######## ip_tx_arbiter ########
ip_tx_arbiter/layer_met1.png
Supply wires on this layer in grey.
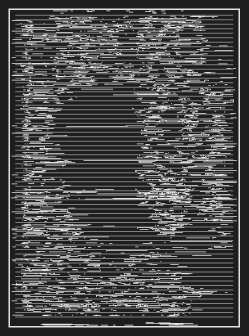
ip_tx_arbiter/layer_met2.png
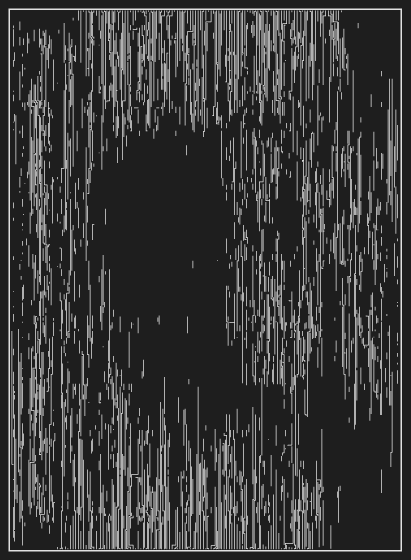
ip_tx_arbiter/layer_met3.png
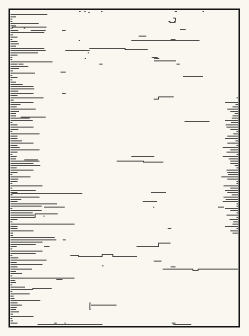
**config.mk**
```make
export PLATFORM = sky130hd
export DESIGN_NAME = ip_tx_arbiter
export DESIGN_NICKNAME = d
export VERILOG_FILES = /design/src/rtl/ip_tx_pkg.sv /design/src/rtl/ip_tx_arbiter_rr_arb2.sv /design/src/rtl/ip_tx_arbiter.sv
export SDC_FILE = /design/constraint.sdc
export NUM_CORES = 1
export LEC_CHECK = 0
export ABC_AREA = 1
export CAP_MARGIN = 20
export CELL_PAD_IN_SITES_DETAIL_PLACEMENT = 0
export CELL_PAD_IN_SITES_GLOBAL_PLACEMENT = 1
export CORE_ASPECT_RATIO = 1.4
export CORE_MARGIN = 3
export CORE_UTILIZATION = 29
export CTS_CLUSTER_SIZE = 14
export DETAILED_ROUTE_END_ITERATION = 10
export HOLD_SLACK_MARGIN = 0.15
export PLACE_DENSITY = 0.84
export SETUP_SLACK_MARGIN = 0.1
export SKIP_LAST_GASP = 1
export SLEW_MARGIN = 20
export SYNTH_ARGS = -nofsm -noshare
export SYNTH_HDL_FRONTEND = slang
export SYNTH_SLANG_ARGS = --single-unit
```
**constraint.sdc**
```tcl
create_clock -name i_clk -period 8.4 [get_ports i_clk]
set_input_delay 1.68 -clock i_clk [delete_from_list [all_inputs] [get_ports i_clk]]
set_output_delay 1.68 -clock i_clk [all_outputs]
set_load 0.01 [all_outputs]
```
**src/rtl/ip_tx_pkg.sv**
```systemverilog
// Shared types and constants for the IP TX arbiter slice.
// Latency: n/a (package only).
// Backpressure: n/a. Holds the AXIS widths, user-field layout and FSM encoding.
package ip_tx_pkg;

    localparam int unsigned DATA_W = 64;
    localparam int unsigned KEEP_W = 8;
    localparam int unsigned USER_W = 56;

    // User field layout, MSB first: {16 len, 3 flag, 8 type, 13 offset, 16 ID}
    localparam int unsigned USER_ID_LSB   = 0;
    localparam int unsigned USER_OFF_LSB  = 16;
    localparam int unsigned USER_TYPE_LSB = 29;
    localparam int unsigned USER_FLAG_LSB = 37;
    localparam int unsigned USER_LEN_LSB  = 40;

    typedef enum logic [1:0] {
        ST_IDLE  = 2'd0,
        ST_GRANT = 2'd1,
        ST_XFER  = 2'd2,
        ST_GAP   = 2'd3
    } state_t;

    typedef struct packed {
        logic [DATA_W-1:0] data;
        logic [USER_W-1:0] user;
        logic [KEEP_W-1:0] keep;
        logic              last;
    } beat_t;

endpackage

```
**src/rtl/ip_tx_arbiter_rr_arb2.sv**
```systemverilog
// Two-way round-robin pick: on a tie the port that did not win last time wins.
// Latency: combinational.
// Backpressure: none; the caller decides when the pick is consumed.
// Ports: i_req0/i_req1 requests, i_last previous winner, o_winner pick, o_valid any request.
module rr_arb2 (
    input  logic i_req0,
    input  logic i_req1,
    input  logic i_last,
    output logic o_winner,
    output logic o_valid
);

    always_comb begin
        o_valid = i_req0 | i_req1;
        if (i_req0 && i_req1) begin
            o_winner = ~i_last;
        end else begin
            o_winner = i_req1;
        end
    end

endmodule

```
**src/rtl/ip_tx_arbiter.sv**
```systemverilog
// Packet-level round-robin arbiter sharing the IP TX input between UDP (port 0) and ICMP (port 1).
// Latency: one registered stage from granted input beat to m_axis_ip.
// Backpressure: none on the stream; req/gnt handshake, i_tx_busy blocks new grants only.
// Ports: sX_req/o_sX_gnt handshake, sX_axis_* sources, m_axis_ip_* muxed output,
//        o_active_src current/last winner, o_timeout and o_ungranted_err single-cycle pulses.
module ip_tx_arbiter
    import ip_tx_pkg::*;
#(
    parameter int unsigned P_GAP_CYCLES    = 4,
    parameter int unsigned P_GRANT_TIMEOUT = 1024
) (
    input  logic              i_clk,
    input  logic              i_rst,
    input  logic              i_tx_busy,
    input  logic              s0_req,
    output logic              o_s0_gnt,
    input  logic [DATA_W-1:0] s0_axis_data,
    input  logic [USER_W-1:0] s0_axis_user,
    input  logic [KEEP_W-1:0] s0_axis_keep,
    input  logic              s0_axis_last,
    input  logic              s0_axis_valid,
    input  logic              s1_req,
    output logic              o_s1_gnt,
    input  logic [DATA_W-1:0] s1_axis_data,
    input  logic [USER_W-1:0] s1_axis_user,
    input  logic [KEEP_W-1:0] s1_axis_keep,
    input  logic              s1_axis_last,
    input  logic              s1_axis_valid,
    output logic [DATA_W-1:0] m_axis_ip_data,
    output logic [USER_W-1:0] m_axis_ip_user,
    output logic [KEEP_W-1:0] m_axis_ip_keep,
    output logic              m_axis_ip_last,
    output logic              m_axis_ip_valid,
    output logic              o_active_src,
    output logic              o_timeout,
    output logic              o_ungranted_err
);

    localparam logic [15:0] TMO_LAST = 16'(P_GRANT_TIMEOUT - 1);
    localparam logic [7:0]  GAP_LAST = 8'(P_GAP_CYCLES - 1);
    // With no gap configured a finished grant returns straight to arbitration.
    localparam state_t      ST_AFTER = (P_GAP_CYCLES == 0) ? ST_IDLE : ST_GAP;

    state_t      state_q, state_d;
    logic [1:0]  gnt_q, gnt_d;
    logic        active_src_q, active_src_d;
    logic        r_last_q, r_last_d;
    logic [15:0] tmo_cnt_q, tmo_cnt_d;
    logic [7:0]  gap_cnt_q, gap_cnt_d;
    logic        timeout_q, timeout_d;
    logic        uerr_q, uerr_d;
    logic        valid_q, valid_d;
    beat_t       beat_q, beat_d;

    logic        arb_winner;
    logic        arb_valid;
    logic        in_pkt;
    logic        sel_valid;
    logic        fwd;
    logic        eop;
    logic        tmo_hit;
    beat_t       sel_beat;

    rr_arb2 u_rr_arb2 (
        .i_req0   (s0_req),
        .i_req1   (s1_req),
        .i_last   (r_last_q),
        .o_winner (arb_winner),
        .o_valid  (arb_valid)
    );

    always_comb begin
        // active_src_q always names the granted port while in GRANT/XFER
        sel_valid = active_src_q ? s1_axis_valid : s0_axis_valid;
        sel_beat  = active_src_q
                  ? '{data: s1_axis_data, user: s1_axis_user, keep: s1_axis_keep, last: s1_axis_last}
                  : '{data: s0_axis_data, user: s0_axis_user, keep: s0_axis_keep, last: s0_axis_last};
        in_pkt    = (state_q == ST_GRANT) || (state_q == ST_XFER);
        fwd       = in_pkt && sel_valid;
        eop       = fwd && sel_beat.last;
        // A beat arriving on the final allowed cycle still wins over the timeout.
        tmo_hit   = (state_q == ST_GRANT) && !sel_valid && (tmo_cnt_q == TMO_LAST);

        state_d      = state_q;
        gnt_d        = gnt_q;
        active_src_d = active_src_q;
        r_last_d     = r_last_q;
        tmo_cnt_d    = tmo_cnt_q;
        gap_cnt_d    = gap_cnt_q;
        timeout_d    = tmo_hit;
        uerr_d       = (s0_axis_valid && !gnt_q[0]) || (s1_axis_valid && !gnt_q[1]);
        valid_d      = fwd;
        beat_d       = fwd ? sel_beat : '0;

        case (state_q)
            ST_IDLE: begin
                if (!i_tx_busy && arb_valid) begin
                    state_d      = ST_GRANT;
                    gnt_d        = arb_winner ? 2'b10 : 2'b01;
                    active_src_d = arb_winner;
                    r_last_d     = arb_winner;
                    tmo_cnt_d    = '0;
                end
            end
            ST_GRANT: begin
                if (eop || tmo_hit) begin
                    state_d   = ST_AFTER;
                    gnt_d     = '0;
                    gap_cnt_d = '0;
                end else if (fwd) begin
                    state_d = ST_XFER;
                end else begin
                    tmo_cnt_d = tmo_cnt_q + 16'd1;
                end
            end
            ST_XFER: begin
                if (eop) begin
                    state_d   = ST_AFTER;
                    gnt_d     = '0;
                    gap_cnt_d = '0;
                end
            end
            ST_GAP: begin
                if (gap_cnt_q == GAP_LAST) begin
                    state_d = ST_IDLE;
                end else begin
                    gap_cnt_d = gap_cnt_q + 8'd1;
                end
            end
            default: state_d = ST_IDLE;
        endcase
    end

    always_ff @(posedge i_clk or posedge i_rst) begin
        if (i_rst) begin
            state_q      <= ST_IDLE;
            gnt_q        <= '0;
            active_src_q <= 1'b0;
            r_last_q     <= 1'b1;
            tmo_cnt_q    <= '0;
            gap_cnt_q    <= '0;
            timeout_q    <= 1'b0;
            uerr_q       <= 1'b0;
            valid_q      <= 1'b0;
            beat_q       <= '0;
        end else begin
            state_q      <= state_d;
            gnt_q        <= gnt_d;
            active_src_q <= active_src_d;
            r_last_q     <= r_last_d;
            tmo_cnt_q    <= tmo_cnt_d;
            gap_cnt_q    <= gap_cnt_d;
            timeout_q    <= timeout_d;
            uerr_q       <= uerr_d;
            valid_q      <= valid_d;
            beat_q       <= beat_d;
        end
    end

    assign o_s0_gnt        = gnt_q[0];
    assign o_s1_gnt        = gnt_q[1];
    assign o_active_src    = active_src_q;
    assign o_timeout       = timeout_q;
    assign o_ungranted_err = uerr_q;
    assign m_axis_ip_valid = valid_q;
    assign m_axis_ip_data  = beat_q.data;
    assign m_axis_ip_user  = beat_q.user;
    assign m_axis_ip_keep  = beat_q.keep;
    assign m_axis_ip_last  = beat_q.last;

endmodule

```
==> summary.rpt <==
PHYSICAL IMPLEMENTATION REPORT
----------------------------------------------------
[Global routing]
  First-pass GRT wire length ........................ around 39000 µm
  M1 GR Usage ........................ between 20% and 30%

[Yosys]
  Cell area after technology mapping ........................ approximately 7000 µm²
  Post-synthesis register bit count ........................ between 150 and 200

[Status]
  Run status ........................ finished clean

[Pwr]
  Maximum ir drop on the vdd rail ........................ just under 0.2 mV
  P_int ........................ between 2000 and 2500 µW
  P_seq ........................ 1160 µW

[Die]
  Standard-cell rows ........................ 67

[Final timing]
  Max-slew headroom at the worst pin ........................ between 30% and 40%

[Critical path]
  Largest incremental delay on the critical path ........................ 940 ps

[CTS]
  Clock tree from TritonCTS ........................ done

[Run]
  Count of warning messages emitted by the tools ........................ 30

[Drt]
  Routed length on met3 ........................ ~2000 µm

[Finish]
  Clock buffer cells ........................ 21
  Combinational gate area ........................ roughly 2700 µm²

----------------------------------------------------
Notes on ip_tx_arbiter/layer_met1.png above:
1275 nets have wire on it. The wires run mostly horizontal. The longest straight run is 59.3 µm.

Notes on ip_tx_arbiter/layer_met2.png above:
The layer carries 13300 µm of wire. 1183 nets have wire on it. The layer holds 53% of the routed length. The wires run mostly vertical.
met2 Track Usage GR: 33.1%
via count: 7027
DRT Wirelength: 25200 µm

Notes on ip_tx_arbiter/layer_met3.png above:
The layer holds 8.0% of the routed length. The wires run mostly horizontal.
met3 capacity usage during global routing: 6.97%

-- cells in the final DEF, fill, tap and decap left out, drive strengths merged, types with 2 or more instances in the layout --
cell / instances
o21ai: 29
xor2: 8
nand3: 27
dfrtp: 161
clkdlybuf4s50: 399
nand2: 359
inv: 28
clkbuf: 21
nor2: 30
clkinv: 6
o21bai: 2
or2: 8
clkinvlp: 3
bufinv: 2
buf: 4
a21oi: 131
ha: 7
-- kinds of logic (layout without fill, tap and decap cells) --
family          Yosys count  in the layout
simple gates            427            427
compound gates          163            163
flops                   162            162
buf+inv                  75            463
xor+xnor                  8              8
fa+ha+maj                 7              7
other cells               0              1

######## add_rr_arb ########
==> config.mk <==
export PLATFORM = sky130hd
export DESIGN_NAME = add_rr_arb
export DESIGN_NICKNAME = d
export VERILOG_FILES = /design/src/rtl/add_rr_arb.sv
export SDC_FILE = /design/constraint.sdc
export NUM_CORES = 1
export LEC_CHECK = 0
export ABC_CLOCK_PERIOD_IN_PS = 17370
export CAP_MARGIN = 5
export CORE_AREA = 2 2 330 332
export CTS_CLUSTER_SIZE = 8
export DETAILED_ROUTE_END_ITERATION = 8
export DIE_AREA = 0 0 332 334
export GPL_ROUTABILITY_DRIVEN = 1
export GPL_TIMING_DRIVEN = 0
export PLACE_DENSITY = 0.36
export SETUP_SLACK_MARGIN = 0.4
export SYNTH_ARGS = -nofsm -noshare
export SYNTH_HDL_FRONTEND = slang
export SYNTH_SLANG_ARGS = --single-unit
==> constraint.sdc <==
create_clock -name ck -period 17.37 [get_ports ck]
set_input_delay 3.474 -clock ck [delete_from_list [all_inputs] [get_ports ck]]
set_output_delay 3.474 -clock ck [all_outputs]
set_load 0.05 [all_outputs]
==> src/rtl/add_rr_arb.sv <==
// add_rr_arb
// Round-robin arbiter that funnels NREQ requesters into one shared 64-bit adder
// and routes each in-order result back to the requester that issued it.
//
// Ports
//   ck, rst                      clock (rising edge) and asynchronous active-high reset
//   i_req_vld / o_req_rdy        per-requester handshake; o_req_rdy is a one-hot grant
//   i_req_a, i_req_b             packed operands, port k in bits [64k+63:64k]
//   i_req_htId                   packed thread ids, port k in bits [9k+8:9k]
//   o_add_vld/_a/_b/_htId        registered issue toward the adder wrapper
//   i_add_rdy                    adder wrapper can accept an issue this cycle
//   i_res_vld/i_res/i_res_htId   in-order adder result
//   o_res_vld/o_res/o_res_htId   result routed back (o_res_vld one-hot by requester)
//   o_outstanding                issued adds not yet returned
//   o_err                        sticky flag: a result arrived with nothing outstanding
module add_rr_arb #(
   parameter int NREQ      = 4,
   parameter int TAG_DEPTH = 64
) (
   input  logic                 ck,
   input  logic                 rst,
   input  logic [NREQ-1:0]      i_req_vld,
   input  logic [64*NREQ-1:0]   i_req_a,
   input  logic [64*NREQ-1:0]   i_req_b,
   input  logic [9*NREQ-1:0]    i_req_htId,
   output logic [NREQ-1:0]      o_req_rdy,
   output logic                 o_add_vld,
   output logic [63:0]          o_add_a,
   output logic [63:0]          o_add_b,
   output logic [8:0]           o_add_htId,
   input  logic                 i_add_rdy,
   input  logic                 i_res_vld,
   input  logic [63:0]          i_res,
   input  logic [8:0]           i_res_htId,
   output logic [NREQ-1:0]      o_res_vld,
   output logic [63:0]          o_res,
   output logic [8:0]           o_res_htId,
   output logic [6:0]           o_outstanding,
   output logic                 o_err
);

   localparam int IDX_W = $clog2(NREQ);
   localparam int PTR_W = $clog2(TAG_DEPTH);
   localparam logic [6:0] DEPTH_CNT = 7'(TAG_DEPTH);

   // ---------------------------------------------------------------
   // State
   // ---------------------------------------------------------------
   logic [IDX_W-1:0] rr_ptr_q, rr_ptr_d;
   logic [PTR_W-1:0] wr_ptr_q, rd_ptr_q;
   logic [6:0]       outstanding_q, outstanding_d;
   logic             err_q, err_d;

   logic             add_vld_q;
   logic [63:0]      add_a_q, add_b_q;
   logic [8:0]       add_htId_q;

   logic [NREQ-1:0]  res_vld_q, res_vld_d;
   logic [63:0]      res_q;
   logic [8:0]       res_htId_q;

   // Tag FIFO storage: which requester each in-flight add belongs to.
   logic [IDX_W-1:0] tag_mem [TAG_DEPTH];

   // ---------------------------------------------------------------
   // Arbitration
   // ---------------------------------------------------------------
   logic             can_issue;
   logic             gnt_vld;
   logic [IDX_W-1:0] gnt_idx;
   logic [IDX_W-1:0] cand;

   // Uses the count registered at the start of the cycle, so a pop in this
   // same cycle never opens a slot for a grant until the following cycle.
   assign can_issue = i_add_rdy && (outstanding_q < DEPTH_CNT);

   always_comb begin
      gnt_vld = 1'b0;
      gnt_idx = rr_ptr_q;
      cand    = rr_ptr_q;
      for (int i = 0; i < NREQ; i++) begin
         cand = rr_ptr_q + IDX_W'(i);
         if (!gnt_vld && can_issue && i_req_vld[cand]) begin
            gnt_vld = 1'b1;
            gnt_idx = cand;
         end
      end
   end

   // Grant is combinational from i_req_vld, held low while in reset.
   generate
      for (genvar gi = 0; gi < NREQ; gi++) begin : g_rdy
         assign o_req_rdy[gi] = !rst && gnt_vld && (gnt_idx == IDX_W'(gi));
      end
   endgenerate

   assign rr_ptr_d = gnt_vld ? gnt_idx + IDX_W'(1) : rr_ptr_q;

   // ---------------------------------------------------------------
   // Tag FIFO push/pop and bookkeeping
   // ---------------------------------------------------------------
   logic             push, pop;
   logic [IDX_W-1:0] pop_idx;

   assign push    = gnt_vld;
   // A result with nothing outstanding is a protocol error, never a pop.
   assign pop     = i_res_vld && (outstanding_q != 7'd0);
   // Read is combinational from the head so the one-hot return is ready one
   // cycle after the result, matching the 1-cycle return latency.
   assign pop_idx = tag_mem[rd_ptr_q];

   always_comb begin
      outstanding_d = outstanding_q;
      if (push && !pop)
         outstanding_d = outstanding_q + 7'd1;
      else if (pop && !push)
         outstanding_d = outstanding_q - 7'd1;
   end

   assign err_d = err_q || (i_res_vld && (outstanding_q == 7'd0));

   always_comb begin
      res_vld_d = '0;
      if (pop)
         res_vld_d[pop_idx] = 1'b1;
   end

   always_ff @(posedge ck) begin
      if (push)
         tag_mem[wr_ptr_q] <= gnt_idx;
   end

   always_ff @(posedge ck or posedge rst) begin
      if (rst) begin
         rr_ptr_q      <= '0;
         wr_ptr_q      <= '0;
         rd_ptr_q      <= '0;
         outstanding_q <= '0;
         err_q         <= 1'b0;
         add_vld_q     <= 1'b0;
         add_a_q       <= '0;
         add_b_q       <= '0;
         add_htId_q    <= '0;
         res_vld_q     <= '0;
         res_q         <= '0;
         res_htId_q    <= '0;
      end else begin
         rr_ptr_q      <= rr_ptr_d;
         outstanding_q <= outstanding_d;
         err_q         <= err_d;
         add_vld_q     <= gnt_vld;
         res_vld_q     <= res_vld_d;
         if (push)
            wr_ptr_q <= wr_ptr_q + PTR_W'(1);
         if (pop) begin
            rd_ptr_q   <= rd_ptr_q + PTR_W'(1);
            res_q      <= i_res;
            res_htId_q <= i_res_htId;
         end
         // Issue payload holds its last value between grants.
         if (gnt_vld) begin
            add_a_q    <= i_req_a[64*gnt_idx +: 64];
            add_b_q    <= i_req_b[64*gnt_idx +: 64];
            add_htId_q <= i_req_htId[9*gnt_idx +: 9];
         end
      end
   end

   assign o_add_vld     = add_vld_q;
   assign o_add_a       = add_a_q;
   assign o_add_b       = add_b_q;
   assign o_add_htId    = add_htId_q;
   assign o_res_vld     = res_vld_q;
   assign o_res         = res_q;
   assign o_res_htId    = res_htId_q;
   assign o_outstanding = outstanding_q;
   assign o_err         = err_q;

endmodule

add_rr_arb/layer_met1.png
Supply wires on this layer in grey.
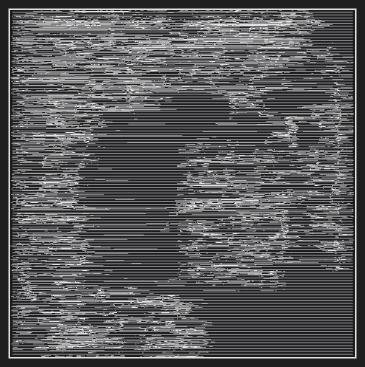
2816 nets have wire on it. The longest straight run is 139 µm. The layer carries 42.0 mm of wire. The wires run mostly horizontal. The layer holds 40% of the routed length.
M1 GR Usage: 21.7%
via count: 16700
DRT Wirelength: 104000 µm

add_rr_arb/layer_met2.png
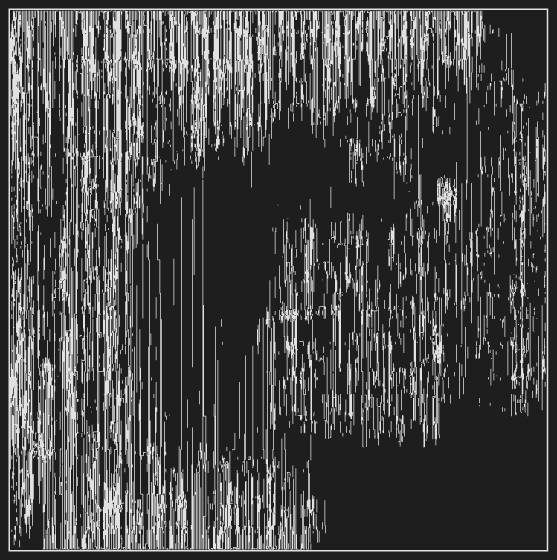
The layer carries 53.6 mm of wire. The longest straight run is 222 µm.
met2 Track Usage GR: 32.6%

add_rr_arb/layer_met3.png
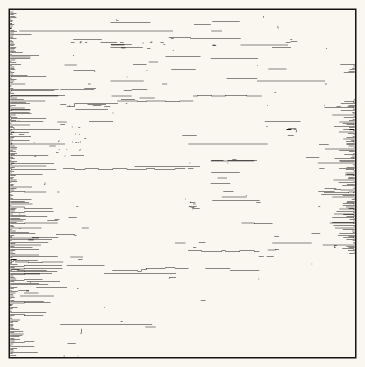
The wires run mostly horizontal. The layer carries 6650 µm of wire. The longest straight run is 148 µm.
met3 capacity usage during global routing: 4.45%

==> summary.rpt <==
PHYSICAL IMPLEMENTATION REPORT
----------------------------------------------------
[Status]
  Run status ........................ finished clean

[CTS]
  Buffers inserted during post-CTS setup optimization ........................ 0
  Hold bufs inserted after CTS ........................ 0
  CTS root buf ........................ sky130_fd_sc_hd__clkbuf_16

[Critical path]
  Type of element capturing the critical path ........................ primary output
  Critical Path Slowest Stage Cell ........................ sky130_fd_sc_hd__clkdlybuf4s50_1

[Global routing]
  Remaining global-route overflow ........................ 0

[Finish]
  Combinational share of cell area ........................ 24.9%
  Area added between synthesis and finish ........................ 66.0%
  Ratio of cells with drive above 1 in the final layout ........................ around 6.6%

[Final timing]
  Final setup violation count ........................ 0
  Time the worst path needs with I/O delays and setup ........................ between 10000 and 15000 ps

[Yosys]
  Share of synthesized cell area in and, or, nand and nor gates ........................ approximately 11%
  Summed standard-cell area reported by yosys ........................ 18300 µm²
  Commonest cells post-synth ........................ sky130_fd_sc_hd__nand2_1 (377), sky130_fd_sc_hd__mux2i_1 (278), sky130_fd_sc_hd__dfrtp_1 (237)
  Avg Synthesized Cell Area ........................ between 10 and 15 µm²

[Drt]
  Detailed-route DRC error count ........................ 0
  Count of nets left with antenna violations after detail routing ........................ 0
  Routed length on met3 ........................ approximately 6700 µm

[Die]
  Area inside the core boundary ........................ between 100000 and 150000 µm²

----------------------------------------------------
-- through the flow --
step	instance area, µm²	power (µW)	hold slack [ps]
floorplan	18300	3170	499
global placement	28600	4410	460
detailed placement	28700	4430	458
CTS	30300	5530	474
global route	30300	5690	496
finish	30300	5430	469
-- sequential cells by signal (all words and copies together), names as in the netlist, 6 cells and up --
register       count
rd_ptr_q           6
o_add_b           64
o_res             64
wr_ptr_q           6
o_outstanding      7
o_add_htId         9
o_res_htId         9
o_add_a           64
tag_mem          128

######## dram_feature_rd_burst_flat ########
dram_feature_rd_burst_flat/layer_met1.png
Supply wires on this layer in grey.
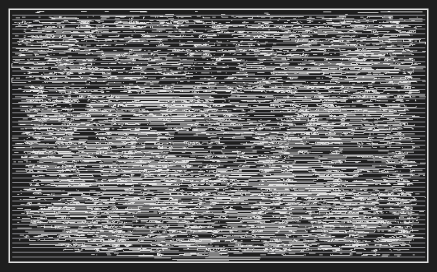
**src/rtl/dram_feature_rd_burst_if.sv**
```systemverilog
// AXI4 read-address and read-data channel bundle for the feature-line reader.
// master: the burst issuer (drives AR and rready); slave: the memory side.
interface dram_feature_rd_burst_if #(
  parameter int LITEWIDTH = 32,
  parameter int AXIWIDTH  = 128
);
  logic [LITEWIDTH-1:0] araddr;
  logic [7:0]           arlen;
  logic [2:0]           arsize;
  logic [1:0]           arburst;
  logic                 arvalid;
  logic                 arready;
  logic [AXIWIDTH-1:0]  rdata;
  logic [1:0]           rresp;
  logic                 rlast;
  logic                 rvalid;
  logic                 rready;

  modport master (
    output araddr, arlen, arsize, arburst, arvalid, rready,
    input  arready, rdata, rresp, rlast, rvalid
  );

  modport slave (
    input  araddr, arlen, arsize, arburst, arvalid, rready,
    output arready, rdata, rresp, rlast, rvalid
  );
endinterface

```
**src/rtl/dram_feature_rd_burst.sv**
```systemverilog
// Feature-line DRAM reader: splits one line-load request into AXI4 INCR read
// bursts (never crossing a 4 KB boundary), counts the returned beats, forwards
// them to the line buffer and pulses O_line_done when the line is complete.
// One further request can wait in a pending slot; a request that finds the
// slot full is dropped and flagged on the sticky O_overflow.
// Optional: define DRAM_RD_RRESP_CHECK_EN to flag non-OKAY read responses on
// the sticky O_rresp_err; otherwise O_rresp_err is tied low.
module dram_feature_rd_burst #(
  parameter int LITEWIDTH = 32,
  parameter int AXIWIDTH  = 128,
  parameter int LENWIDTH  = 19,
  parameter int MAX_BURST = 16
) (
  input  logic                    I_clk,
  input  logic                    I_rst,
  input  logic                    I_rd_flag,
  input  logic [LITEWIDTH-1:0]    I_rd_addr,
  input  logic [LENWIDTH-1:0]     I_beat_num,
  output logic                    O_busy,
  output logic                    O_line_done,
  output logic                    O_overflow,
  dram_feature_rd_burst_if.master axi,
  input  logic                    I_data_ready,
  output logic [AXIWIDTH-1:0]     O_data,
  output logic                    O_data_valid,
  output logic                    O_rresp_err
);

  // Beat counters are one bit wider than the line length.
  localparam int CW = LENWIDTH + 1;

  typedef enum logic [1:0] {IDLE, CALC, AREQ, DRAIN} state_t;

  state_t               state;
  logic [LITEWIDTH-1:0] addr_q;     // next burst start, beat units
  logic [CW-1:0]        remain_q;   // beats of the line not yet requested
  logic [CW-1:0]        blen_q;     // length of the burst on the AR channel
  logic [CW-1:0]        expect_q;   // requested beats not yet returned

  logic                 pend_valid;
  logic [LITEWIDTH-1:0] pend_addr;
  logic [LENWIDTH-1:0]  pend_len;

  logic                 ar_hs;
  logic                 beat;
  logic                 drain_done;
  logic [8:0]           to4k;
  logic [CW-1:0]        blen_calc;

  logic                 take_pend;
  logic                 take_flag;
  logic                 flag_to_pend;
  logic                 flag_drop;
  logic                 start_now;
  logic [LITEWIDTH-1:0] start_addr;
  logic [LENWIDTH-1:0]  start_len;

  logic                 unused_bits;

  assign axi.arsize  = 3'b100;
  assign axi.arburst = 2'b01;
  assign axi.rready  = I_data_ready;

  assign ar_hs      = axi.arvalid & axi.arready;
  assign beat       = axi.rvalid & axi.rready;
  assign drain_done = (state == DRAIN) && (expect_q == '0);

  // Distance to the next 4 KB boundary: 256 beats of 16 bytes per 4 KB page.
  assign to4k = 9'd256 - {1'b0, addr_q[7:0]};

  // Burst length: smallest of remaining beats, MAX_BURST and the 4 KB distance.
  always_comb begin
    // NOTE: every always_comb output gets a default before any condition so no path can infer a latch.
    blen_calc = remain_q;
    if (blen_calc > CW'(MAX_BURST)) blen_calc = CW'(MAX_BURST);
    if (blen_calc > CW'(to4k))      blen_calc = CW'(to4k);
  end

  // Request routing: start a line now, park it in the pending slot, or drop it.
  // A flag arriving while the pending slot is being consumed still sees the
  // slot as full and is dropped; a flag at line completion with an empty slot
  // starts immediately.
  always_comb begin
    take_pend    = drain_done & pend_valid;
    take_flag    = I_rd_flag & ((state == IDLE) | (drain_done & ~pend_valid));
    flag_to_pend = I_rd_flag & ~take_flag & ~pend_valid;
    flag_drop    = I_rd_flag & ~take_flag & pend_valid;
    start_now    = take_pend | take_flag;
    start_addr   = take_pend ? pend_addr : I_rd_addr;
    start_len    = take_pend ? pend_len  : I_beat_num;
  end

  // Control FSM, burst issue, beat accounting and the pending slot.
  always_ff @(posedge I_clk) begin
    // NOTE: all sequential state uses non-blocking assignment so every flop samples pre-edge values.
    if (I_rst) begin
      state       <= IDLE;
      addr_q      <= '0;
      remain_q    <= '0;
      blen_q      <= '0;
      expect_q    <= '0;
      pend_valid  <= 1'b0;
      pend_addr   <= '0;
      pend_len    <= '0;
      O_busy      <= 1'b0;
      O_line_done <= 1'b0;
      O_overflow  <= 1'b0;
      axi.araddr  <= '0;
      axi.arlen   <= '0;
      axi.arvalid <= 1'b0;
    end else begin
      O_line_done <= 1'b0;

      if (flag_drop) O_overflow <= 1'b1;

      if (take_pend) pend_valid <= 1'b0;
      if (flag_to_pend) begin
        pend_valid <= 1'b1;
        pend_addr  <= I_rd_addr;
        pend_len   <= I_beat_num;
      end

      // Issue and return may coincide; a beat never takes the count below 0.
      expect_q <= expect_q + (ar_hs ? blen_q : '0)
                           - ((beat && expect_q != '0) ? CW'(1) : '0);

      case (state)
        IDLE: begin
          if (start_now) O_busy <= 1'b1;
        end
        CALC: begin
          O_busy      <= 1'b1;
          axi.araddr  <= {addr_q[LITEWIDTH-5:0], 4'b0000};
          axi.arlen   <= 8'(blen_calc - CW'(1));
          blen_q      <= blen_calc;
          axi.arvalid <= 1'b1;
          state       <= AREQ;
        end
        AREQ: begin
          if (axi.arready) begin
            axi.arvalid <= 1'b0;
            addr_q      <= addr_q + LITEWIDTH'(blen_q);
            remain_q    <= remain_q - blen_q;
            state       <= (remain_q == blen_q) ? DRAIN : CALC;
          end
        end
        DRAIN: begin
          if (expect_q == '0) begin
            O_line_done <= 1'b1;
            O_busy      <= 1'b0;
            state       <= IDLE;
          end else begin
            O_busy      <= 1'b1;
          end
        end
        default: state <= IDLE;
      endcase

      // A newly started line overrides the next state chosen above.
      if (start_now) begin
        addr_q   <= start_addr;
        remain_q <= {1'b0, start_len};
        state    <= (start_len == '0) ? DRAIN : CALC;
      end
    end
  end

  // Forwarding register: each accepted R beat appears one cycle later.
  always_ff @(posedge I_clk) begin
    if (I_rst) begin
      O_data       <= '0;
      O_data_valid <= 1'b0;
    end else begin
      O_data_valid <= beat;
      if (beat) O_data <= axi.rdata;
    end
  end

`ifdef DRAM_RD_RRESP_CHECK_EN
  // Sticky flag for any accepted beat carrying a non-OKAY response.
  always_ff @(posedge I_clk) begin
    if (I_rst) begin
      O_rresp_err <= 1'b0;
    end else if (beat && axi.rresp != 2'b00) begin
      O_rresp_err <= 1'b1;
    end
  end

  assign unused_bits = ^{axi.rlast, addr_q[LITEWIDTH-1 -: 4]};
`else
  assign O_rresp_err = 1'b0;

  assign unused_bits = ^{axi.rlast, axi.rresp, addr_q[LITEWIDTH-1 -: 4]};
`endif

endmodule

```
**src/flat_wrapper.sv**
```systemverilog
// flat-port wrapper written by rule: the top's interface ports become plain ports
module dram_feature_rd_burst_flat 
#(
  parameter int LITEWIDTH = 32,
  parameter int AXIWIDTH  = 128,
  parameter int LENWIDTH  = 19,
  parameter int MAX_BURST = 16
)
  (I_clk, I_rst, I_rd_flag, I_rd_addr, I_beat_num, O_busy, O_line_done, O_overflow, I_data_ready, O_data, O_data_valid, O_rresp_err, axi_araddr, axi_arlen, axi_arsize, axi_arburst, axi_arvalid, axi_rready, axi_arready, axi_rdata, axi_rresp, axi_rlast, axi_rvalid);
  dram_feature_rd_burst_if #(.LITEWIDTH(LITEWIDTH), .AXIWIDTH(AXIWIDTH)) axi_i ();
  input  logic I_clk;
  input  logic I_rst;
  input  logic I_rd_flag;
  input  logic [LITEWIDTH-1:0] I_rd_addr;
  input  logic [LENWIDTH-1:0] I_beat_num;
  output logic O_busy;
  output logic O_line_done;
  output logic O_overflow;
  input  logic I_data_ready;
  output logic [AXIWIDTH-1:0] O_data;
  output logic O_data_valid;
  output logic O_rresp_err;
  output wire logic [$bits(axi_i.araddr)-1:0] axi_araddr;
  output wire logic [$bits(axi_i.arlen)-1:0] axi_arlen;
  output wire logic [$bits(axi_i.arsize)-1:0] axi_arsize;
  output wire logic [$bits(axi_i.arburst)-1:0] axi_arburst;
  output wire logic [$bits(axi_i.arvalid)-1:0] axi_arvalid;
  output wire logic [$bits(axi_i.rready)-1:0] axi_rready;
  input wire logic [$bits(axi_i.arready)-1:0] axi_arready;
  input wire logic [$bits(axi_i.rdata)-1:0] axi_rdata;
  input wire logic [$bits(axi_i.rresp)-1:0] axi_rresp;
  input wire logic [$bits(axi_i.rlast)-1:0] axi_rlast;
  input wire logic [$bits(axi_i.rvalid)-1:0] axi_rvalid;
  assign axi_araddr = axi_i.araddr;
  assign axi_arlen = axi_i.arlen;
  assign axi_arsize = axi_i.arsize;
  assign axi_arburst = axi_i.arburst;
  assign axi_arvalid = axi_i.arvalid;
  assign axi_rready = axi_i.rready;
  assign axi_i.arready = axi_arready;
  assign axi_i.rdata = axi_rdata;
  assign axi_i.rresp = axi_rresp;
  assign axi_i.rlast = axi_rlast;
  assign axi_i.rvalid = axi_rvalid;
  dram_feature_rd_burst #(.LITEWIDTH(LITEWIDTH), .AXIWIDTH(AXIWIDTH), .LENWIDTH(LENWIDTH), .MAX_BURST(MAX_BURST)) u_core (.I_clk(I_clk), .I_rst(I_rst), .I_rd_flag(I_rd_flag), .I_rd_addr(I_rd_addr), .I_beat_num(I_beat_num), .O_busy(O_busy), .O_line_done(O_line_done), .O_overflow(O_overflow), .axi(axi_i), .I_data_ready(I_data_ready), .O_data(O_data), .O_data_valid(O_data_valid), .O_rresp_err(O_rresp_err));
endmodule
```
**config.mk**
```make
export PLATFORM = sky130hd
export DESIGN_NAME = dram_feature_rd_burst_flat
export DESIGN_NICKNAME = d
export VERILOG_FILES = /design/src/rtl/dram_feature_rd_burst_if.sv /design/src/rtl/dram_feature_rd_burst.sv /design/src/flat_wrapper.sv
export SDC_FILE = /design/constraint.sdc
export NUM_CORES = 1
export LEC_CHECK = 0
export ABC_AREA = 1
export CAP_MARGIN = 20
export CORE_ASPECT_RATIO = 0.6
export CORE_UTILIZATION = 46
export CTS_BUF_LIST = sky130_fd_sc_hd__clkbuf_4 sky130_fd_sc_hd__clkbuf_8 sky130_fd_sc_hd__clkbuf_16
export CTS_CLUSTER_DIAMETER = 50
export CTS_CLUSTER_SIZE = 20
export DETAILED_ROUTE_END_ITERATION = 12
export PLACE_DENSITY = 0.74
export SLEW_MARGIN = 30
export SYNTH_ARGS = -nofsm -noshare
export SYNTH_HDL_FRONTEND = slang
export SYNTH_SLANG_ARGS = --single-unit
```
**constraint.sdc**
```tcl
create_clock -name I_clk -period 2.8 [get_ports I_clk]
set_input_delay 0.42 -clock I_clk [delete_from_list [all_inputs] [get_ports I_clk]]
set_output_delay 0.42 -clock I_clk [all_outputs]
set_load 0.01 [all_outputs]
```
==> summary.rpt <==
PHYSICAL IMPLEMENTATION REPORT
----------------------------------------------------
[Status]
  Run status ........................ finished, violations left
  Failing checks ........................ setup timing

[Critical path]
  Top cell by count, worst path ........................ sky130_fd_sc_hd__nand2_1
  Worst reg2reg path endpoint ........................ u_core.axi.arlen[5]$_SDFFE_PP0P_

[CTS]
  Clock Latency Late Sink ........................ roughly 600 ps

[Drt]
  Detailed-route DRC error count ........................ 0

[Placement]
  Post-detailed-placement half-perimeter wirelength ........................ between 40000 and 50000 µm

[Yosys]
  Cell type with the highest aggregate area in the netlist ........................ sky130_fd_sc_hd__dfxtp_1
  Sequential share of the synthesized area ........................ about two fifths
  Largest type area fraction ........................ 38.0%
  Top comb family, area ........................ simple AND/OR/NAND/NOR gates

[Final timing]
  Unrepaired setup endpoints after global routing ........................ yes
  Final setup violation count ........................ 11
  Worst setup slack after layout ........................ -172 ps
  Post-route clock period utilization ........................ 106%

[Pwr]
  Switching share of power ........................ 43.6%
  P_seq ........................ between 5000 and 6000 µW
  Group drawing the most power ........................ combinational logic
  P_int ........................ about 13000 µW

[Die]
  Floorplan utilization ........................ 47.3%

[Finish]
  Combinational share of cell area ........................ about two fifths

----------------------------------------------------
Notes on dram_feature_rd_burst_flat/layer_met1.png above:
2900 nets have wire on it. The wires run mostly horizontal. The layer carries 27.7 mm of wire. The layer holds 46% of the routed length.

what timing repair did:
item	4_1_cts	5_1_grt
setup buffers	13	9
resized	62	118
cloned	0	0
setup endpoints to repair	30	63
pin swaps	34	56
routing by layer:
metal / track usage, % / part of all wire [%]
met1: 47.5 / 46
met2: 47.1 / 42
met3: 8.99 / 10
met4: 8.34 / 2.4
met5: 0 / 0.056
tightest hold or removal path, delay by kind of cell:
family	cells	cell delay (ps)
buffers and inverters	3	290
and+or+nand+nor	1	100

######## fb_arbiter ########
**src/rtl/fb_arbiter.sv**
```systemverilog
// Frame-buffer arbiter: one single-port RAM shared between display reads (absolute priority) and buffered writer commits.
// Optional macro FB_WR_FIFO_EN selects a 4-entry write FIFO instead of the single holding register.
module fb_arbiter #(
  parameter int ADDR_W = 16,
  parameter int DATA_W = 8
) (
  input  logic              clk,
  input  logic              rst,
  input  logic              disp_req,
  input  logic [ADDR_W-1:0] disp_addr,
  output logic [DATA_W-1:0] disp_data,
  output logic              disp_valid,
  input  logic              wr_valid,
  input  logic [ADDR_W-1:0] wr_addr,
  input  logic [DATA_W-1:0] wr_data,
  output logic              wr_ready,
  output logic              ram_en,
  output logic              ram_we,
  output logic [ADDR_W-1:0] ram_addr,
  output logic [DATA_W-1:0] ram_wdata,
  input  logic [DATA_W-1:0] ram_rdata,
  output logic              wr_pending,
  output logic [15:0]       stall_cnt
);

  typedef enum logic [1:0] {IDLE, RD, WR} state_t;

  state_t              r_state;
  logic                r_ram_en;
  logic                r_ram_we;
  logic [ADDR_W-1:0]   r_ram_addr;
  logic [DATA_W-1:0]   r_ram_wdata;
  logic                r_rd_vld_p1;
  logic                r_disp_vld_p2;
  logic [DATA_W-1:0]   r_disp_data_p2;
  logic [15:0]         r_stall_cnt;

  logic                w_ready;
  logic                w_pending;
  logic                w_push;
  logic                w_pop;
  logic [ADDR_W-1:0]   w_head_addr;
  logic [DATA_W-1:0]   w_head_data;

  function automatic logic [15:0] sat_inc(input logic [15:0] v);
    return (v == 16'hFFFF) ? v : v + 16'd1;
  endfunction

  assign w_push = wr_valid && w_ready;
  // The head leaves the buffer on the same edge that loads it into the RAM port.
  assign w_pop  = !disp_req && w_pending;

`ifdef FB_WR_FIFO_EN
  localparam int DEPTH = 4;

  logic [ADDR_W-1:0] r_fifo_addr [DEPTH];
  logic [DATA_W-1:0] r_fifo_data [DEPTH];
  logic [1:0]        r_wptr;
  logic [1:0]        r_rptr;
  logic [2:0]        r_count;

  assign w_ready     = (r_count != 3'd4);
  assign w_pending   = (r_count != 3'd0);
  assign w_head_addr = r_fifo_addr[r_rptr];
  assign w_head_data = r_fifo_data[r_rptr];

  always_ff @(posedge clk or posedge rst) begin
    if (rst) begin
      r_wptr  <= '0;
      r_rptr  <= '0;
      r_count <= '0;
    end else begin
      if (w_push) r_wptr <= r_wptr + 2'd1;
      if (w_pop)  r_rptr <= r_rptr + 2'd1;
      case ({w_push, w_pop})
        2'b10:   r_count <= r_count + 3'd1;
        2'b01:   r_count <= r_count - 3'd1;
        default: ;
      endcase
    end
  end

  always_ff @(posedge clk) begin
    if (w_push) begin
      r_fifo_addr[r_wptr] <= wr_addr;
      r_fifo_data[r_wptr] <= wr_data;
    end
  end
`else
  logic              r_hold_vld;
  logic [ADDR_W-1:0] r_hold_addr;
  logic [DATA_W-1:0] r_hold_data;

  // Ready only while empty, so a pop and a refill never share an edge.
  assign w_ready     = !r_hold_vld;
  assign w_pending   = r_hold_vld;
  assign w_head_addr = r_hold_addr;
  assign w_head_data = r_hold_data;

  always_ff @(posedge clk or posedge rst) begin
    if (rst)         r_hold_vld <= 1'b0;
    else if (w_push) r_hold_vld <= 1'b1;
    else if (w_pop)  r_hold_vld <= 1'b0;
  end

  always_ff @(posedge clk) begin
    if (w_push) begin
      r_hold_addr <= wr_addr;
      r_hold_data <= wr_data;
    end
  end
`endif

  // p0: arbitration and RAM port registers
  always_ff @(posedge clk or posedge rst) begin
    if (rst) begin
      r_state     <= IDLE;
      r_ram_en    <= 1'b0;
      r_ram_we    <= 1'b0;
      r_ram_addr  <= '0;
      r_ram_wdata <= '0;
    end else if (disp_req) begin
      r_state    <= RD;
      r_ram_en   <= 1'b1;
      r_ram_we   <= 1'b0;
      r_ram_addr <= disp_addr;
    end else if (w_pending) begin
      r_state     <= WR;
      r_ram_en    <= 1'b1;
      r_ram_we    <= 1'b1;
      r_ram_addr  <= w_head_addr;
      r_ram_wdata <= w_head_data;
    end else begin
      r_state  <= IDLE;
      r_ram_en <= 1'b0;
      r_ram_we <= 1'b0;
    end
  end

  // p1: RAM access in progress; p2: capture read data
  always_ff @(posedge clk or posedge rst) begin
    if (rst) begin
      r_rd_vld_p1    <= 1'b0;
      r_disp_vld_p2  <= 1'b0;
      r_disp_data_p2 <= '0;
    end else begin
      r_rd_vld_p1    <= (r_state == RD);
      r_disp_vld_p2  <= r_rd_vld_p1;
      r_disp_data_p2 <= r_rd_vld_p1 ? ram_rdata : '0;
    end
  end

  // No assignment when idle, so the count is only ever touched by a real stall.
  always_ff @(posedge clk or posedge rst) begin
    if (rst)                        r_stall_cnt <= '0;
    else if (disp_req && w_pending) r_stall_cnt <= sat_inc(r_stall_cnt);
  end

  assign ram_en     = r_ram_en;
  assign ram_we     = r_ram_we;
  assign ram_addr   = r_ram_addr;
  assign ram_wdata  = r_ram_wdata;
  assign disp_valid = r_disp_vld_p2;
  assign disp_data  = r_disp_data_p2;
  assign wr_ready   = w_ready;
  assign wr_pending = w_pending;
  assign stall_cnt  = r_stall_cnt;

endmodule

```
**config.mk**
```make
export PLATFORM = sky130hd
export DESIGN_NAME = fb_arbiter
export DESIGN_NICKNAME = d
export VERILOG_FILES = /design/src/rtl/fb_arbiter.sv
export SDC_FILE = /design/constraint.sdc
export NUM_CORES = 1
export LEC_CHECK = 0
export CAP_MARGIN = 5
export CORE_ASPECT_RATIO = 1.5
export CORE_MARGIN = 4
export CORE_UTILIZATION = 40
export CTS_CLUSTER_DIAMETER = 80
export DETAILED_ROUTE_END_ITERATION = 16
export GPL_TIMING_DRIVEN = 0
export PLACE_DENSITY = 0.84
export SLEW_MARGIN = 15
export SYNTH_ARGS = -nofsm -noshare
export SYNTH_HDL_FRONTEND = slang
export SYNTH_SLANG_ARGS = --single-unit
```
**constraint.sdc**
```tcl
create_clock -name clk -period 1.9 [get_ports clk]
set_input_delay 0.285 -clock clk [delete_from_list [all_inputs] [get_ports clk]]
set_output_delay 0.285 -clock clk [all_outputs]
set_load 0.01 [all_outputs]
```
fb_arbiter/layer_met1.png
Supply wires on this layer in grey.
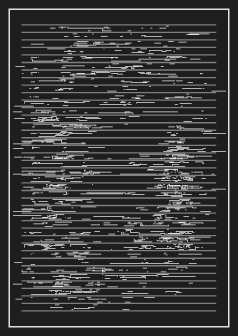
The layer holds 36% of the routed length. The wires run mostly horizontal.
via count: 2136
DRT Wirelength: 6810 µm
M1 GR Usage: 19.2%

fb_arbiter/layer_met2.png
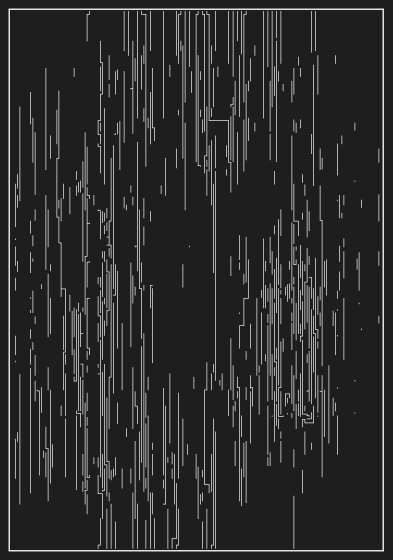
348 nets have wire on it. The layer carries 3770 µm of wire. The longest straight run is 44.2 µm.
met2 Track Usage GR: 28.7%

==> summary.rpt <==
PHYSICAL IMPLEMENTATION REPORT
----------------------------------------------------
[Finish]
  Repair and plain buffers ........................ ~120
  Most common cell after layout, fill and taps aside ........................ sky130_fd_sc_hd__clkdlybuf4s50_1
  Summed area of non-filler cells in the final layout ........................ 4530 µm²
  Sequential portion of the cell area ........................ 45.8%

[Die]
  Chip area ........................ 8990 µm²
  Vertical die dimension ........................ ~110 µm

[Yosys]
  Yosys adder share ........................ less than 1%
  Count of mapped cells out of synthesis ........................ approximately 220
  Portion of netlist area occupied by mux cells ........................ under 10%
  Most used DFF post-synth ........................ sky130_fd_sc_hd__dfrtp_1

[CTS]
  Level count of the clock H-tree ........................ 3

[Pwr]
  PwrDens ........................ about 1000 nW/µm²
  P_int ........................ approximately 3500 µW

[Final timing]
  Time the worst path needs with I/O delays and setup ........................ between 1500 and 2000 ps

[Global routing]
  Via count of the first global-routing pass ........................ roughly 2300

[Critical path]
  Critical Path Stages ........................ 5
  Type of element capturing the critical path ........................ register
  Worst-path fanout max ........................ 6

[Drt]
  Iteration count of the initial detailed-routing pass ........................ 4

[Status]
  Run status ........................ finished clean

----------------------------------------------------
fb_arbiter/layer_met3.png
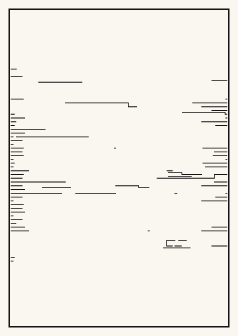
The layer carries 478 µm of wire. The longest straight run is 26.0 µm. The wires run mostly horizontal.

## state kept, by name, indices dropped and copies added (netlist names)
register	cells
ram_wdata	8
r_hold_addr	16
disp_valid	1
stall_cnt	16
ram_we	1
ram_addr	16
r_hold_data	8
r_state	1
wr_pending	1
r_rd_vld_p1	1
disp_data	8
ram_en	1
## power groups by stage
stage	Sequential [µW]	Combinational, µW	Clock (µW)
floorplan	2180	352	0
global placement	2120	946	0
detailed placement	2120	980	0
CTS	2100	1040	1490
global route	2140	1140	1570
finish	2100	1050	1450

######## fpu_result_collector ########
--- src/rtl/fpu_result_collector.sv ---
// ============================================================================
// Module      : fpu_result_collector
// Description : Captures {flag_vector,result} pairs from the FPU into a FIFO
//               and presents them to the output pipe sender with valid/ready,
//               tracking end-of-message and completion.
//               Optional feature macro: FPU_RESULT_STICKY_FLAGS_EN
// Revision    : 1.0 - initial release
// ============================================================================
`default_nettype none

module fpu_result_collector #(
    parameter int DATA_WIDTH = 32,
    parameter int DEPTH      = 8,
    parameter int CNT_W      = 16
) (
    input  logic                    clk,
    input  logic                    reset,
    input  logic                    res_valid,
    input  logic                    res_last,
    input  logic [DATA_WIDTH-1:0]   result,
    input  logic [7:0]              flag_vector,
    output logic                    res_ready,
    output logic                    rec_valid,
    input  logic                    rec_ready,
    output logic [DATA_WIDTH+7:0]   rec_data,
    output logic                    rec_eom,
    output logic [CNT_W-1:0]        rec_count,
    output logic                    overflow_err,
`ifdef FPU_RESULT_STICKY_FLAGS_EN
    output logic [7:0]              sticky_flags,
`endif
    output logic                    done
);

    localparam int PTR_W   = (DEPTH > 1) ? $clog2(DEPTH) : 1;
    localparam int REC_W   = DATA_WIDTH + 8;
    localparam int ENTRY_W = REC_W + 1;

    localparam logic [PTR_W:0]   c_full_occ = (PTR_W+1)'(DEPTH);
    localparam logic [PTR_W:0]   c_occ_one  = (PTR_W+1)'(1);
    localparam logic [PTR_W-1:0] c_ptr_one  = PTR_W'(1);
    localparam logic [CNT_W-1:0] c_cnt_one  = CNT_W'(1);

    typedef enum logic [1:0] {
        S_IDLE   = 2'd0,
        S_STREAM = 2'd1,
        S_DRAIN  = 2'd2,
        S_DONE   = 2'd3
    } state_t;

    state_t               r_state;
    state_t               w_state_next;

    logic [ENTRY_W-1:0]   r_mem [DEPTH];
    logic [PTR_W-1:0]     r_wr_ptr;
    logic [PTR_W-1:0]     r_rd_ptr;
    logic [PTR_W:0]       r_occ;
    logic [CNT_W-1:0]     r_rec_count;
    logic                 r_overflow_err;

    logic                 w_full;
    logic                 w_empty;
    logic                 w_accepting;
    logic                 w_push;
    logic                 w_pop;
    logic [ENTRY_W-1:0]   w_head;

    assign w_full      = (r_occ == c_full_occ);
    assign w_empty     = (r_occ == '0);
    assign w_accepting = (r_state == S_IDLE) || (r_state == S_STREAM);
    assign w_push      = res_valid && res_ready;
    assign w_pop       = rec_valid && rec_ready;
    assign w_head      = r_mem[r_rd_ptr];

    // res_ready depends only on registered state, never on rec_ready.
    assign res_ready    = w_accepting && !w_full;
    assign rec_valid    = !w_empty;
    assign rec_data     = rec_valid ? w_head[REC_W-1:0] : '0;
    assign rec_eom      = rec_valid && w_head[REC_W];
    assign rec_count    = r_rec_count;
    assign overflow_err = r_overflow_err;
    assign done         = (r_state == S_DONE);

    // Storage needs no reset: reads are masked whenever the FIFO is empty.
    always_ff @(posedge clk) begin
        if (w_push) begin
            r_mem[r_wr_ptr] <= {res_last, flag_vector, result};
        end
    end

    always_ff @(posedge clk) begin
        if (reset) begin
            r_wr_ptr <= '0;
            r_rd_ptr <= '0;
            r_occ    <= '0;
        end else begin
            if (w_push) begin
                r_wr_ptr <= r_wr_ptr + c_ptr_one;
            end
            if (w_pop) begin
                r_rd_ptr <= r_rd_ptr + c_ptr_one;
            end
            if (w_push && !w_pop) begin
                r_occ <= r_occ + c_occ_one;
            end else if (w_pop && !w_push) begin
                r_occ <= r_occ - c_occ_one;
            end
        end
    end

    always_ff @(posedge clk) begin
        if (reset) begin
            r_rec_count    <= '0;
            r_overflow_err <= 1'b0;
        end else begin
            if (w_push && (r_rec_count != '1)) begin
                r_rec_count <= r_rec_count + c_cnt_one;
            end
            // A result arriving in DRAIN/DONE is ignored, not an overflow.
            if (res_valid && w_accepting && w_full) begin
                r_overflow_err <= 1'b1;
            end
        end
    end

`ifdef FPU_RESULT_STICKY_FLAGS_EN
    logic [7:0] r_sticky_flags;

    always_ff @(posedge clk) begin
        if (reset) begin
            r_sticky_flags <= '0;
        end else if (w_push) begin
            r_sticky_flags <= r_sticky_flags | flag_vector;
        end
    end

    assign sticky_flags = r_sticky_flags;
`endif

    always_ff @(posedge clk) begin
        if (reset) begin
            r_state <= S_IDLE;
        end else begin
            r_state <= w_state_next;
        end
    end

    always_comb begin
        w_state_next = r_state;
        case (r_state)
            S_IDLE: begin
                if (w_push) begin
                    w_state_next = res_last ? S_DRAIN : S_STREAM;
                end
            end
            S_STREAM: begin
                if (w_push && res_last) begin
                    w_state_next = S_DRAIN;
                end
            end
            S_DRAIN: begin
                if (w_pop && w_head[REC_W]) begin
                    w_state_next = S_DONE;
                end
            end
            S_DONE: begin
                w_state_next = S_DONE;
            end
            default: begin
                w_state_next = S_IDLE;
            end
        endcase
    end

endmodule

`default_nettype wire

--- config.mk ---
export PLATFORM = sky130hd
export DESIGN_NAME = fpu_result_collector
export DESIGN_NICKNAME = d
export VERILOG_FILES = /design/src/rtl/fpu_result_collector.sv
export SDC_FILE = /design/constraint.sdc
export NUM_CORES = 1
export LEC_CHECK = 0
export CAP_MARGIN = 40
export CORE_UTILIZATION = 30
export CTS_BUF_LIST = sky130_fd_sc_hd__clkbuf_2
export DETAILED_ROUTE_END_ITERATION = 8
export GPL_ROUTABILITY_DRIVEN = 0
export PLACE_DENSITY = 0.53
export SYNTH_ARGS = -nofsm -noshare
export SYNTH_HDL_FRONTEND = slang
export SYNTH_SLANG_ARGS = --single-unit
--- constraint.sdc ---
create_clock -name clk -period 6 [get_ports clk]
set_input_delay 0.6 -clock clk [delete_from_list [all_inputs] [get_ports clk]]
set_output_delay 0.6 -clock clk [all_outputs]
set_load 0.005 [all_outputs]
==> summary.rpt <==
PHYSICAL IMPLEMENTATION REPORT
----------------------------------------------------
[Yosys]
  Synth Warn # ........................ 0
  Largest type area fraction ........................ a little over two thirds
  Cell area after technology mapping ........................ 14100 µm²

[Finish]
  Sequential portion of the cell area ........................ a little over three fifths
  Non-clock buffer area fraction after layout ........................ under 10%
  Clock buffer cells ........................ between 100 and 150

[CTS]
  Clock-pin slew reported for the worst setup and hold paths after clock tree synthesis ........................ approximately 90 ps
  Level count of the clock H-tree ........................ 3

[Global routing]
  Via count of the first global-routing pass ........................ around 7700
  Remaining global-route overflow ........................ 0
  Maximum number of pins on one net before global-route repair ........................ about 62

[Placement]
  Pre-CTS WS ........................ around 2400 ps

[Critical path]
  Largest incremental delay on the critical path ........................ between 900 and 1000 ps

[Status]
  Run status ........................ finished clean

[Pwr]
  Clock network fraction of design power ........................ between 20% and 30%

[Die]
  Standard-cell rows ........................ ~80

----------------------------------------------------
metal layers:
| metal | track usage (%) | up-vias |
|---|---|---|
| met5 | 0 | - |
| met4 | 5.20 | 6 |
| met3 | 3.44 | 51 |
| met2 | 20.6 | 184 |
| met1 | 16.1 | 3664 |
| li1 | - | 3328 |
worst min-delay path: cells and delay by family:
family                 cells  cell delay, ps
AND-OR/OR-AND              1              70
buffers and inverters      1             470
AND/OR/NAND/NOR            1             110
flip-flops by register name, indices dropped and copies added, names as in the netlist, named ones only:
name	count
overflow_err	1
r_mem	328
r_occ	4
r_rd_ptr	3
r_state	2
r_wr_ptr	3
rec_count	16
fpu_result_collector/layer_met1.png
Supply wires on this layer in grey.
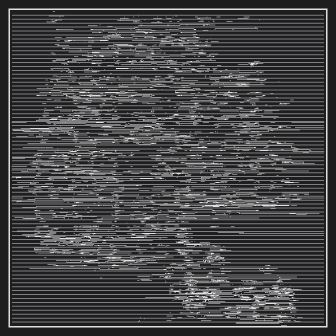
The longest straight run is 58.9 µm. The wires run mostly horizontal.

fpu_result_collector/layer_met2.png
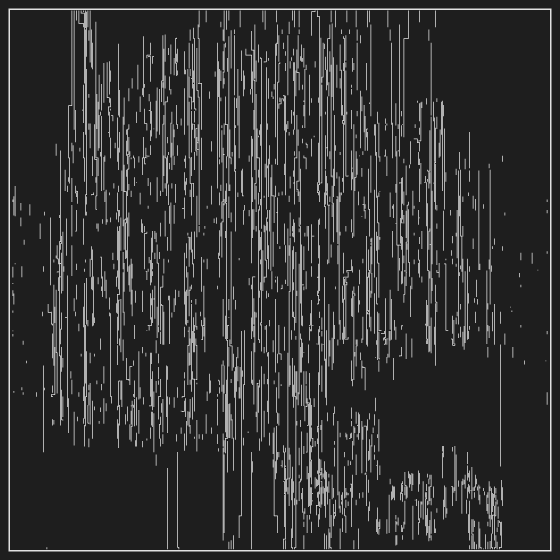
The layer holds 49% of the routed length. 833 nets have wire on it. The longest straight run is 75.5 µm. The layer carries 14500 µm of wire.

fpu_result_collector/layer_met3.png
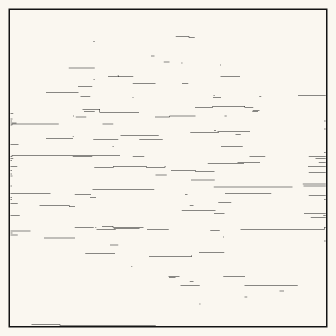
The layer carries 1550 µm of wire. 68 nets have wire on it.


######## mult_div_secuencial ########
mult_div_secuencial/layer_met1.png
Supply wires on this layer in grey.
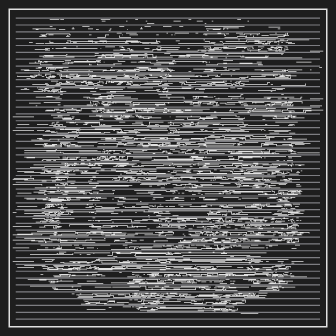
mult_div_secuencial/layer_met2.png
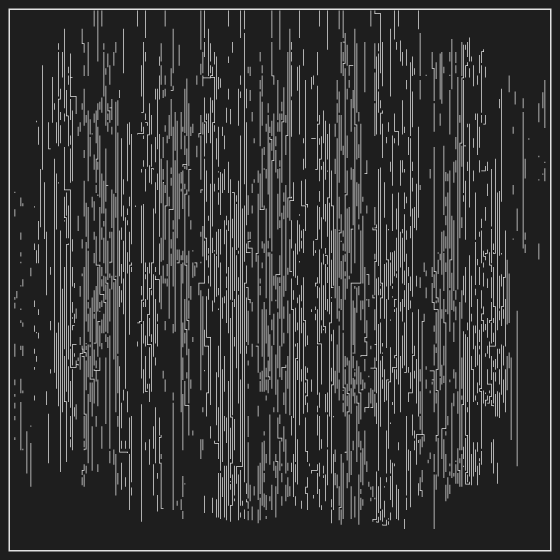
mult_div_secuencial/layer_met3.png
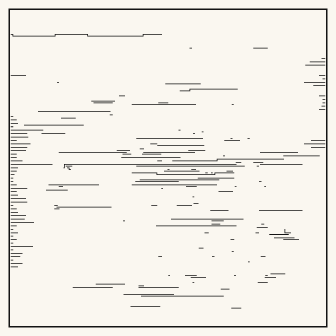
<file path="src/rtl/mult_div_secuencial_pkg.sv">
// ============================================================================
// Module  : mult_div_secuencial_pkg
// Brief   : Shared state encodings, opcodes and default width for the
//           sequential multiplier/divider.
// Revision: 1.0 - initial release
// ============================================================================
`default_nettype none

package mult_div_secuencial_pkg;

    localparam int   ANCHO_DEF = 16;

    localparam logic OP_MULT   = 1'b0;
    localparam logic OP_DIV    = 1'b1;

    typedef enum logic [1:0] {
        ST_IDLE = 2'd0,
        ST_CALC = 2'd1,
        ST_DONE = 2'd2
    } state_t;

endpackage

`default_nettype wire

</file>
<file path="src/rtl/mult_div_paso.sv">
// ============================================================================
// Module  : mult_div_paso
// Brief   : One combinational iteration: shift-add (multiply) or restoring
//           trial-subtract (divide) on a 2N+1 bit accumulator.
// Revision: 1.0 - initial release
// ============================================================================
`default_nettype none

module mult_div_paso
    import mult_div_secuencial_pkg::*;
#(
    parameter int ANCHO = ANCHO_DEF
) (
    input  logic [2*ANCHO:0]   acc_i,
    input  logic [ANCHO-1:0]   operand_i,
    input  logic               op_i,
    output logic [2*ANCHO:0]   acc_o,
    output logic               qbit_o
);

    logic [ANCHO:0]   sum;
    logic [2*ANCHO:0] sh;
    logic [ANCHO:0]   trial;

    always_comb begin
        sum    = {1'b0, acc_i[2*ANCHO-1:ANCHO]} + {1'b0, operand_i};
        sh     = {acc_i[2*ANCHO-1:0], 1'b0};
        trial  = sh[2*ANCHO:ANCHO] - {1'b0, operand_i};
        acc_o  = acc_i;
        qbit_o = 1'b0;
        if (op_i == OP_DIV) begin
            // Bit 0 is left clear; the caller inserts the quotient bit.
            qbit_o = (sh[2*ANCHO:ANCHO] >= {1'b0, operand_i});
            acc_o  = qbit_o ? {trial, sh[ANCHO-1:0]} : sh;
        end else begin
            acc_o  = acc_i[0] ? {1'b0, sum, acc_i[ANCHO-1:1]}
                              : {1'b0, acc_i[2*ANCHO:1]};
        end
    end

endmodule

`default_nettype wire

</file>
<file path="src/rtl/mult_div_secuencial.sv">
// ============================================================================
// Module  : mult_div_secuencial
// Brief   : Hardwired sequential N x N multiplier / 2N / N divider with a
//           go/done four-phase handshake. Optional err port: MULT_DIV_ERR_EN.
// Revision: 1.0 - initial release
// ============================================================================
`default_nettype none

module mult_div_secuencial
    import mult_div_secuencial_pkg::*;
#(
    parameter int ANCHO = ANCHO_DEF
) (
    input  logic                 reloj,
    input  logic                 reset,
    input  logic [2*ANCHO-1:0]   ent_32,
    input  logic [ANCHO-1:0]     ent_16,
    input  logic                 go,
    input  logic                 div_mult,
    output logic [2*ANCHO-1:0]   sal_32,
`ifdef MULT_DIV_ERR_EN
    output logic                 err,
`endif
    output logic                 done
);

    localparam int CW = (ANCHO > 1) ? $clog2(ANCHO) : 1;

    state_t               state_q, state_d;
    logic [CW-1:0]        cnt_q, cnt_d;
    logic [2*ANCHO:0]     acc_q, acc_d;
    logic [ANCHO-1:0]     opnd_q, opnd_d;
    logic                 op_q, op_d;
    logic                 ovf_q, ovf_d;
    logic [2*ANCHO-1:0]   sal_q, sal_d;
    logic                 done_q, done_d;

    logic [2*ANCHO:0]     paso_acc;
    logic                 paso_qbit;
    logic [2*ANCHO:0]     step_acc;

    mult_div_paso #(.ANCHO(ANCHO)) u_paso (
        .acc_i     (acc_q),
        .operand_i (opnd_q),
        .op_i      (op_q),
        .acc_o     (paso_acc),
        .qbit_o    (paso_qbit)
    );

    assign step_acc = paso_acc | {{(2*ANCHO){1'b0}}, paso_qbit};

    always_ff @(posedge reloj) begin
        if (reset) begin
            state_q <= ST_IDLE;
            cnt_q   <= '0;
            acc_q   <= '0;
            opnd_q  <= '0;
            op_q    <= OP_MULT;
            ovf_q   <= 1'b0;
            sal_q   <= '0;
            done_q  <= 1'b0;
        end else begin
            state_q <= state_d;
            cnt_q   <= cnt_d;
            acc_q   <= acc_d;
            opnd_q  <= opnd_d;
            op_q    <= op_d;
            ovf_q   <= ovf_d;
            sal_q   <= sal_d;
            done_q  <= done_d;
        end
    end

    always_comb begin
        state_d = state_q;
        cnt_d   = cnt_q;
        acc_d   = acc_q;
        opnd_d  = opnd_q;
        op_d    = op_q;
        ovf_d   = ovf_q;
        sal_d   = sal_q;
        done_d  = done_q;
        case (state_q)
            ST_IDLE: begin
                if (go) begin
                    op_d    = div_mult;
                    cnt_d   = CW'(ANCHO - 1);
                    state_d = ST_CALC;
                    if (div_mult == OP_DIV) begin
                        opnd_d = ent_16;
                        acc_d  = {1'b0, ent_32};
                        // A quotient that cannot fit in N bits is flagged up front.
                        ovf_d  = (ent_16 == '0) || (ent_32[2*ANCHO-1:ANCHO] >= ent_16);
                    end else begin
                        opnd_d = ent_32[ANCHO-1:0];
                        acc_d  = {1'b0, {ANCHO{1'b0}}, ent_16};
                        ovf_d  = 1'b0;
                    end
                end
            end
            ST_CALC: begin
                acc_d = step_acc;
                if (cnt_q == '0) begin
                    sal_d   = ovf_q ? '1 : step_acc[2*ANCHO-1:0];
                    done_d  = 1'b1;
                    state_d = ST_DONE;
                end else begin
                    cnt_d = cnt_q - CW'(1);
                end
            end
            ST_DONE: begin
                if (!go) begin
                    done_d  = 1'b0;
                    state_d = ST_IDLE;
                end
            end
            default: begin
                state_d = ST_IDLE;
                done_d  = 1'b0;
            end
        endcase
    end

    assign sal_32 = sal_q;
    assign done   = done_q;

`ifdef MULT_DIV_ERR_EN
    logic err_q;

    always_ff @(posedge reloj) begin
        if (reset) begin
            err_q <= 1'b0;
        end else if (state_q == ST_CALC && cnt_q == '0) begin
            err_q <= ovf_q;
        end else if (state_q == ST_DONE && !go) begin
            err_q <= 1'b0;
        end
    end

    assign err = err_q;
`endif

endmodule

`default_nettype wire

</file>
<file path="config.mk">
export PLATFORM = sky130hd
export DESIGN_NAME = mult_div_secuencial
export DESIGN_NICKNAME = d
export VERILOG_FILES = /design/src/rtl/mult_div_secuencial_pkg.sv /design/src/rtl/mult_div_paso.sv /design/src/rtl/mult_div_secuencial.sv
export SDC_FILE = /design/constraint.sdc
export NUM_CORES = 1
export LEC_CHECK = 0
export CORE_MARGIN = 2
export CORE_UTILIZATION = 42
export DETAILED_ROUTE_END_ITERATION = 8
export GPL_ROUTABILITY_DRIVEN = 0
export PLACE_DENSITY_LB_ADDON = 0.05
export SYNTH_ARGS = -nofsm -noshare
export SYNTH_HDL_FRONTEND = slang
export SYNTH_SLANG_ARGS = --single-unit
</file>
<file path="constraint.sdc">
create_clock -name reloj -period 3.1 [get_ports reloj]
set_input_delay 0.31 -clock reloj [delete_from_list [all_inputs] [get_ports reloj]]
set_output_delay 0.31 -clock reloj [all_outputs]
set_load 0.005 [all_outputs]
</file>
==> summary.rpt <==
PHYSICAL IMPLEMENTATION REPORT
----------------------------------------------------
[Placement]
  Post-placement cell count ........................ 1046

[Final timing]
  Achievable frequency ........................ roughly 330 MHz
  Transition time of the tightest slew-check pin ........................ roughly 830 ps
  Final setup violation count ........................ 0
  Time the worst path needs with I/O delays and setup ........................ slightly above 3000 ps

[Pwr]
  Clock network power ........................ approximately 1100 µW
  P_int ........................ around 2600 µW
  Sequential cell fraction of total power ........................ approximately 33%
  Group drawing the most power ........................ combinational logic

[Critical path]
  Critical Path Stages ........................ 10
  Top Family by Delay on Critical Path ........................ AND-OR/OR-AND gates
  Bufs and invs on worst path ........................ 2

[Finish]
  Biggest Area Class ........................ combinational gates
  Combinational share of cell area ........................ 52.4%

[Die]
  Number of well taps ........................ around 180

[CTS]
  Clock-pin slew reported for the worst setup and hold paths after clock tree synthesis ........................ approximately 70 ps
  Level count of the clock H-tree ........................ 3
  Clock Latency Late Sink ........................ roughly 350 ps

[Yosys]
  Synth Warn # ........................ 0
  Post-synthesis async set-or-reset flop share ........................ 0%
  Share of synthesized cell area in and, or, nand and nor gates ........................ ~16%
  Largest type area fraction ........................ a little under 30%

[Drt]
  Detailed-route DRC error count ........................ 0

[Status]
  Run status ........................ finished clean

[Min path]
  Worst Hold Launch ........................ acc_q[32]$_SDFFE_PP0P_

----------------------------------------------------
About mult_div_secuencial/layer_met1.png:
The layer carries 9890 µm of wire. The layer holds 45% of the routed length. The longest straight run is 49.2 µm. 901 nets have wire on it. The wires run mostly horizontal.
M1 GR Usage: 37.8%
via count: 6425
DRT Wirelength: 21800 µm

About mult_div_secuencial/layer_met2.png:
The layer holds 45% of the routed length. 850 nets have wire on it. The layer carries 9770 µm of wire.

About mult_div_secuencial/layer_met3.png:
The layer holds 6.0% of the routed length. The wires run mostly horizontal. The layer carries 1320 µm of wire. 137 nets have wire on it.

through the flow:
| stage | hold WS (ps) | setup TNS (ps) |
|---|---|---|
| finish | 477 | 0 |
| global route | 506 | -193 |
| CTS | 477 | 0 |
| detailed placement | 466 | -1.50 |
| global placement | 475 | 0 |
| floorplan | 441 | 0 |
flip-flops by register name, indices dropped and copies added, names as in the netlist:
signal,cells
done,1
opnd_q,16
cnt_q,4
sal_32,32
op_q,1
acc_q,33
state_q,2
ovf_q,1

######## muldiv_seq_flat ########
**config.mk**
```make
export PLATFORM = sky130hd
export DESIGN_NAME = muldiv_seq_flat
export DESIGN_NICKNAME = d
export VERILOG_FILES = /design/src/rtl/muldiv_seq_pkg.sv /design/src/rtl/muldiv_seq_if.sv /design/src/rtl/muldiv_seq_div.sv /design/src/rtl/muldiv_seq.sv /design/src/flat_wrapper.sv
export SDC_FILE = /design/constraint.sdc
export NUM_CORES = 1
export LEC_CHECK = 0
export CORE_ASPECT_RATIO = 1.5
export CORE_UTILIZATION = 55
export CTS_CLUSTER_DIAMETER = 200
export CTS_CLUSTER_SIZE = 14
export DETAILED_ROUTE_END_ITERATION = 10
export GPL_TIMING_DRIVEN = 0
export PLACE_DENSITY = 0.82
export SETUP_SLACK_MARGIN = 0.4
export SYNTH_ARGS = -nofsm -noshare
export SYNTH_HDL_FRONTEND = slang
export SYNTH_HIERARCHICAL = 1
export SYNTH_SLANG_ARGS = --single-unit
export TNS_END_PERCENT = 5
```
**constraint.sdc**
```tcl
create_clock -name clk -period 4.65 [get_ports clk]
set_input_delay 1.395 -clock clk [delete_from_list [all_inputs] [get_ports clk]]
set_output_delay 1.395 -clock clk [all_outputs]
set_load 0.03 [all_outputs]
```
**src/rtl/muldiv_seq_pkg.sv**
```systemverilog
// Shared definitions for the RV32M sequencer: funct3 encodings, one-hot FSM states,
// divider iteration count and the divide special-case helpers.
package muldiv_seq_pkg;

  localparam int XLEN = 32;
  localparam logic [5:0] DIV_ITER = 6'd32;

  localparam logic [2:0] F3_MUL    = 3'b000;
  localparam logic [2:0] F3_MULH   = 3'b001;
  localparam logic [2:0] F3_MULHSU = 3'b010;
  localparam logic [2:0] F3_MULHU  = 3'b011;
  localparam logic [2:0] F3_DIV    = 3'b100;
  localparam logic [2:0] F3_DIVU   = 3'b101;
  localparam logic [2:0] F3_REM    = 3'b110;
  localparam logic [2:0] F3_REMU   = 3'b111;

  typedef enum logic [5:0] {
    S_IDLE      = 6'b000001,
    S_MUL_ISSUE = 6'b000010,
    S_MUL_WAIT  = 6'b000100,
    S_DIV_RUN   = 6'b001000,
    S_DIV_FIX   = 6'b010000,
    S_DONE      = 6'b100000
  } state_t;

  // Divide by zero, or the single signed overflow case INT_MIN / -1.
  function automatic logic div_special(input logic is_signed,
                                       input logic [XLEN-1:0] a,
                                       input logic [XLEN-1:0] b);
    return (b == '0) || (is_signed && a == {1'b1, {(XLEN-1){1'b0}}} && b == '1);
  endfunction

  function automatic logic [XLEN-1:0] div_special_result(input logic rem_sel,
                                                         input logic [XLEN-1:0] a,
                                                         input logic [XLEN-1:0] b);
    if (b == '0) return rem_sel ? a : '1;
    return rem_sel ? '0 : {1'b1, {(XLEN-1){1'b0}}};
  endfunction

endpackage

```
**src/rtl/muldiv_seq_if.sv**
```systemverilog
// Core-side request/response bundle of the M-extension sequencer.
interface muldiv_seq_if;
  logic        start;
  logic [2:0]  funct3;
  logic [31:0] rs1;
  logic [31:0] rs2;
  logic        busy;
  logic        done;
  logic [31:0] rd_out;

  modport master (output start, funct3, rs1, rs2, input busy, done, rd_out);
  modport slave  (input start, funct3, rs1, rs2, output busy, done, rd_out);
endinterface

```
**src/rtl/muldiv_seq_div.sv**
```systemverilog
// Radix-2 restoring divider on unsigned magnitudes: one quotient bit per cycle after go.
module div_r2_core
  import muldiv_seq_pkg::*;
(
  input  logic            clk,
  input  logic            reset,
  input  logic            go,
  input  logic [XLEN-1:0] dividend,
  input  logic [XLEN-1:0] divisor,
  output logic            last,
  output logic [XLEN-1:0] quotient,
  output logic [XLEN-1:0] remainder
);

  logic [XLEN-1:0] quo_reg, rem_reg, dvs_reg;
  logic [5:0]      cnt_reg;
  logic [XLEN:0]   shifted, trial;

  // Partial remainder shifted left with the next dividend bit; bit XLEN of trial is the borrow.
  assign shifted = {rem_reg, quo_reg[XLEN-1]};
  assign trial   = shifted - {1'b0, dvs_reg};

  always_ff @(posedge clk or posedge reset) begin
    if (reset) begin
      quo_reg <= '0;
      rem_reg <= '0;
      dvs_reg <= '0;
      cnt_reg <= '0;
    end else if (go) begin
      quo_reg <= dividend;
      rem_reg <= '0;
      dvs_reg <= divisor;
      cnt_reg <= DIV_ITER;
    end else if (cnt_reg != 6'd0) begin
      cnt_reg <= cnt_reg - 6'd1;
      if (!trial[XLEN]) begin
        rem_reg <= trial[XLEN-1:0];
        quo_reg <= {quo_reg[XLEN-2:0], 1'b1};
      end else begin
        rem_reg <= shifted[XLEN-1:0];
        quo_reg <= {quo_reg[XLEN-2:0], 1'b0};
      end
    end
  end

  assign last      = (cnt_reg == 6'd1);
  assign quotient  = quo_reg;
  assign remainder = rem_reg;

endmodule

```
**src/rtl/muldiv_seq.sv**
```systemverilog
// RV32M execute sequencer: issues MUL* to the external shift multiplier and runs DIV*/REM*
// on the embedded divider, returning one rd value per start with a busy/done handshake.
module muldiv_seq
  import muldiv_seq_pkg::*;
#(
  parameter int WIDTH         = 32,
  parameter bit DIV_EARLY_OUT = 1'b1
) (
  input  logic             clk,
  input  logic             reset,
  muldiv_seq_if.slave      core,
  output logic [WIDTH-1:0] mul_a,
  output logic [WIDTH-1:0] mul_b,
  output logic             mul_ua,
  output logic             mul_ub,
  output logic             mul_hm,
  output logic             mul_load,
  input  logic             mul_busy,
  input  logic [WIDTH-1:0] mul_out
);

  state_t           state_reg, state_next;
  logic [WIDTH-1:0] rs1_reg, rs2_reg, rd_reg;
  logic [1:0]       op_reg;
  logic             accept, is_div, div_signed, early, div_go, div_last;
  logic [WIDTH-1:0] div_dividend, div_divisor, quo, rem, early_val, fix_val;
  logic             q_neg, r_neg;

  assign accept       = (state_reg == S_IDLE) && core.start;
  assign is_div       = core.funct3[2];
  assign div_signed   = !core.funct3[0];
  assign early        = DIV_EARLY_OUT && is_div && div_special(div_signed, core.rs1, core.rs2);
  assign div_go       = accept && is_div && !early;
  assign div_dividend = (div_signed && core.rs1[31]) ? -core.rs1 : core.rs1;
  assign div_divisor  = (div_signed && core.rs2[31]) ? -core.rs2 : core.rs2;
  assign early_val    = div_special_result(core.funct3[1], core.rs1, core.rs2);

  div_r2_core u_div (
    .clk       (clk),
    .reset     (reset),
    .go        (div_go),
    .dividend  (div_dividend),
    .divisor   (div_divisor),
    .last      (div_last),
    .quotient  (quo),
    .remainder (rem)
  );

  // A zero divisor keeps the all-ones quotient regardless of the dividend sign.
  assign q_neg   = !op_reg[0] && (rs1_reg[31] ^ rs2_reg[31]) && (rs2_reg != '0);
  assign r_neg   = !op_reg[0] && rs1_reg[31];
  assign fix_val = op_reg[1] ? (r_neg ? -rem : rem) : (q_neg ? -quo : quo);

  always_ff @(posedge clk or posedge reset) begin
    if (reset) state_reg <= S_IDLE;
    else       state_reg <= state_next;
  end

  always_comb begin
    state_next = state_reg;
    case (state_reg)
      S_IDLE: begin
        if (core.start) begin
          if (!is_div)    state_next = S_MUL_ISSUE;
          else if (early) state_next = S_DONE;
          else            state_next = S_DIV_RUN;
        end
      end
      S_MUL_ISSUE: state_next = S_MUL_WAIT;
      S_MUL_WAIT:  if (!mul_busy) state_next = S_DONE;
      S_DIV_RUN:   if (div_last) state_next = S_DIV_FIX;
      S_DIV_FIX:   state_next = S_DONE;
      S_DONE:      state_next = S_IDLE;
      default:     state_next = S_IDLE;
    endcase
  end

  always_comb begin
    core.busy = (state_reg == S_MUL_ISSUE) || (state_reg == S_MUL_WAIT) ||
                (state_reg == S_DIV_RUN)   || (state_reg == S_DIV_FIX);
    core.done = (state_reg == S_DONE);
    mul_load  = (state_reg == S_MUL_ISSUE);
  end

  // Operands are captured only on acceptance, so they stay stable for the whole operation.
  always_ff @(posedge clk or posedge reset) begin
    if (reset) begin
      rs1_reg <= '0;
      rs2_reg <= '0;
      op_reg  <= '0;
      rd_reg  <= '0;
      mul_ua  <= 1'b0;
      mul_ub  <= 1'b0;
      mul_hm  <= 1'b0;
    end else begin
      if (accept) begin
        rs1_reg <= core.rs1;
        rs2_reg <= core.rs2;
        op_reg  <= core.funct3[1:0];
        if (!is_div) begin
          mul_ua <= core.funct3[1];
          mul_ub <= (core.funct3 == F3_MULHU);
          mul_hm <= (core.funct3[1:0] != 2'b00);
        end
      end
      if (accept && early)                            rd_reg <= early_val;
      else if (state_reg == S_MUL_WAIT && !mul_busy)  rd_reg <= mul_out;
      else if (state_reg == S_DIV_FIX)                rd_reg <= fix_val;
    end
  end

  assign mul_a       = rs2_reg;
  assign mul_b       = rs1_reg;
  assign core.rd_out = rd_reg;

endmodule

```
**src/flat_wrapper.sv**
```systemverilog
// flat-port wrapper written by rule: the top's interface ports become plain ports
module muldiv_seq_flat import muldiv_seq_pkg::*;
#(
  parameter int WIDTH         = 32,
  parameter bit DIV_EARLY_OUT = 1'b1
)
  (clk, reset, mul_a, mul_b, mul_ua, mul_ub, mul_hm, mul_load, mul_busy, mul_out, core_start, core_funct3, core_rs1, core_rs2, core_busy, core_done, core_rd_out);
  muldiv_seq_if core_i ();
  input  logic clk;
  input  logic reset;
  output logic [WIDTH-1:0] mul_a;
  output logic [WIDTH-1:0] mul_b;
  output logic mul_ua;
  output logic mul_ub;
  output logic mul_hm;
  output logic mul_load;
  input  logic mul_busy;
  input  logic [WIDTH-1:0] mul_out;
  input wire logic [$bits(core_i.start)-1:0] core_start;
  input wire logic [$bits(core_i.funct3)-1:0] core_funct3;
  input wire logic [$bits(core_i.rs1)-1:0] core_rs1;
  input wire logic [$bits(core_i.rs2)-1:0] core_rs2;
  output wire logic [$bits(core_i.busy)-1:0] core_busy;
  output wire logic [$bits(core_i.done)-1:0] core_done;
  output wire logic [$bits(core_i.rd_out)-1:0] core_rd_out;
  assign core_i.start = core_start;
  assign core_i.funct3 = core_funct3;
  assign core_i.rs1 = core_rs1;
  assign core_i.rs2 = core_rs2;
  assign core_busy = core_i.busy;
  assign core_done = core_i.done;
  assign core_rd_out = core_i.rd_out;
  muldiv_seq #(.WIDTH(WIDTH), .DIV_EARLY_OUT(DIV_EARLY_OUT)) u_core (.clk(clk), .reset(reset), .core(core_i), .mul_a(mul_a), .mul_b(mul_b), .mul_ua(mul_ua), .mul_ub(mul_ub), .mul_hm(mul_hm), .mul_load(mul_load), .mul_busy(mul_busy), .mul_out(mul_out));
endmodule
```
muldiv_seq_flat/layer_met4.png
Scale bar: 50 µm. Supply wires on this layer in grey.
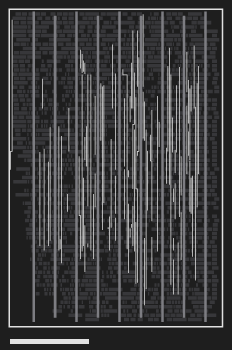
The longest straight run is 133 µm. The wires run mostly vertical. 78 nets have wire on it. The layer carries 4060 µm of wire. The layer holds 8.0% of the routed length.
via count: 14200
DRT Wirelength: 50700 µm

muldiv_seq_flat/layer_met3.png
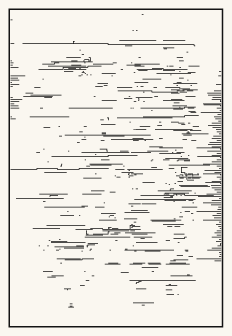
The wires run mostly horizontal. The layer carries 3280 µm of wire. The longest straight run is 54.3 µm.
met3 capacity usage during global routing: 5.61%

==> summary.rpt <==
PHYSICAL IMPLEMENTATION REPORT
----------------------------------------------------
[CTS]
  Level count of the clock H-tree ........................ 1
  Number of sinks on the clock net ........................ roughly 210

[Pwr]
  Maximum ir drop on the vdd rail ........................ approximately 0.45 mV

[Final timing]
  Max-slew headroom at the worst pin ........................ between 10 and 15%
  Unrepaired setup endpoints after global routing ........................ yes
  Endpoints failing hold ........................ 0
  Post-route setup TNS ........................ 0 ps
  Final Max-Slew Violation Tally ........................ 0

[Global routing]
  Met2 Track Usage GR ........................ 66.1%
  M1 GR Usage ........................ 40.5%

[Finish]
  Count of sequential standard cells ........................ approximately 210
  Total Nets Final ........................ 2005
  Core Util, Final ........................ between 60% and 70%

[Placement]
  Total placed instance area ........................ between 15000 and 20000 µm²

[Yosys]
  Area contributors post-synth ........................ sky130_fd_sc_hd__dfrtp_1 (36%), sky130_fd_sc_hd__mux2_2 (5.7%), sky130_fd_sc_hd__o21ai_0 (5.3%), sky130_fd_sc_hd__xor2_1 (4.6%), sky130_fd_sc_hd__nand2_1 (4.6%)
  Most common cell in the synthesized netlist ........................ sky130_fd_sc_hd__dfrtp_1
  Post-synth EDFFs ........................ 0

[Status]
  Run status ........................ finished clean

[Critical path]
  Bufs and invs on worst path ........................ 1
  Critical Path Stages ........................ 9
  Arrival time worst endpoint ........................ 4700 ps
  Capturing instance or port of the critical path ........................ u_core/u_div/quotient[25]$_DFFE_PP0P_

[Min path]
  Hold EP ........................ u_core/mul_b[26]$_DFFE_PP0P_

[Drt]
  Number of DRC markers after the initial detailed-route iteration ........................ about 1300

----------------------------------------------------
[where the power goes]
| part | internal, µW | switching [µW] | total, µW |
|---|---|---|---|
| combinational | 3660 | 5100 | 8760 |
| sequential | 2730 | 932 | 3660 |
| clock | 747 | 672 | 1420 |
| total | 7130 | 6700 | 13800 |
[what timing repair did]
item	4_1_cts	5_1_grt
pin swaps	2	3
buffers inserted	2	1
resized	9	18
endpoints found under the setup margin	77	94
[per-layer routing]
metal / vias up / part of all wire, %
li1: 6386 / -
met1: 6896 / 35
met2: 706 / 50
met3: 214 / 6.5
met4: 0 / 8.0
met5: - / 0

######## mole_slot_manager ########
mole_slot_manager/layer_met1.png
Supply wires on this layer in grey.
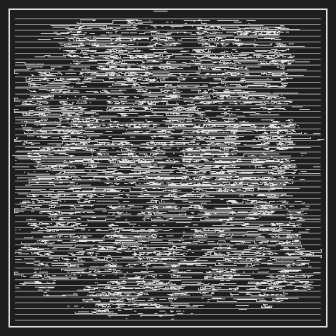
**src/rtl/game_pkg.sv**
```systemverilog
// Shared encodings for the whack-an-engineer game: slot states, slot count and
// the main game FSM states.
package game_pkg;

  localparam int NUM_MOLES = 5;

  typedef enum logic [1:0] {
    OFFSCREEN = 2'd0,
    ONSCREEN  = 2'd1,
    HIT       = 2'd2,
    MISS      = 2'd3
  } slot_state_t;

  typedef enum logic [1:0] {
    IDLE      = 2'd0,
    STARTGAME = 2'd1,
    INGAME    = 2'd2,
    GAMEOVER  = 2'd3
  } game_state_t;

  // Reduces 0..9 into a slot index 0..4 (used for mod-5 and wrap-around scan).
  function automatic logic [2:0] wrap_slot(input logic [3:0] idx);
    logic [3:0] r;
    r = (idx >= 4'd5) ? idx - 4'd5 : idx;
    return r[2:0];
  endfunction

endpackage

```
**src/rtl/mole_slot.sv**
```systemverilog
// One mole slot: lifecycle FSM plus its shared lifetime/show counter.
// kill overrides everything; the parent only spawns into OFFSCREEN slots.
module mole_slot
  import game_pkg::*;
#(
  parameter int CW      = 26,
  parameter int LIFE_TC = 49999999,
  parameter int SHOW_TC = 12499999
) (
  input  logic       clock,
  input  logic       reset,
  input  logic       kill,
  input  logic       spawn,
  input  logic       hit,
  output logic [1:0] state,
  output logic [1:0] state_next,
  output logic       expire
);

  slot_state_t   st_q, st_d;
  logic [CW-1:0] cnt_q, cnt_d;

  always_ff @(posedge clock or posedge reset) begin
    if (reset) begin
      st_q  <= OFFSCREEN;
      cnt_q <= '0;
    end else begin
      st_q  <= st_d;
      cnt_q <= cnt_d;
    end
  end

  always_comb begin
    st_d  = st_q;
    cnt_d = cnt_q;
    if (kill) begin
      st_d  = OFFSCREEN;
      cnt_d = '0;
    end else begin
      case (st_q)
        OFFSCREEN: begin
          if (spawn) begin
            st_d  = ONSCREEN;
            cnt_d = '0;
          end
        end
        ONSCREEN: begin
          // A hit on the expiry cycle wins, so no miss is produced.
          if (hit) begin
            st_d  = HIT;
            cnt_d = '0;
          end else if (cnt_q == CW'(LIFE_TC)) begin
            st_d  = MISS;
            cnt_d = '0;
          end else begin
            cnt_d = cnt_q + CW'(1);
          end
        end
        default: begin
          if (cnt_q == CW'(SHOW_TC)) begin
            st_d  = OFFSCREEN;
            cnt_d = '0;
          end else begin
            cnt_d = cnt_q + CW'(1);
          end
        end
      endcase
    end
  end

  always_comb begin
    state      = st_q;
    state_next = st_d;
    expire     = !kill && (st_q == ONSCREEN) && !hit && (cnt_q == CW'(LIFE_TC));
  end

endmodule

```
**src/rtl/mole_slot_manager.sv**
```systemverilog
// Mole lifecycle engine: spawn timer + LFSR slot picker, five slot FSMs,
// swing resolution into hit/miss events. All outputs registered.
module mole_slot_manager
  import game_pkg::*;
#(
  parameter int         LIFETIME_CYCLES = 50000000,
  parameter int         SPAWN_INTERVAL  = 25000000,
  parameter int         SHOW_CYCLES     = 12500000,
  parameter logic [7:0] LFSR_SEED       = 8'hA5
) (
  input  logic       clock,
  input  logic       reset,
  input  logic       game_active,
  input  logic       clear,
  input  logic       hit_valid,
  input  logic [2:0] hit_index,
  output logic [4:0] moles_visible,
  output logic [9:0] slot_state,
  output logic       hit_pulse,
  output logic [2:0] hit_position,
  output logic [2:0] miss_count,
  output logic [2:0] active_count
);

  localparam int MAX_A   = (LIFETIME_CYCLES > SPAWN_INTERVAL) ? LIFETIME_CYCLES : SPAWN_INTERVAL;
  localparam int MAX_CYC = (MAX_A > SHOW_CYCLES) ? MAX_A : SHOW_CYCLES;
  localparam int CW      = (MAX_CYC > 1) ? $clog2(MAX_CYC) : 1;

  logic [CW-1:0]  spawn_cnt;
  logic [7:0]     lfsr;
  logic           attempt, kill, hit_ok, bad_swing, found;
  logic [2:0]     cand, idx, miss_sum, next_active;
  logic [4:0]     spawn_vec, hit_vec, expire_vec, on_vec, off_vec, next_on_vec;
  logic [1:0]     st    [NUM_MOLES];
  logic [1:0]     st_nx [NUM_MOLES];

  assign kill    = clear || !game_active;
  assign attempt = game_active && !clear && (spawn_cnt == CW'(SPAWN_INTERVAL - 1));

  // Candidate from the LFSR, then first free slot scanning upward with wrap.
  always_comb begin
    spawn_vec = '0;
    found     = 1'b0;
    idx       = '0;
    cand      = wrap_slot({1'b0, lfsr[2:0]});
    for (int k = 0; k < NUM_MOLES; k++) begin
      idx = wrap_slot({1'b0, cand} + 4'(k));
      if (attempt && !found && off_vec[idx]) begin
        spawn_vec[idx] = 1'b1;
        found          = 1'b1;
      end
    end
  end

  // Swings are resolved against the pre-update slot states.
  always_comb begin
    for (int i = 0; i < NUM_MOLES; i++) begin
      hit_vec[i] = game_active && hit_valid && (hit_index == 3'(i)) && on_vec[i];
    end
    hit_ok    = !clear && (|hit_vec);
    bad_swing = !clear && game_active && hit_valid && !(|hit_vec);
    miss_sum  = {2'b00, bad_swing};
    next_active = '0;
    for (int i = 0; i < NUM_MOLES; i++) begin
      miss_sum    = miss_sum + {2'b00, expire_vec[i]};
      next_active = next_active + {2'b00, next_on_vec[i]};
    end
  end

  for (genvar g = 0; g < NUM_MOLES; g++) begin : g_slot
    mole_slot #(
      .CW     (CW),
      .LIFE_TC(LIFETIME_CYCLES - 1),
      .SHOW_TC(SHOW_CYCLES - 1)
    ) u_slot (
      .clock     (clock),
      .reset     (reset),
      .kill      (kill),
      .spawn     (spawn_vec[g]),
      .hit       (hit_vec[g]),
      .state     (st[g]),
      .state_next(st_nx[g]),
      .expire    (expire_vec[g])
    );
    assign on_vec[g]             = (st[g] == ONSCREEN);
    assign off_vec[g]            = (st[g] == OFFSCREEN);
    assign next_on_vec[g]        = (st_nx[g] == ONSCREEN);
    assign slot_state[2*g+1:2*g] = st[g];
  end

  always_ff @(posedge clock or posedge reset) begin
    if (reset) begin
      spawn_cnt     <= '0;
      lfsr          <= LFSR_SEED;
      moles_visible <= '0;
      active_count  <= '0;
      hit_pulse     <= 1'b0;
      hit_position  <= '0;
      miss_count    <= '0;
    end else if (clear) begin
      spawn_cnt     <= '0;
      lfsr          <= LFSR_SEED;
      moles_visible <= '0;
      active_count  <= '0;
      hit_pulse     <= 1'b0;
      hit_position  <= '0;
      miss_count    <= '0;
    end else begin
      if (!game_active || attempt) spawn_cnt <= '0;
      else                         spawn_cnt <= spawn_cnt + CW'(1);
      // LFSR steps on every attempt, even a skipped one.
      if (attempt) lfsr <= {lfsr[6:0], lfsr[7] ^ lfsr[5] ^ lfsr[4] ^ lfsr[3]};
      if (hit_ok)  hit_position <= hit_index;
      hit_pulse     <= hit_ok;
      miss_count    <= miss_sum;
      moles_visible <= next_on_vec;
      active_count  <= next_active;
    end
  end

endmodule

```
**config.mk**
```make
export PLATFORM = sky130hd
export DESIGN_NAME = mole_slot_manager
export DESIGN_NICKNAME = d
export VERILOG_FILES = /design/src/rtl/game_pkg.sv /design/src/rtl/mole_slot.sv /design/src/rtl/mole_slot_manager.sv
export SDC_FILE = /design/constraint.sdc
export NUM_CORES = 1
export LEC_CHECK = 0
export CORE_MARGIN = 2
export CORE_UTILIZATION = 57
export CTS_BUF_LIST = sky130_fd_sc_hd__clkbuf_8 sky130_fd_sc_hd__clkbuf_16
export DETAILED_ROUTE_END_ITERATION = 12
export HOLD_SLACK_MARGIN = 0.06
export PLACE_DENSITY = 0.77
export SYNTH_ARGS = -nofsm -noshare
export SYNTH_HDL_FRONTEND = slang
export SYNTH_SLANG_ARGS = --single-unit
```
**constraint.sdc**
```tcl
create_clock -name clock -period 6.7 [get_ports clock]
set_input_delay 1.34 -clock clock [delete_from_list [all_inputs] [get_ports clock]]
set_output_delay 1.34 -clock clock [all_outputs]
set_load 0.1 [all_outputs]
```
==> summary.rpt <==
PHYSICAL IMPLEMENTATION REPORT
----------------------------------------------------
[Status]
  Run status ........................ finished clean

[Critical path]
  Top cell by count, worst path ........................ sky130_fd_sc_hd__ha_1
  Setup slack, reg-to-reg ........................ around 380 ps
  Worst-path fanout max ........................ 16

[Run]
  Max-cap violations ........................ 0

[Min path]
  Worst Hold Launch ........................ g_slot[1].u_slot.cnt_q[21]$_DFFE_PP0P_
  Class of the tightest hold or removal check ........................ register to register

[Yosys]
  Sequential share of the synthesized area ........................ 39.9%
  Post-Synthesis Net Count ........................ 1425

[Placement]
  Pre-CTS WS ........................ 261 ps

[Drt]
  Detailed-route DRC error count ........................ 0

[Finish]
  Clock buffer cells ........................ 17
  Biggest Area Class ........................ combinational gates

[Final timing]
  Achievable frequency ........................ 158 MHz
  Post-route setup TNS ........................ 0 ps
  Unrepaired setup endpoints after global routing ........................ no

[CTS]
  Clock-pin slew reported for the worst setup and hold paths after clock tree synthesis ........................ about 70 ps

----------------------------------------------------
## Picture notes: mole_slot_manager/layer_met1.png
1328 nets have wire on it. The wires run mostly horizontal. The layer carries 13600 µm of wire. The longest straight run is 52.9 µm. The layer holds 46% of the routed length.
M1 GR Usage: 40.7%
DRT Wirelength: 29400 µm

## power by group
group / internal [µW] / switching, µW
clock network: 549 / 461
registers: 1140 / 0.621
logic: 14.0 / 54.0
## layer usage
layer,GRT usage (%),share of wire (%),up-vias
li1,-,-,5114
met1,40.7,46,5138
met2,42.4,46,313
met3,4.26,6.2,39
met4,7.33,1.6,0
met5,0,0,-
## timing repair
item	4_1_cts	5_1_grt
endpoints found under the setup margin	0	3
setup buffers	0	4
resized	0	3

######## mmio_io_hub ########
==> src/rtl/mmio_io_hub.sv <==
`default_nettype none
// ============================================================================
// Module   : mmio_io_hub
// Purpose  : Memory-mapped I/O hub: RAM/IO decode, debounced buttons with
//            sticky W1C events, synchronised switches, VGA/7-seg registers
//            and a prescaled tick timer.
// Revision : 1.0 - initial release
// ============================================================================
module mmio_io_hub #(
  parameter int          NBTN      = 4,
  parameter int          NSW       = 2,
  parameter int          DB_CYCLES = 250000,
  parameter logic [31:0] IO_BASE   = 32'h0000_0400,
  parameter int          TICK_DIV  = 25000
) (
  input  logic             clk,
  input  logic             reset,
  input  logic [31:0]      addr,
  input  logic             cs,
  input  logic             sig_w,
  input  logic             sig_r,
  input  logic [31:0]      wdata,
  input  logic [31:0]      data_fmem,
  input  logic [NBTN-1:0]  btn,
  input  logic [NSW-1:0]   sw,
  output logic [31:0]      rdata,
  output logic             ram_we,
  output logic [31:0]      data_tovga,
  output logic [31:0]      data_toseg7,
  output logic             seg7_cs,
  output logic             tick_irq
);

  localparam int DBW = $clog2(DB_CYCLES);
  localparam int PSW = (TICK_DIV > 1) ? $clog2(TICK_DIV) : 1;
  localparam logic [DBW-1:0] DB_LAST = DBW'(DB_CYCLES - 1);
  localparam logic [PSW-1:0] PS_LAST = PSW'(TICK_DIV - 1);

  localparam logic [3:0] REG_BTN_LVL = 4'd0;
  localparam logic [3:0] REG_BTN_EVT = 4'd1;
  localparam logic [3:0] REG_SW      = 4'd2;
  localparam logic [3:0] REG_VGA     = 4'd3;
  localparam logic [3:0] REG_SEG     = 4'd4;
  localparam logic [3:0] REG_TICK    = 4'd5;

  // Window test by subtraction so IO_BASE needs no particular alignment.
  logic [31:0] io_off;
  logic        is_io;
  logic [3:0]  reg_idx;
  logic        io_wr;

  assign io_off  = addr - IO_BASE;
  assign is_io   = (io_off < 32'd64);
  assign reg_idx = io_off[5:2];
  assign io_wr   = cs & sig_w & is_io;
  assign ram_we  = cs & sig_w & ~is_io;

  logic [NBTN-1:0] btn_s1, btn_s2;
  logic [NSW-1:0]  sw_s1, sw_s2;

  always_ff @(posedge clk) begin
    if (reset) begin
      btn_s1 <= '0;
      btn_s2 <= '0;
      sw_s1  <= '0;
      sw_s2  <= '0;
    end else begin
      btn_s1 <= btn;
      btn_s2 <= btn_s1;
      sw_s1  <= sw;
      sw_s2  <= sw_s1;
    end
  end

  logic [NBTN-1:0] btn_lvl;
  logic [NBTN-1:0] btn_flip;
  logic [NBTN-1:0] btn_rise;
  logic [NBTN-1:0] btn_evt;

  generate
    for (genvar i = 0; i < NBTN; i++) begin : g_db
      logic [DBW-1:0] cnt;
      logic           differs;

      assign differs     = (btn_s2[i] != btn_lvl[i]);
      assign btn_flip[i] = differs && (cnt == DB_LAST);

      always_ff @(posedge clk) begin
        if (reset) begin
          cnt <= '0;
        end else if (!differs || (cnt == DB_LAST)) begin
          cnt <= '0;
        end else begin
          cnt <= cnt + DBW'(1);
        end
      end
    end
  endgenerate

  assign btn_rise = btn_flip & ~btn_lvl;

  // A rising edge in the same cycle as a W1C on that bit keeps the bit set.
  logic [NBTN-1:0] evt_clr;
  assign evt_clr = (io_wr && (reg_idx == REG_BTN_EVT)) ? wdata[NBTN-1:0] : '0;

  always_ff @(posedge clk) begin
    if (reset) begin
      btn_lvl <= '0;
      btn_evt <= '0;
    end else begin
      btn_lvl <= btn_lvl ^ btn_flip;
      btn_evt <= (btn_evt & ~evt_clr) | btn_rise;
    end
  end

  logic [31:0]    vga_reg;
  logic [31:0]    seg_reg;
  logic [31:0]    tick_reg;
  logic [PSW-1:0] presc;
  logic           seg_cs_r;
  logic           irq_r;

  always_ff @(posedge clk) begin
    if (reset) begin
      vga_reg  <= '0;
      seg_reg  <= '0;
      seg_cs_r <= 1'b0;
      tick_reg <= '0;
      presc    <= '0;
      irq_r    <= 1'b0;
    end else begin
      seg_cs_r <= io_wr && (reg_idx == REG_SEG);
      if (io_wr && (reg_idx == REG_VGA)) begin
        vga_reg <= wdata;
      end
      if (io_wr && (reg_idx == REG_SEG)) begin
        seg_reg <= wdata;
      end
      // A software load restarts the prescaler and swallows this cycle's tick.
      if (io_wr && (reg_idx == REG_TICK)) begin
        tick_reg <= wdata;
        presc    <= '0;
        irq_r    <= 1'b0;
      end else if (presc == PS_LAST) begin
        tick_reg <= tick_reg + 32'd1;
        presc    <= '0;
        irq_r    <= 1'b1;
      end else begin
        presc    <= presc + PSW'(1);
        irq_r    <= 1'b0;
      end
    end
  end

  assign data_tovga  = vga_reg;
  assign data_toseg7 = seg_reg;
  assign seg7_cs     = seg_cs_r;
  assign tick_irq    = irq_r;

  always_comb begin
    rdata = '0;
    if (cs && sig_r) begin
      if (!is_io) begin
        rdata = data_fmem;
      end else begin
        case (reg_idx)
          REG_BTN_LVL: rdata = 32'(btn_lvl);
          REG_BTN_EVT: rdata = 32'(btn_evt);
          REG_SW:      rdata = 32'(sw_s2);
          REG_VGA:     rdata = vga_reg;
          REG_SEG:     rdata = seg_reg;
          REG_TICK:    rdata = tick_reg;
          default:     rdata = '0;
        endcase
      end
    end
  end

endmodule
`default_nettype wire

==> config.mk <==
export PLATFORM = sky130hd
export DESIGN_NAME = mmio_io_hub
export DESIGN_NICKNAME = d
export VERILOG_FILES = /design/src/rtl/mmio_io_hub.sv
export SDC_FILE = /design/constraint.sdc
export NUM_CORES = 1
export LEC_CHECK = 0
export CAP_MARGIN = 20
export CORE_ASPECT_RATIO = 1.5
export CORE_MARGIN = 3
export CORE_UTILIZATION = 53
export DETAILED_ROUTE_END_ITERATION = 10
export HOLD_SLACK_MARGIN = 0.03
export PLACE_DENSITY_LB_ADDON = 0.2
export SYNTH_ARGS = -nofsm -noshare
export SYNTH_HDL_FRONTEND = slang
export SYNTH_SLANG_ARGS = --single-unit
export TNS_END_PERCENT = 5
==> constraint.sdc <==
create_clock -name clk -period 3.4 [get_ports clk]
set_input_delay 0.68 -clock clk [delete_from_list [all_inputs] [get_ports clk]]
set_output_delay 0.68 -clock clk [all_outputs]
set_load 0.02 [all_outputs]
mmio_io_hub/layer_met1.png
Supply wires on this layer in grey.
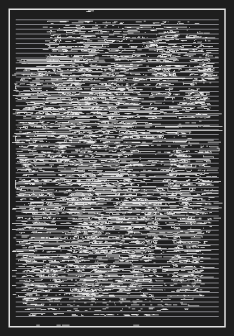
The wires run mostly horizontal. The longest straight run is 42.8 µm. The layer carries 13100 µm of wire. The layer holds 36% of the routed length. 1428 nets have wire on it.
via count: 11100
DRT Wirelength: 36600 µm
M1 GR Usage: 34.4%

mmio_io_hub/layer_met2.png
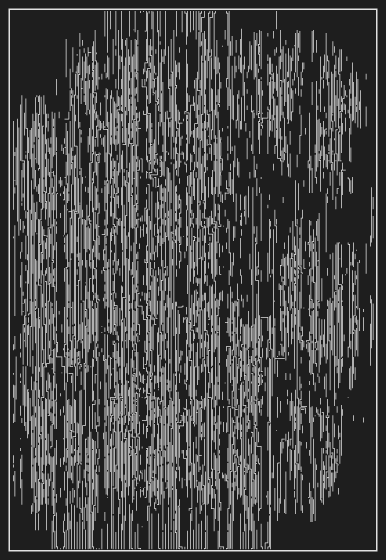
The longest straight run is 57.3 µm. 1371 nets have wire on it. The wires run mostly vertical. The layer carries 19000 µm of wire.
met2 Track Usage GR: 53.0%

==> summary.rpt <==
PHYSICAL IMPLEMENTATION REPORT
----------------------------------------------------
[Status]
  Run status ........................ finished, violations left
  Failing checks ........................ setup timing

[Finish]
  Repair and plain buffers ........................ around 300
  Core Util, Final ........................ 75.7%
  Flip-flop count of the largest register after layout ........................ between 70 and 80

[Drt]
  Count of nets left with antenna violations after detail routing ........................ 0
  Iteration count of the initial detailed-routing pass ........................ 7

[CTS]
  Clock Latency Late Sink ........................ approximately 500 ps
  Clock tree from TritonCTS ........................ done
  Number of sinks on the clock net ........................ about 210

[Global routing]
  First-pass GRT wire length ........................ between 50000 and 60000 µm
  Number of antenna violations at the first check in global routing ........................ 0
  Via count of the first global-routing pass ........................ 10600
  Routing layer with the top usage in global route ........................ met2
  Total GRT Usage ........................ around 30%
  Remaining global-route overflow ........................ 0

[Min path]
  Class of the tightest hold or removal check ........................ register to register

[Pwr]
  Clock network fraction of design power ........................ approximately 43%
  P_seq ........................ 2420 µW

[Final timing]
  Final setup violation count ........................ 6
  Unrepaired setup endpoints after global routing ........................ yes
  Achievable frequency ........................ about 290 MHz
  Worst setup slack after layout ........................ -67.5 ps

[Critical path]
  Required time reported for the critical path endpoint ........................ 2720 ps
  Element type at the critical path start ........................ input port
  Critical-path cell list ........................ clkdlybuf4s50_1 > nor4_1 > and3_1 > and4_4 > nand4_4 > buf_12 > buf_8 > o31ai_1 > buf_4
  Type of element capturing the critical path ........................ primary output

[Placement]
  Final RePlAce weighted congestion ........................ 0.973
  Post-detailed-placement half-perimeter wirelength ........................ roughly 25000 µm

[Yosys]
  Post-synthesis async set-or-reset flop share ........................ 0%

----------------------------------------------------
## critical path, delay by kind of cell
family / cells / cell delay (ps)
AOI/OAI and AO/OA: 1 / 280
and+or+nand+nor: 4 / 870
buffers and inverters: 4 / 940
## worst paths after layout
kind	to	from	slack [ps]	cells past startpoint
hold reg to reg	sw_s2[1]$_SDFF_PP0_	sw_s1[1]$_SDFF_PP0_	450	1
setup reg to reg	tick_reg[4]$_SDFFE_PP0P_	presc[8]$_SDFF_PP0_	820	6
hold / removal	sw_s2[1]$_SDFF_PP0_	sw_s1[1]$_SDFF_PP0_	450	1
setup / recovery	rdata[27]	addr[25]	-70	9

######## wchb_sync_pipe ########
wchb_sync_pipe/layer_met1.png
Supply wires on this layer in grey.
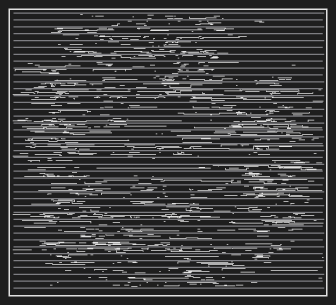
wchb_sync_pipe/layer_met2.png
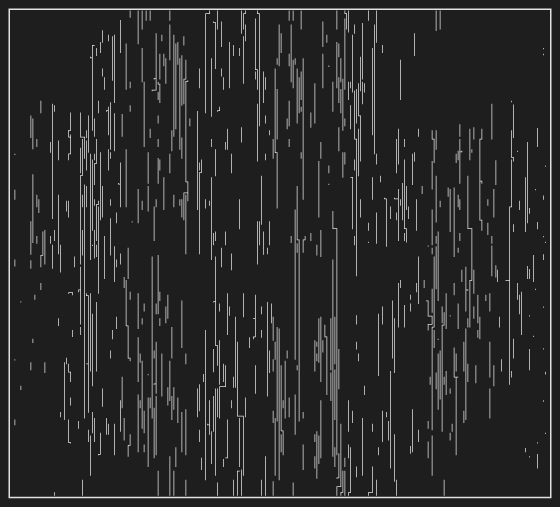
===== src/rtl/wchb_pkg.sv =====
// rtl/wchb_pkg.sv - shared types, widths and C-element rule for the WCHB pipeline
package wchb_pkg;

  // Width of the completed-transfer counter exported by the pipeline
  localparam int XFER_CNT_W = 16;

  // One stage's handshake state bit; vectors of stages are built as
  // stage_state_t [N-1:0] so the type carries no depth of its own
  typedef logic stage_state_t;

  // Muller C-element: set when both inputs are high, clear when both are
  // low, otherwise keep the previous state
  function automatic stage_state_t c_next(input logic a, input logic b,
                                          input stage_state_t q);
    return (a & b) | (q & (a | b));
  endfunction

endpackage


===== src/rtl/c_element_sync.sv =====
// rtl/c_element_sync.sv - clocked C-element, one WCHB stage state bit
module c_element_sync
  import wchb_pkg::*;
#(
  parameter logic INIT = 1'b0
) (
  input  logic clk,
  input  logic rst,
  input  logic a,
  input  logic b,
  output logic o
);

  stage_state_t state_q;
  stage_state_t state_d;

  // Next state evaluated only from registered neighbour values, so a whole
  // chain of these advances by at most one stage per clock
  always_comb begin
    state_d = c_next(a, b, state_q);
  end

  // State register with asynchronous active-low reset to the configured value
  always_ff @(posedge clk or negedge rst) begin
    if (!rst) begin
      state_q <= INIT;
    end else begin
      state_q <= state_d;
    end
  end

  assign o = state_q;

endmodule


===== src/rtl/wchb_sync_pipe.sv =====
// rtl/wchb_sync_pipe.sv - DEPTH-stage synchronous WCHB bundled-data pipeline (optional WCHB_PIPE_STATS_EN)
module wchb_sync_pipe
  import wchb_pkg::*;
#(
  parameter int               WIDTH = 32,
  parameter int               DEPTH = 4,
  parameter logic [DEPTH-1:0] INIT  = '0
) (
  input  logic                  clk,
  input  logic                  rst,
  input  logic                  i_req,
  output logic                  o_ack,
  input  logic [WIDTH-1:0]      i_data,
  output logic                  o_req,
  input  logic                  i_ack,
  output logic [WIDTH-1:0]      o_data,
  output logic [DEPTH-1:0]      o_aclk,
  output logic [XFER_CNT_W-1:0] o_xfer_cnt
);

  // Stage states and the two neighbour terms each stage looks at:
  // a = left neighbour (i_req for stage 0), b = inverted right neighbour
  // (inverted i_ack for the last stage)
  stage_state_t [DEPTH-1:0] s;
  logic         [DEPTH-1:0] a_vec;
  logic         [DEPTH-1:0] b_vec;
  logic         [DEPTH-1:0] rise;

  assign a_vec = {s[DEPTH-2:0], i_req};
  assign b_vec = ~{i_ack, s[DEPTH-1:1]};

  for (genvar k = 0; k < DEPTH; k++) begin : gen_stage
    c_element_sync #(
      .INIT(INIT[k])
    ) u_stage (
      .clk(clk),
      .rst(rst),
      .a  (a_vec[k]),
      .b  (b_vec[k]),
      .o  (s[k])
    );
  end

  // A stage is about to set on this edge when it is clear and both of its
  // inputs are high; that is the capture condition for its data register
  always_comb begin
    rise = ~s & a_vec & b_vec;
  end

  assign o_ack = s[0];
  assign o_req = s[DEPTH-1];

  // Payload registers: stage k copies stage k-1 (i_data for stage 0) only
  // on its own rising state; a falling state leaves the payload in place.
  // Stage k-1 cannot change on the edge stage k captures, because stage k
  // only sets while stage k-1 is already set.
  logic [DEPTH-1:0][WIDTH-1:0] data_q;
  logic [DEPTH-1:0][WIDTH-1:0] data_d;
  logic [DEPTH-1:0][WIDTH-1:0] data_src;

  assign data_src = {data_q[DEPTH-2:0], i_data};

  // Select new payload per stage from the capture strobes
  always_comb begin
    data_d = data_q;
    for (int k = 0; k < DEPTH; k++) begin
      if (rise[k]) begin
        data_d[k] = data_src[k];
      end
    end
  end

  // Payload storage, cleared by reset
  always_ff @(posedge clk or negedge rst) begin
    if (!rst) begin
      data_q <= '0;
    end else begin
      data_q <= data_d;
    end
  end

  assign o_data = data_q[DEPTH-1];

  // Registered capture strobes: high for the single cycle after each stage sets
  logic [DEPTH-1:0] aclk_q;

  always_ff @(posedge clk or negedge rst) begin
    if (!rst) begin
      aclk_q <= '0;
    end else begin
      aclk_q <= rise;
    end
  end

  assign o_aclk = aclk_q;

`ifdef WCHB_PIPE_STATS_EN
  // Completed output transfers: one count per rising o_req, wrapping freely
  logic [XFER_CNT_W-1:0] xfer_cnt_q;
  logic [XFER_CNT_W-1:0] xfer_cnt_d;

  // Increment whenever the last stage sets on this edge
  always_comb begin
    xfer_cnt_d = xfer_cnt_q;
    if (rise[DEPTH-1]) begin
      xfer_cnt_d = xfer_cnt_q + XFER_CNT_W'(1);
    end
  end

  // Counter register, cleared by reset
  always_ff @(posedge clk or negedge rst) begin
    if (!rst) begin
      xfer_cnt_q <= '0;
    end else begin
      xfer_cnt_q <= xfer_cnt_d;
    end
  end

  assign o_xfer_cnt = xfer_cnt_q;
`else
  assign o_xfer_cnt = '0;
`endif

endmodule


===== config.mk =====
export PLATFORM = sky130hd
export DESIGN_NAME = wchb_sync_pipe
export DESIGN_NICKNAME = d
export VERILOG_FILES = /design/src/rtl/wchb_pkg.sv /design/src/rtl/c_element_sync.sv /design/src/rtl/wchb_sync_pipe.sv
export SDC_FILE = /design/constraint.sdc
export NUM_CORES = 1
export LEC_CHECK = 0
export CAP_MARGIN = 20
export CORE_ASPECT_RATIO = 0.9
export CORE_MARGIN = 1
export CORE_UTILIZATION = 40
export DETAILED_ROUTE_END_ITERATION = 6
export SLEW_MARGIN = 25
export SYNTH_ARGS = -nofsm -noshare
export SYNTH_HDL_FRONTEND = slang
export SYNTH_SLANG_ARGS = --single-unit

===== constraint.sdc =====
create_clock -name clk -period 4.5 [get_ports clk]
set_clock_uncertainty 0.15 [all_clocks]
set_input_delay 0.9 -clock clk [delete_from_list [all_inputs] [get_ports clk]]
set_output_delay 0.9 -clock clk [all_outputs]
set_load 0.005 [all_outputs]

==> summary.rpt <==
PHYSICAL IMPLEMENTATION REPORT
----------------------------------------------------
[Die]
  Vertical die dimension ........................ 113 µm
  IO Pins ........................ about 90
  Area inside the core boundary ........................ 13300 µm²

[Status]
  Failing checks ........................ DRC
  Run status ........................ finished, violations left

[Global routing]
  Maximum number of pins on one net before global-route repair ........................ 61
  M1 GR Usage ........................ 19.3%
  Remaining global-route overflow ........................ 0
  Routing layer with the top usage in global route ........................ met2

[Drt]
  Max Used Layer ........................ met4
  Detailed-route DRC error count ........................ 18

[Finish]
  Multi-In Gates ........................ between 150 and 200
  Total Nets Final ........................ ~430
  Non-clock buffer area fraction after layout ........................ around an eighth
  Ratio of cells with drive above 1 in the final layout ........................ about two fifths

[Critical path]
  Launching point of the worst reg2reg path ........................ gen_stage[1].u_stage.o$_DFF_PN0_
  Worst-path fanout max ........................ 21
  Capturing instance or port of the critical path ........................ data_q[1]$_DFFE_PN0P_
  Setup crit start ........................ i_req

[CTS]
  Maximum clock path buffer count ........................ 2
  Clock tree from TritonCTS ........................ done

[Yosys]
  Post-synthesis async set-or-reset flop share ........................ 100%
  Summed standard-cell area reported by yosys ........................ about 5400 µm²

----------------------------------------------------
About wchb_sync_pipe/layer_met1.png:
The layer carries 4130 µm of wire. The longest straight run is 45.1 µm. 368 nets have wire on it. The wires run mostly horizontal.

About wchb_sync_pipe/layer_met2.png:
The wires run mostly vertical. The layer holds 47% of the routed length.
met2 Track Usage GR: 20.8%
DRT Wirelength: 8960 µm

## power by group
group	leakage, µW	switching, µW	internal [µW]
Clock	0.000305	478	938
Sequential	0.00165	320	1840
Combinational	0.000931	454	974
Total	0.00289	1250	3750
## worst max-delay path, stage by stage
cell and delay [ps]:
sky130_fd_sc_hd__clkdlybuf4s50_1 500, sky130_fd_sc_hd__nor3b_4 680, sky130_fd_sc_hd__buf_12 270, sky130_fd_sc_hd__mux2_2 350
## registers in the layout, indices dropped and copies added, names as in the netlist
name                 cells
data_q                  96
o_aclk                   4
gen_stage.u_stage.o      4
o_data                  32

######## sr_cmd_gen_flat ########
sr_cmd_gen_flat/layer_met1.png
Supply wires on this layer in grey.
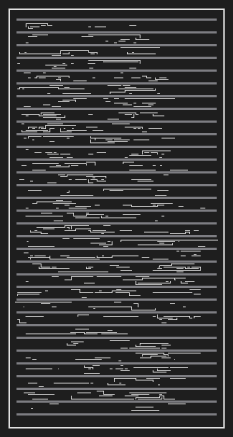
sr_cmd_gen_flat/layer_met2.png
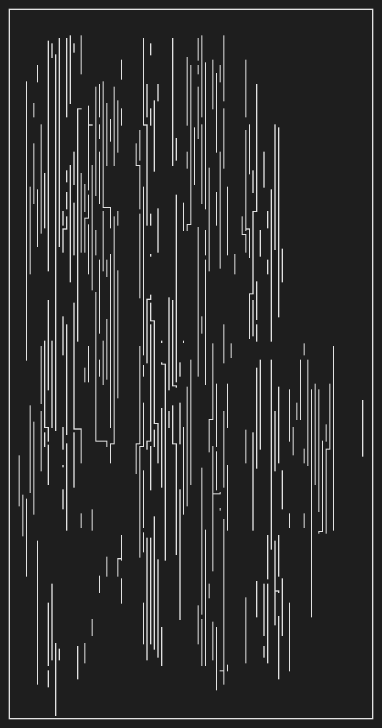
<file path="src/rtl/sr_cmd_gen_pkg.sv">
// Shared types and parameter defaults for the set/reset command generator.
package sr_cmd_pkg;

  localparam int unsigned DEBOUNCE_DEFAULT = 4;
  localparam int unsigned PULSE_DEFAULT    = 1;

  typedef enum logic [1:0] {
    IDLE,
    PULSE_S,
    PULSE_R,
    GAP
  } state_e;

endpackage

</file>
<file path="src/rtl/sr_cmd_gen_if.sv">
// Button inputs and latch command outputs of the command generator.
interface sr_cmd_gen_if;
  logic btn_set;
  logic btn_rst;
  logic s;
  logic r;
  logic conflict;
  logic busy;

  modport master (
    output btn_set, btn_rst,
    input  s, r, conflict, busy
  );

  modport slave (
    input  btn_set, btn_rst,
    output s, r, conflict, busy
  );
endinterface

</file>
<file path="src/rtl/sr_cmd_gen_debounce.sv">
// Synchroniser plus counting debouncer; emits a one-cycle request on each
// accepted 0->1 change of the stable level.
module sr_debounce
  import sr_cmd_pkg::*;
#(
  parameter int unsigned DEBOUNCE_CYCLES = DEBOUNCE_DEFAULT
) (
  input  logic clk,
  input  logic rst,
  input  logic btn_i,
  output logic req_o
);

  localparam logic [7:0] CNT_LAST = 8'(DEBOUNCE_CYCLES);

  logic       sync1_q, sync2_q;
  logic       stable_q, stable_d;
  logic       req_q, req_d;
  logic [7:0] cnt_q, cnt_d;

  // The request is registered together with the level change so the FSM
  // sees it in the very cycle the new stable level becomes visible.
  always_comb begin
    cnt_d    = '0;
    stable_d = stable_q;
    req_d    = 1'b0;
    if (sync2_q != stable_q) begin
      if (cnt_q + 8'd1 == CNT_LAST) begin
        stable_d = ~stable_q;
        req_d    = ~stable_q;
      end else begin
        cnt_d = cnt_q + 8'd1;
      end
    end
  end

  always_ff @(posedge clk) begin
    if (rst) begin
      sync1_q  <= 1'b0;
      sync2_q  <= 1'b0;
      stable_q <= 1'b0;
      req_q    <= 1'b0;
      cnt_q    <= '0;
    end else begin
      sync1_q  <= btn_i;
      sync2_q  <= sync1_q;
      stable_q <= stable_d;
      req_q    <= req_d;
      cnt_q    <= cnt_d;
    end
  end

  assign req_o = req_q;

endmodule

</file>
<file path="src/rtl/sr_cmd_gen.sv">
// Turns two bouncing pushbuttons into non-overlapping, fixed-width set/reset
// pulses for a downstream SR latch, with reset winning any conflict.
module sr_cmd_gen
  import sr_cmd_pkg::*;
#(
  parameter int unsigned DEBOUNCE_CYCLES = DEBOUNCE_DEFAULT,
  parameter int unsigned PULSE_WIDTH     = PULSE_DEFAULT
) (
  input  logic           clk,
  input  logic           rst,
  sr_cmd_gen_if.slave    bus
);

  localparam logic [3:0] PCNT_LAST = 4'(PULSE_WIDTH - 1);

  logic       set_req, rst_req;
  logic       set_any, rst_any;
  state_e     state_q, state_d;
  logic [3:0] pcnt_q, pcnt_d;
  logic       pend_s_q, pend_s_d, pend_r_q, pend_r_d;
  logic       s_q, s_d, r_q, r_d, conflict_q, conflict_d, busy_q, busy_d;

  sr_debounce #(.DEBOUNCE_CYCLES(DEBOUNCE_CYCLES)) u_db_set (
    .clk   (clk),
    .rst   (rst),
    .btn_i (bus.btn_set),
    .req_o (set_req)
  );

  sr_debounce #(.DEBOUNCE_CYCLES(DEBOUNCE_CYCLES)) u_db_rst (
    .clk   (clk),
    .rst   (rst),
    .btn_i (bus.btn_rst),
    .req_o (rst_req)
  );

  assign set_any = set_req | pend_s_q;
  assign rst_any = rst_req | pend_r_q;

  always_ff @(posedge clk) begin
    if (rst) begin
      state_q    <= IDLE;
      pcnt_q     <= '0;
      pend_s_q   <= 1'b0;
      pend_r_q   <= 1'b0;
      s_q        <= 1'b0;
      r_q        <= 1'b0;
      conflict_q <= 1'b0;
      busy_q     <= 1'b0;
    end else begin
      state_q    <= state_d;
      pcnt_q     <= pcnt_d;
      pend_s_q   <= pend_s_d;
      pend_r_q   <= pend_r_d;
      s_q        <= s_d;
      r_q        <= r_d;
      conflict_q <= conflict_d;
      busy_q     <= busy_d;
    end
  end

  // Dispatch only from IDLE; anything arriving while busy is parked in the
  // one-deep pending flags. Reset always wins and discards a waiting set.
  always_comb begin
    state_d  = state_q;
    pcnt_d   = pcnt_q;
    pend_s_d = pend_s_q;
    pend_r_d = pend_r_q;
    unique case (state_q)
      IDLE: begin
        if (rst_any) begin
          state_d  = PULSE_R;
          pcnt_d   = '0;
          pend_r_d = 1'b0;
          pend_s_d = 1'b0;
        end else if (set_any) begin
          state_d  = PULSE_S;
          pcnt_d   = '0;
          pend_s_d = 1'b0;
        end
      end
      PULSE_S, PULSE_R: begin
        if (set_req) pend_s_d = 1'b1;
        if (rst_req) pend_r_d = 1'b1;
        if (pcnt_q == PCNT_LAST) begin
          state_d = GAP;
        end else begin
          pcnt_d = pcnt_q + 4'd1;
        end
      end
      GAP: begin
        if (set_req) pend_s_d = 1'b1;
        if (rst_req) pend_r_d = 1'b1;
        state_d = IDLE;
      end
      default: state_d = IDLE;
    endcase
  end

  // Outputs are decoded from the next state so they register in step with it.
  always_comb begin
    s_d        = (state_d == PULSE_S);
    r_d        = (state_d == PULSE_R);
    busy_d     = (state_d != IDLE);
    conflict_d = (state_q == IDLE) && rst_any && set_any;
  end

  assign bus.s        = s_q;
  assign bus.r        = r_q;
  assign bus.conflict = conflict_q;
  assign bus.busy     = busy_q;

endmodule

</file>
<file path="src/flat_wrapper.sv">
// flat-port wrapper written by rule: the top's interface ports become plain ports
module sr_cmd_gen_flat import sr_cmd_pkg::*;
#(
  parameter int unsigned DEBOUNCE_CYCLES = DEBOUNCE_DEFAULT,
  parameter int unsigned PULSE_WIDTH     = PULSE_DEFAULT
)
  (clk, rst, bus_btn_set, bus_btn_rst, bus_s, bus_r, bus_conflict, bus_busy);
  sr_cmd_gen_if bus_i ();
  input  logic clk;
  input  logic rst;
  input wire logic [$bits(bus_i.btn_set)-1:0] bus_btn_set;
  input wire logic [$bits(bus_i.btn_rst)-1:0] bus_btn_rst;
  output wire logic [$bits(bus_i.s)-1:0] bus_s;
  output wire logic [$bits(bus_i.r)-1:0] bus_r;
  output wire logic [$bits(bus_i.conflict)-1:0] bus_conflict;
  output wire logic [$bits(bus_i.busy)-1:0] bus_busy;
  assign bus_i.btn_set = bus_btn_set;
  assign bus_i.btn_rst = bus_btn_rst;
  assign bus_s = bus_i.s;
  assign bus_r = bus_i.r;
  assign bus_conflict = bus_i.conflict;
  assign bus_busy = bus_i.busy;
  sr_cmd_gen #(.DEBOUNCE_CYCLES(DEBOUNCE_CYCLES), .PULSE_WIDTH(PULSE_WIDTH)) u_core (.clk(clk), .rst(rst), .bus(bus_i));
endmodule
</file>
<file path="config.mk">
export PLATFORM = sky130hd
export DESIGN_NAME = sr_cmd_gen_flat
export DESIGN_NICKNAME = d
export VERILOG_FILES = /design/src/rtl/sr_cmd_gen_pkg.sv /design/src/rtl/sr_cmd_gen_if.sv /design/src/rtl/sr_cmd_gen_debounce.sv /design/src/rtl/sr_cmd_gen.sv /design/src/flat_wrapper.sv
export SDC_FILE = /design/constraint.sdc
export NUM_CORES = 1
export LEC_CHECK = 0
export CAP_MARGIN = 20
export CELL_PAD_IN_SITES_DETAIL_PLACEMENT = 1
export CELL_PAD_IN_SITES_GLOBAL_PLACEMENT = 1
export CORE_ASPECT_RATIO = 2
export CORE_UTILIZATION = 40
export CTS_CLUSTER_SIZE = 24
export DETAILED_ROUTE_END_ITERATION = 16
export PLACE_DENSITY = 0.74
export SETUP_SLACK_MARGIN = 0.15
export SYNTH_ARGS = -nofsm -noshare
export SYNTH_HDL_FRONTEND = slang
export SYNTH_SLANG_ARGS = --single-unit
</file>
<file path="constraint.sdc">
create_clock -name clk -period 1.8 [get_ports clk]
set_clock_uncertainty 0.05 [all_clocks]
set_input_delay 0.36 -clock clk [delete_from_list [all_inputs] [get_ports clk]]
set_output_delay 0.36 -clock clk [all_outputs]
set_load 0.01 [all_outputs]
</file>
==> summary.rpt <==
PHYSICAL IMPLEMENTATION REPORT
----------------------------------------------------
[Finish]
  Area added between synthesis and finish ........................ 24.2%
  Sequential portion of the cell area ........................ a little under 40%
  Ratio of cells with drive above 1 in the final layout ........................ 20.5%
  Ant diodes ........................ 0
  Combinational share of cell area ........................ 44.9%

[Die]
  Number of well taps ........................ about 49
  Vertical die dimension ........................ between 80 and 90 µm

[Final timing]
  Time the worst path needs with I/O delays and setup ........................ roughly 1600 ps
  Worst Hold Slack ........................ between 300 and 400 ps

[CTS]
  Hold bufs inserted after CTS ........................ 0

[Status]
  Run status ........................ finished clean

[Yosys]
  Area contributors post-synth ........................ sky130_fd_sc_hd__dfxtp_1 (47%), sky130_fd_sc_hd__ha_1 (5.8%), sky130_fd_sc_hd__xor2_1 (5.8%), sky130_fd_sc_hd__nor2_1 (4.5%), sky130_fd_sc_hd__nand3_1 (2.6%)
  Most common cell in the synthesized netlist ........................ sky130_fd_sc_hd__dfxtp_1
  AO/OA Area Share ........................ ~8.3%
  Synth Warn # ........................ 0

[Pwr]
  Total combinational power ........................ around 490 µW
  Maximum ir drop on the vdd rail ........................ 0.851 mV
  Group drawing the most power ........................ sequential cells

[Critical path]
  Arrival time worst endpoint ........................ between 1500 and 2000 ps

[Run]
  Max-cap violations ........................ 0

[Min path]
  Instance count along the most critical hold path ........................ 1

[Global routing]
  First-pass GRT wire length ........................ 5430 µm
  Via count of the first global-routing pass ........................ about 1200

----------------------------------------------------
Notes on sr_cmd_gen_flat/layer_met1.png above:
The wires run mostly horizontal. 172 nets have wire on it.

Notes on sr_cmd_gen_flat/layer_met2.png above:
170 nets have wire on it. The layer carries 2060 µm of wire. The layer holds 61% of the routed length. The wires run mostly vertical. The longest straight run is 47.3 µm.

[what timing repair did]
item                       in CTS  in global routing
setup endpoints to repair       6                  8
resized                         7                 16
hold endpoints to repair        0                  0
buffers inserted                0                  4
cloned                          0                  0
pin swaps                       2                  6
[worst max-delay path, cell delays in order, from the launching register on]
cell	delay [ps]
sky130_fd_sc_hd__dfxtp_4	360
sky130_fd_sc_hd__inv_4	60
sky130_fd_sc_hd__ha_4	120
sky130_fd_sc_hd__or3b_4	390
sky130_fd_sc_hd__mux2i_4	190
sky130_fd_sc_hd__o221ai_4	150
sky130_fd_sc_hd__nor3b_1	180


==> notes/layouts.md <==
Pictures saved along the way, in no particular order.

Signal wires on met3.
shot_01.png
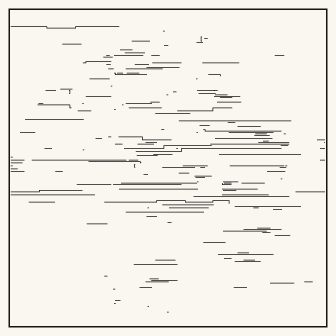
shot_02.png
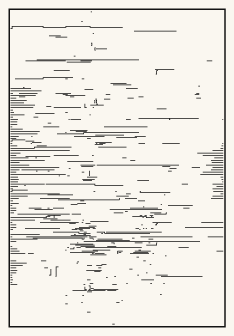
shot_03.png
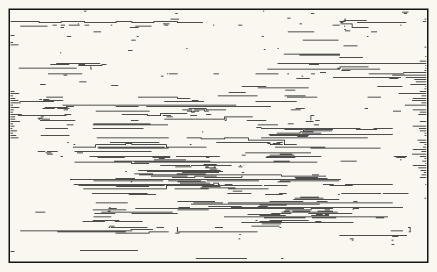
shot_04.png
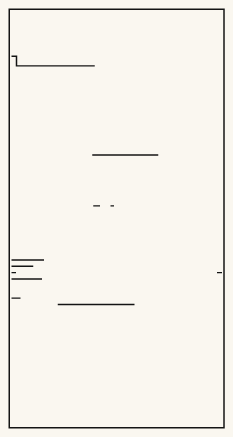
shot_05.png
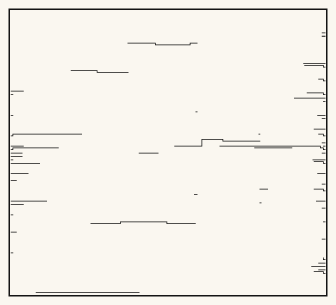
For dram_feature_rd_burst_flat, see shot_03.png.
For mmio_io_hub, see shot_02.png.
For mole_slot_manager, see shot_01.png.
For wchb_sync_pipe, see shot_05.png.
For sr_cmd_gen_flat, see shot_04.png.

Key to shot_04.png:
8 nets have wire on it. The layer holds 2.1% of the routed length. The wires run mostly horizontal. The longest straight run is 16.6 µm.


==> notes/layouts.md <==
Pictures saved along the way, in no particular order.

The clock network.
panel A
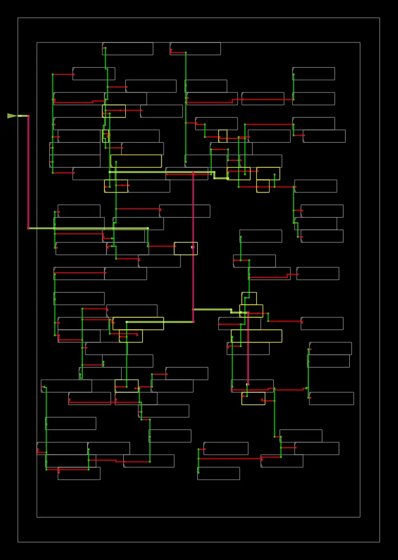
panel B
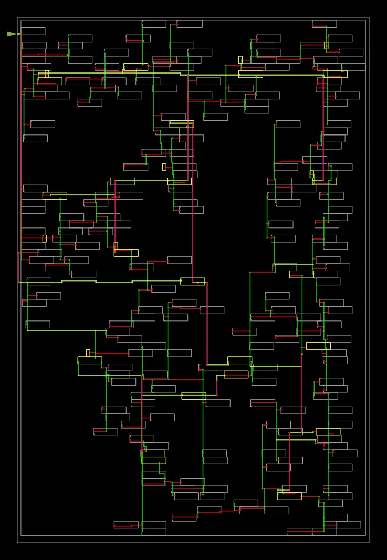
panel C
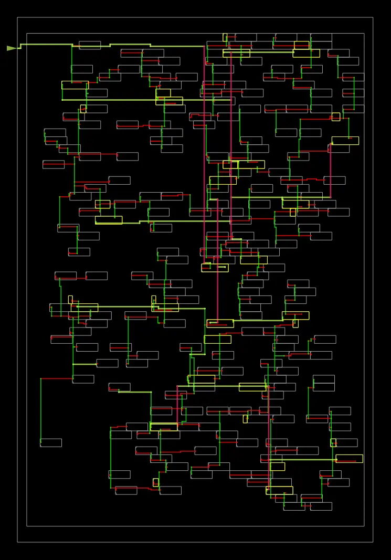
panel D
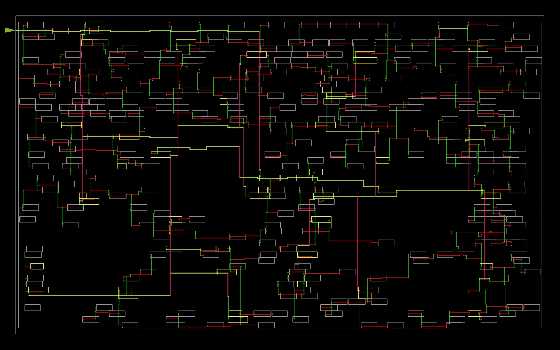
panel E
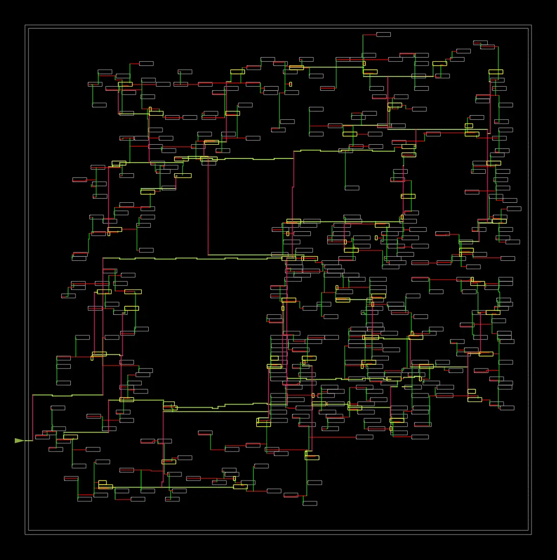
panel F
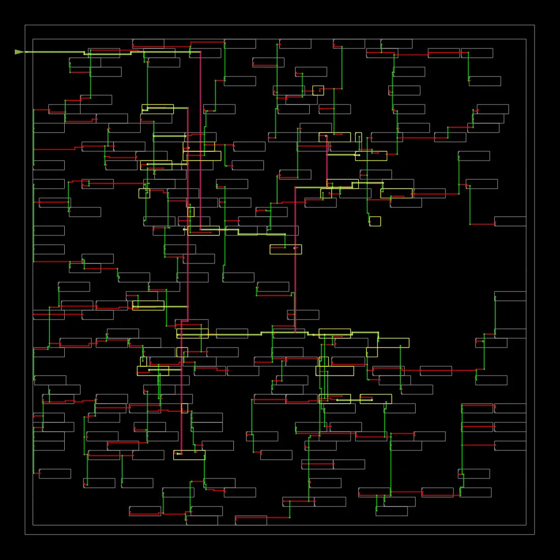
Of these, most clock buffers: panel E
Of these, fewest sequential cells: panel A
add_rr_arb -> panel E
muldiv_seq_flat -> panel B
mmio_io_hub -> panel C
fb_arbiter -> panel A
dram_feature_rd_burst_flat -> panel D
mole_slot_manager -> panel F

No activity file was given, so power comes from the tool's default toggle rates.
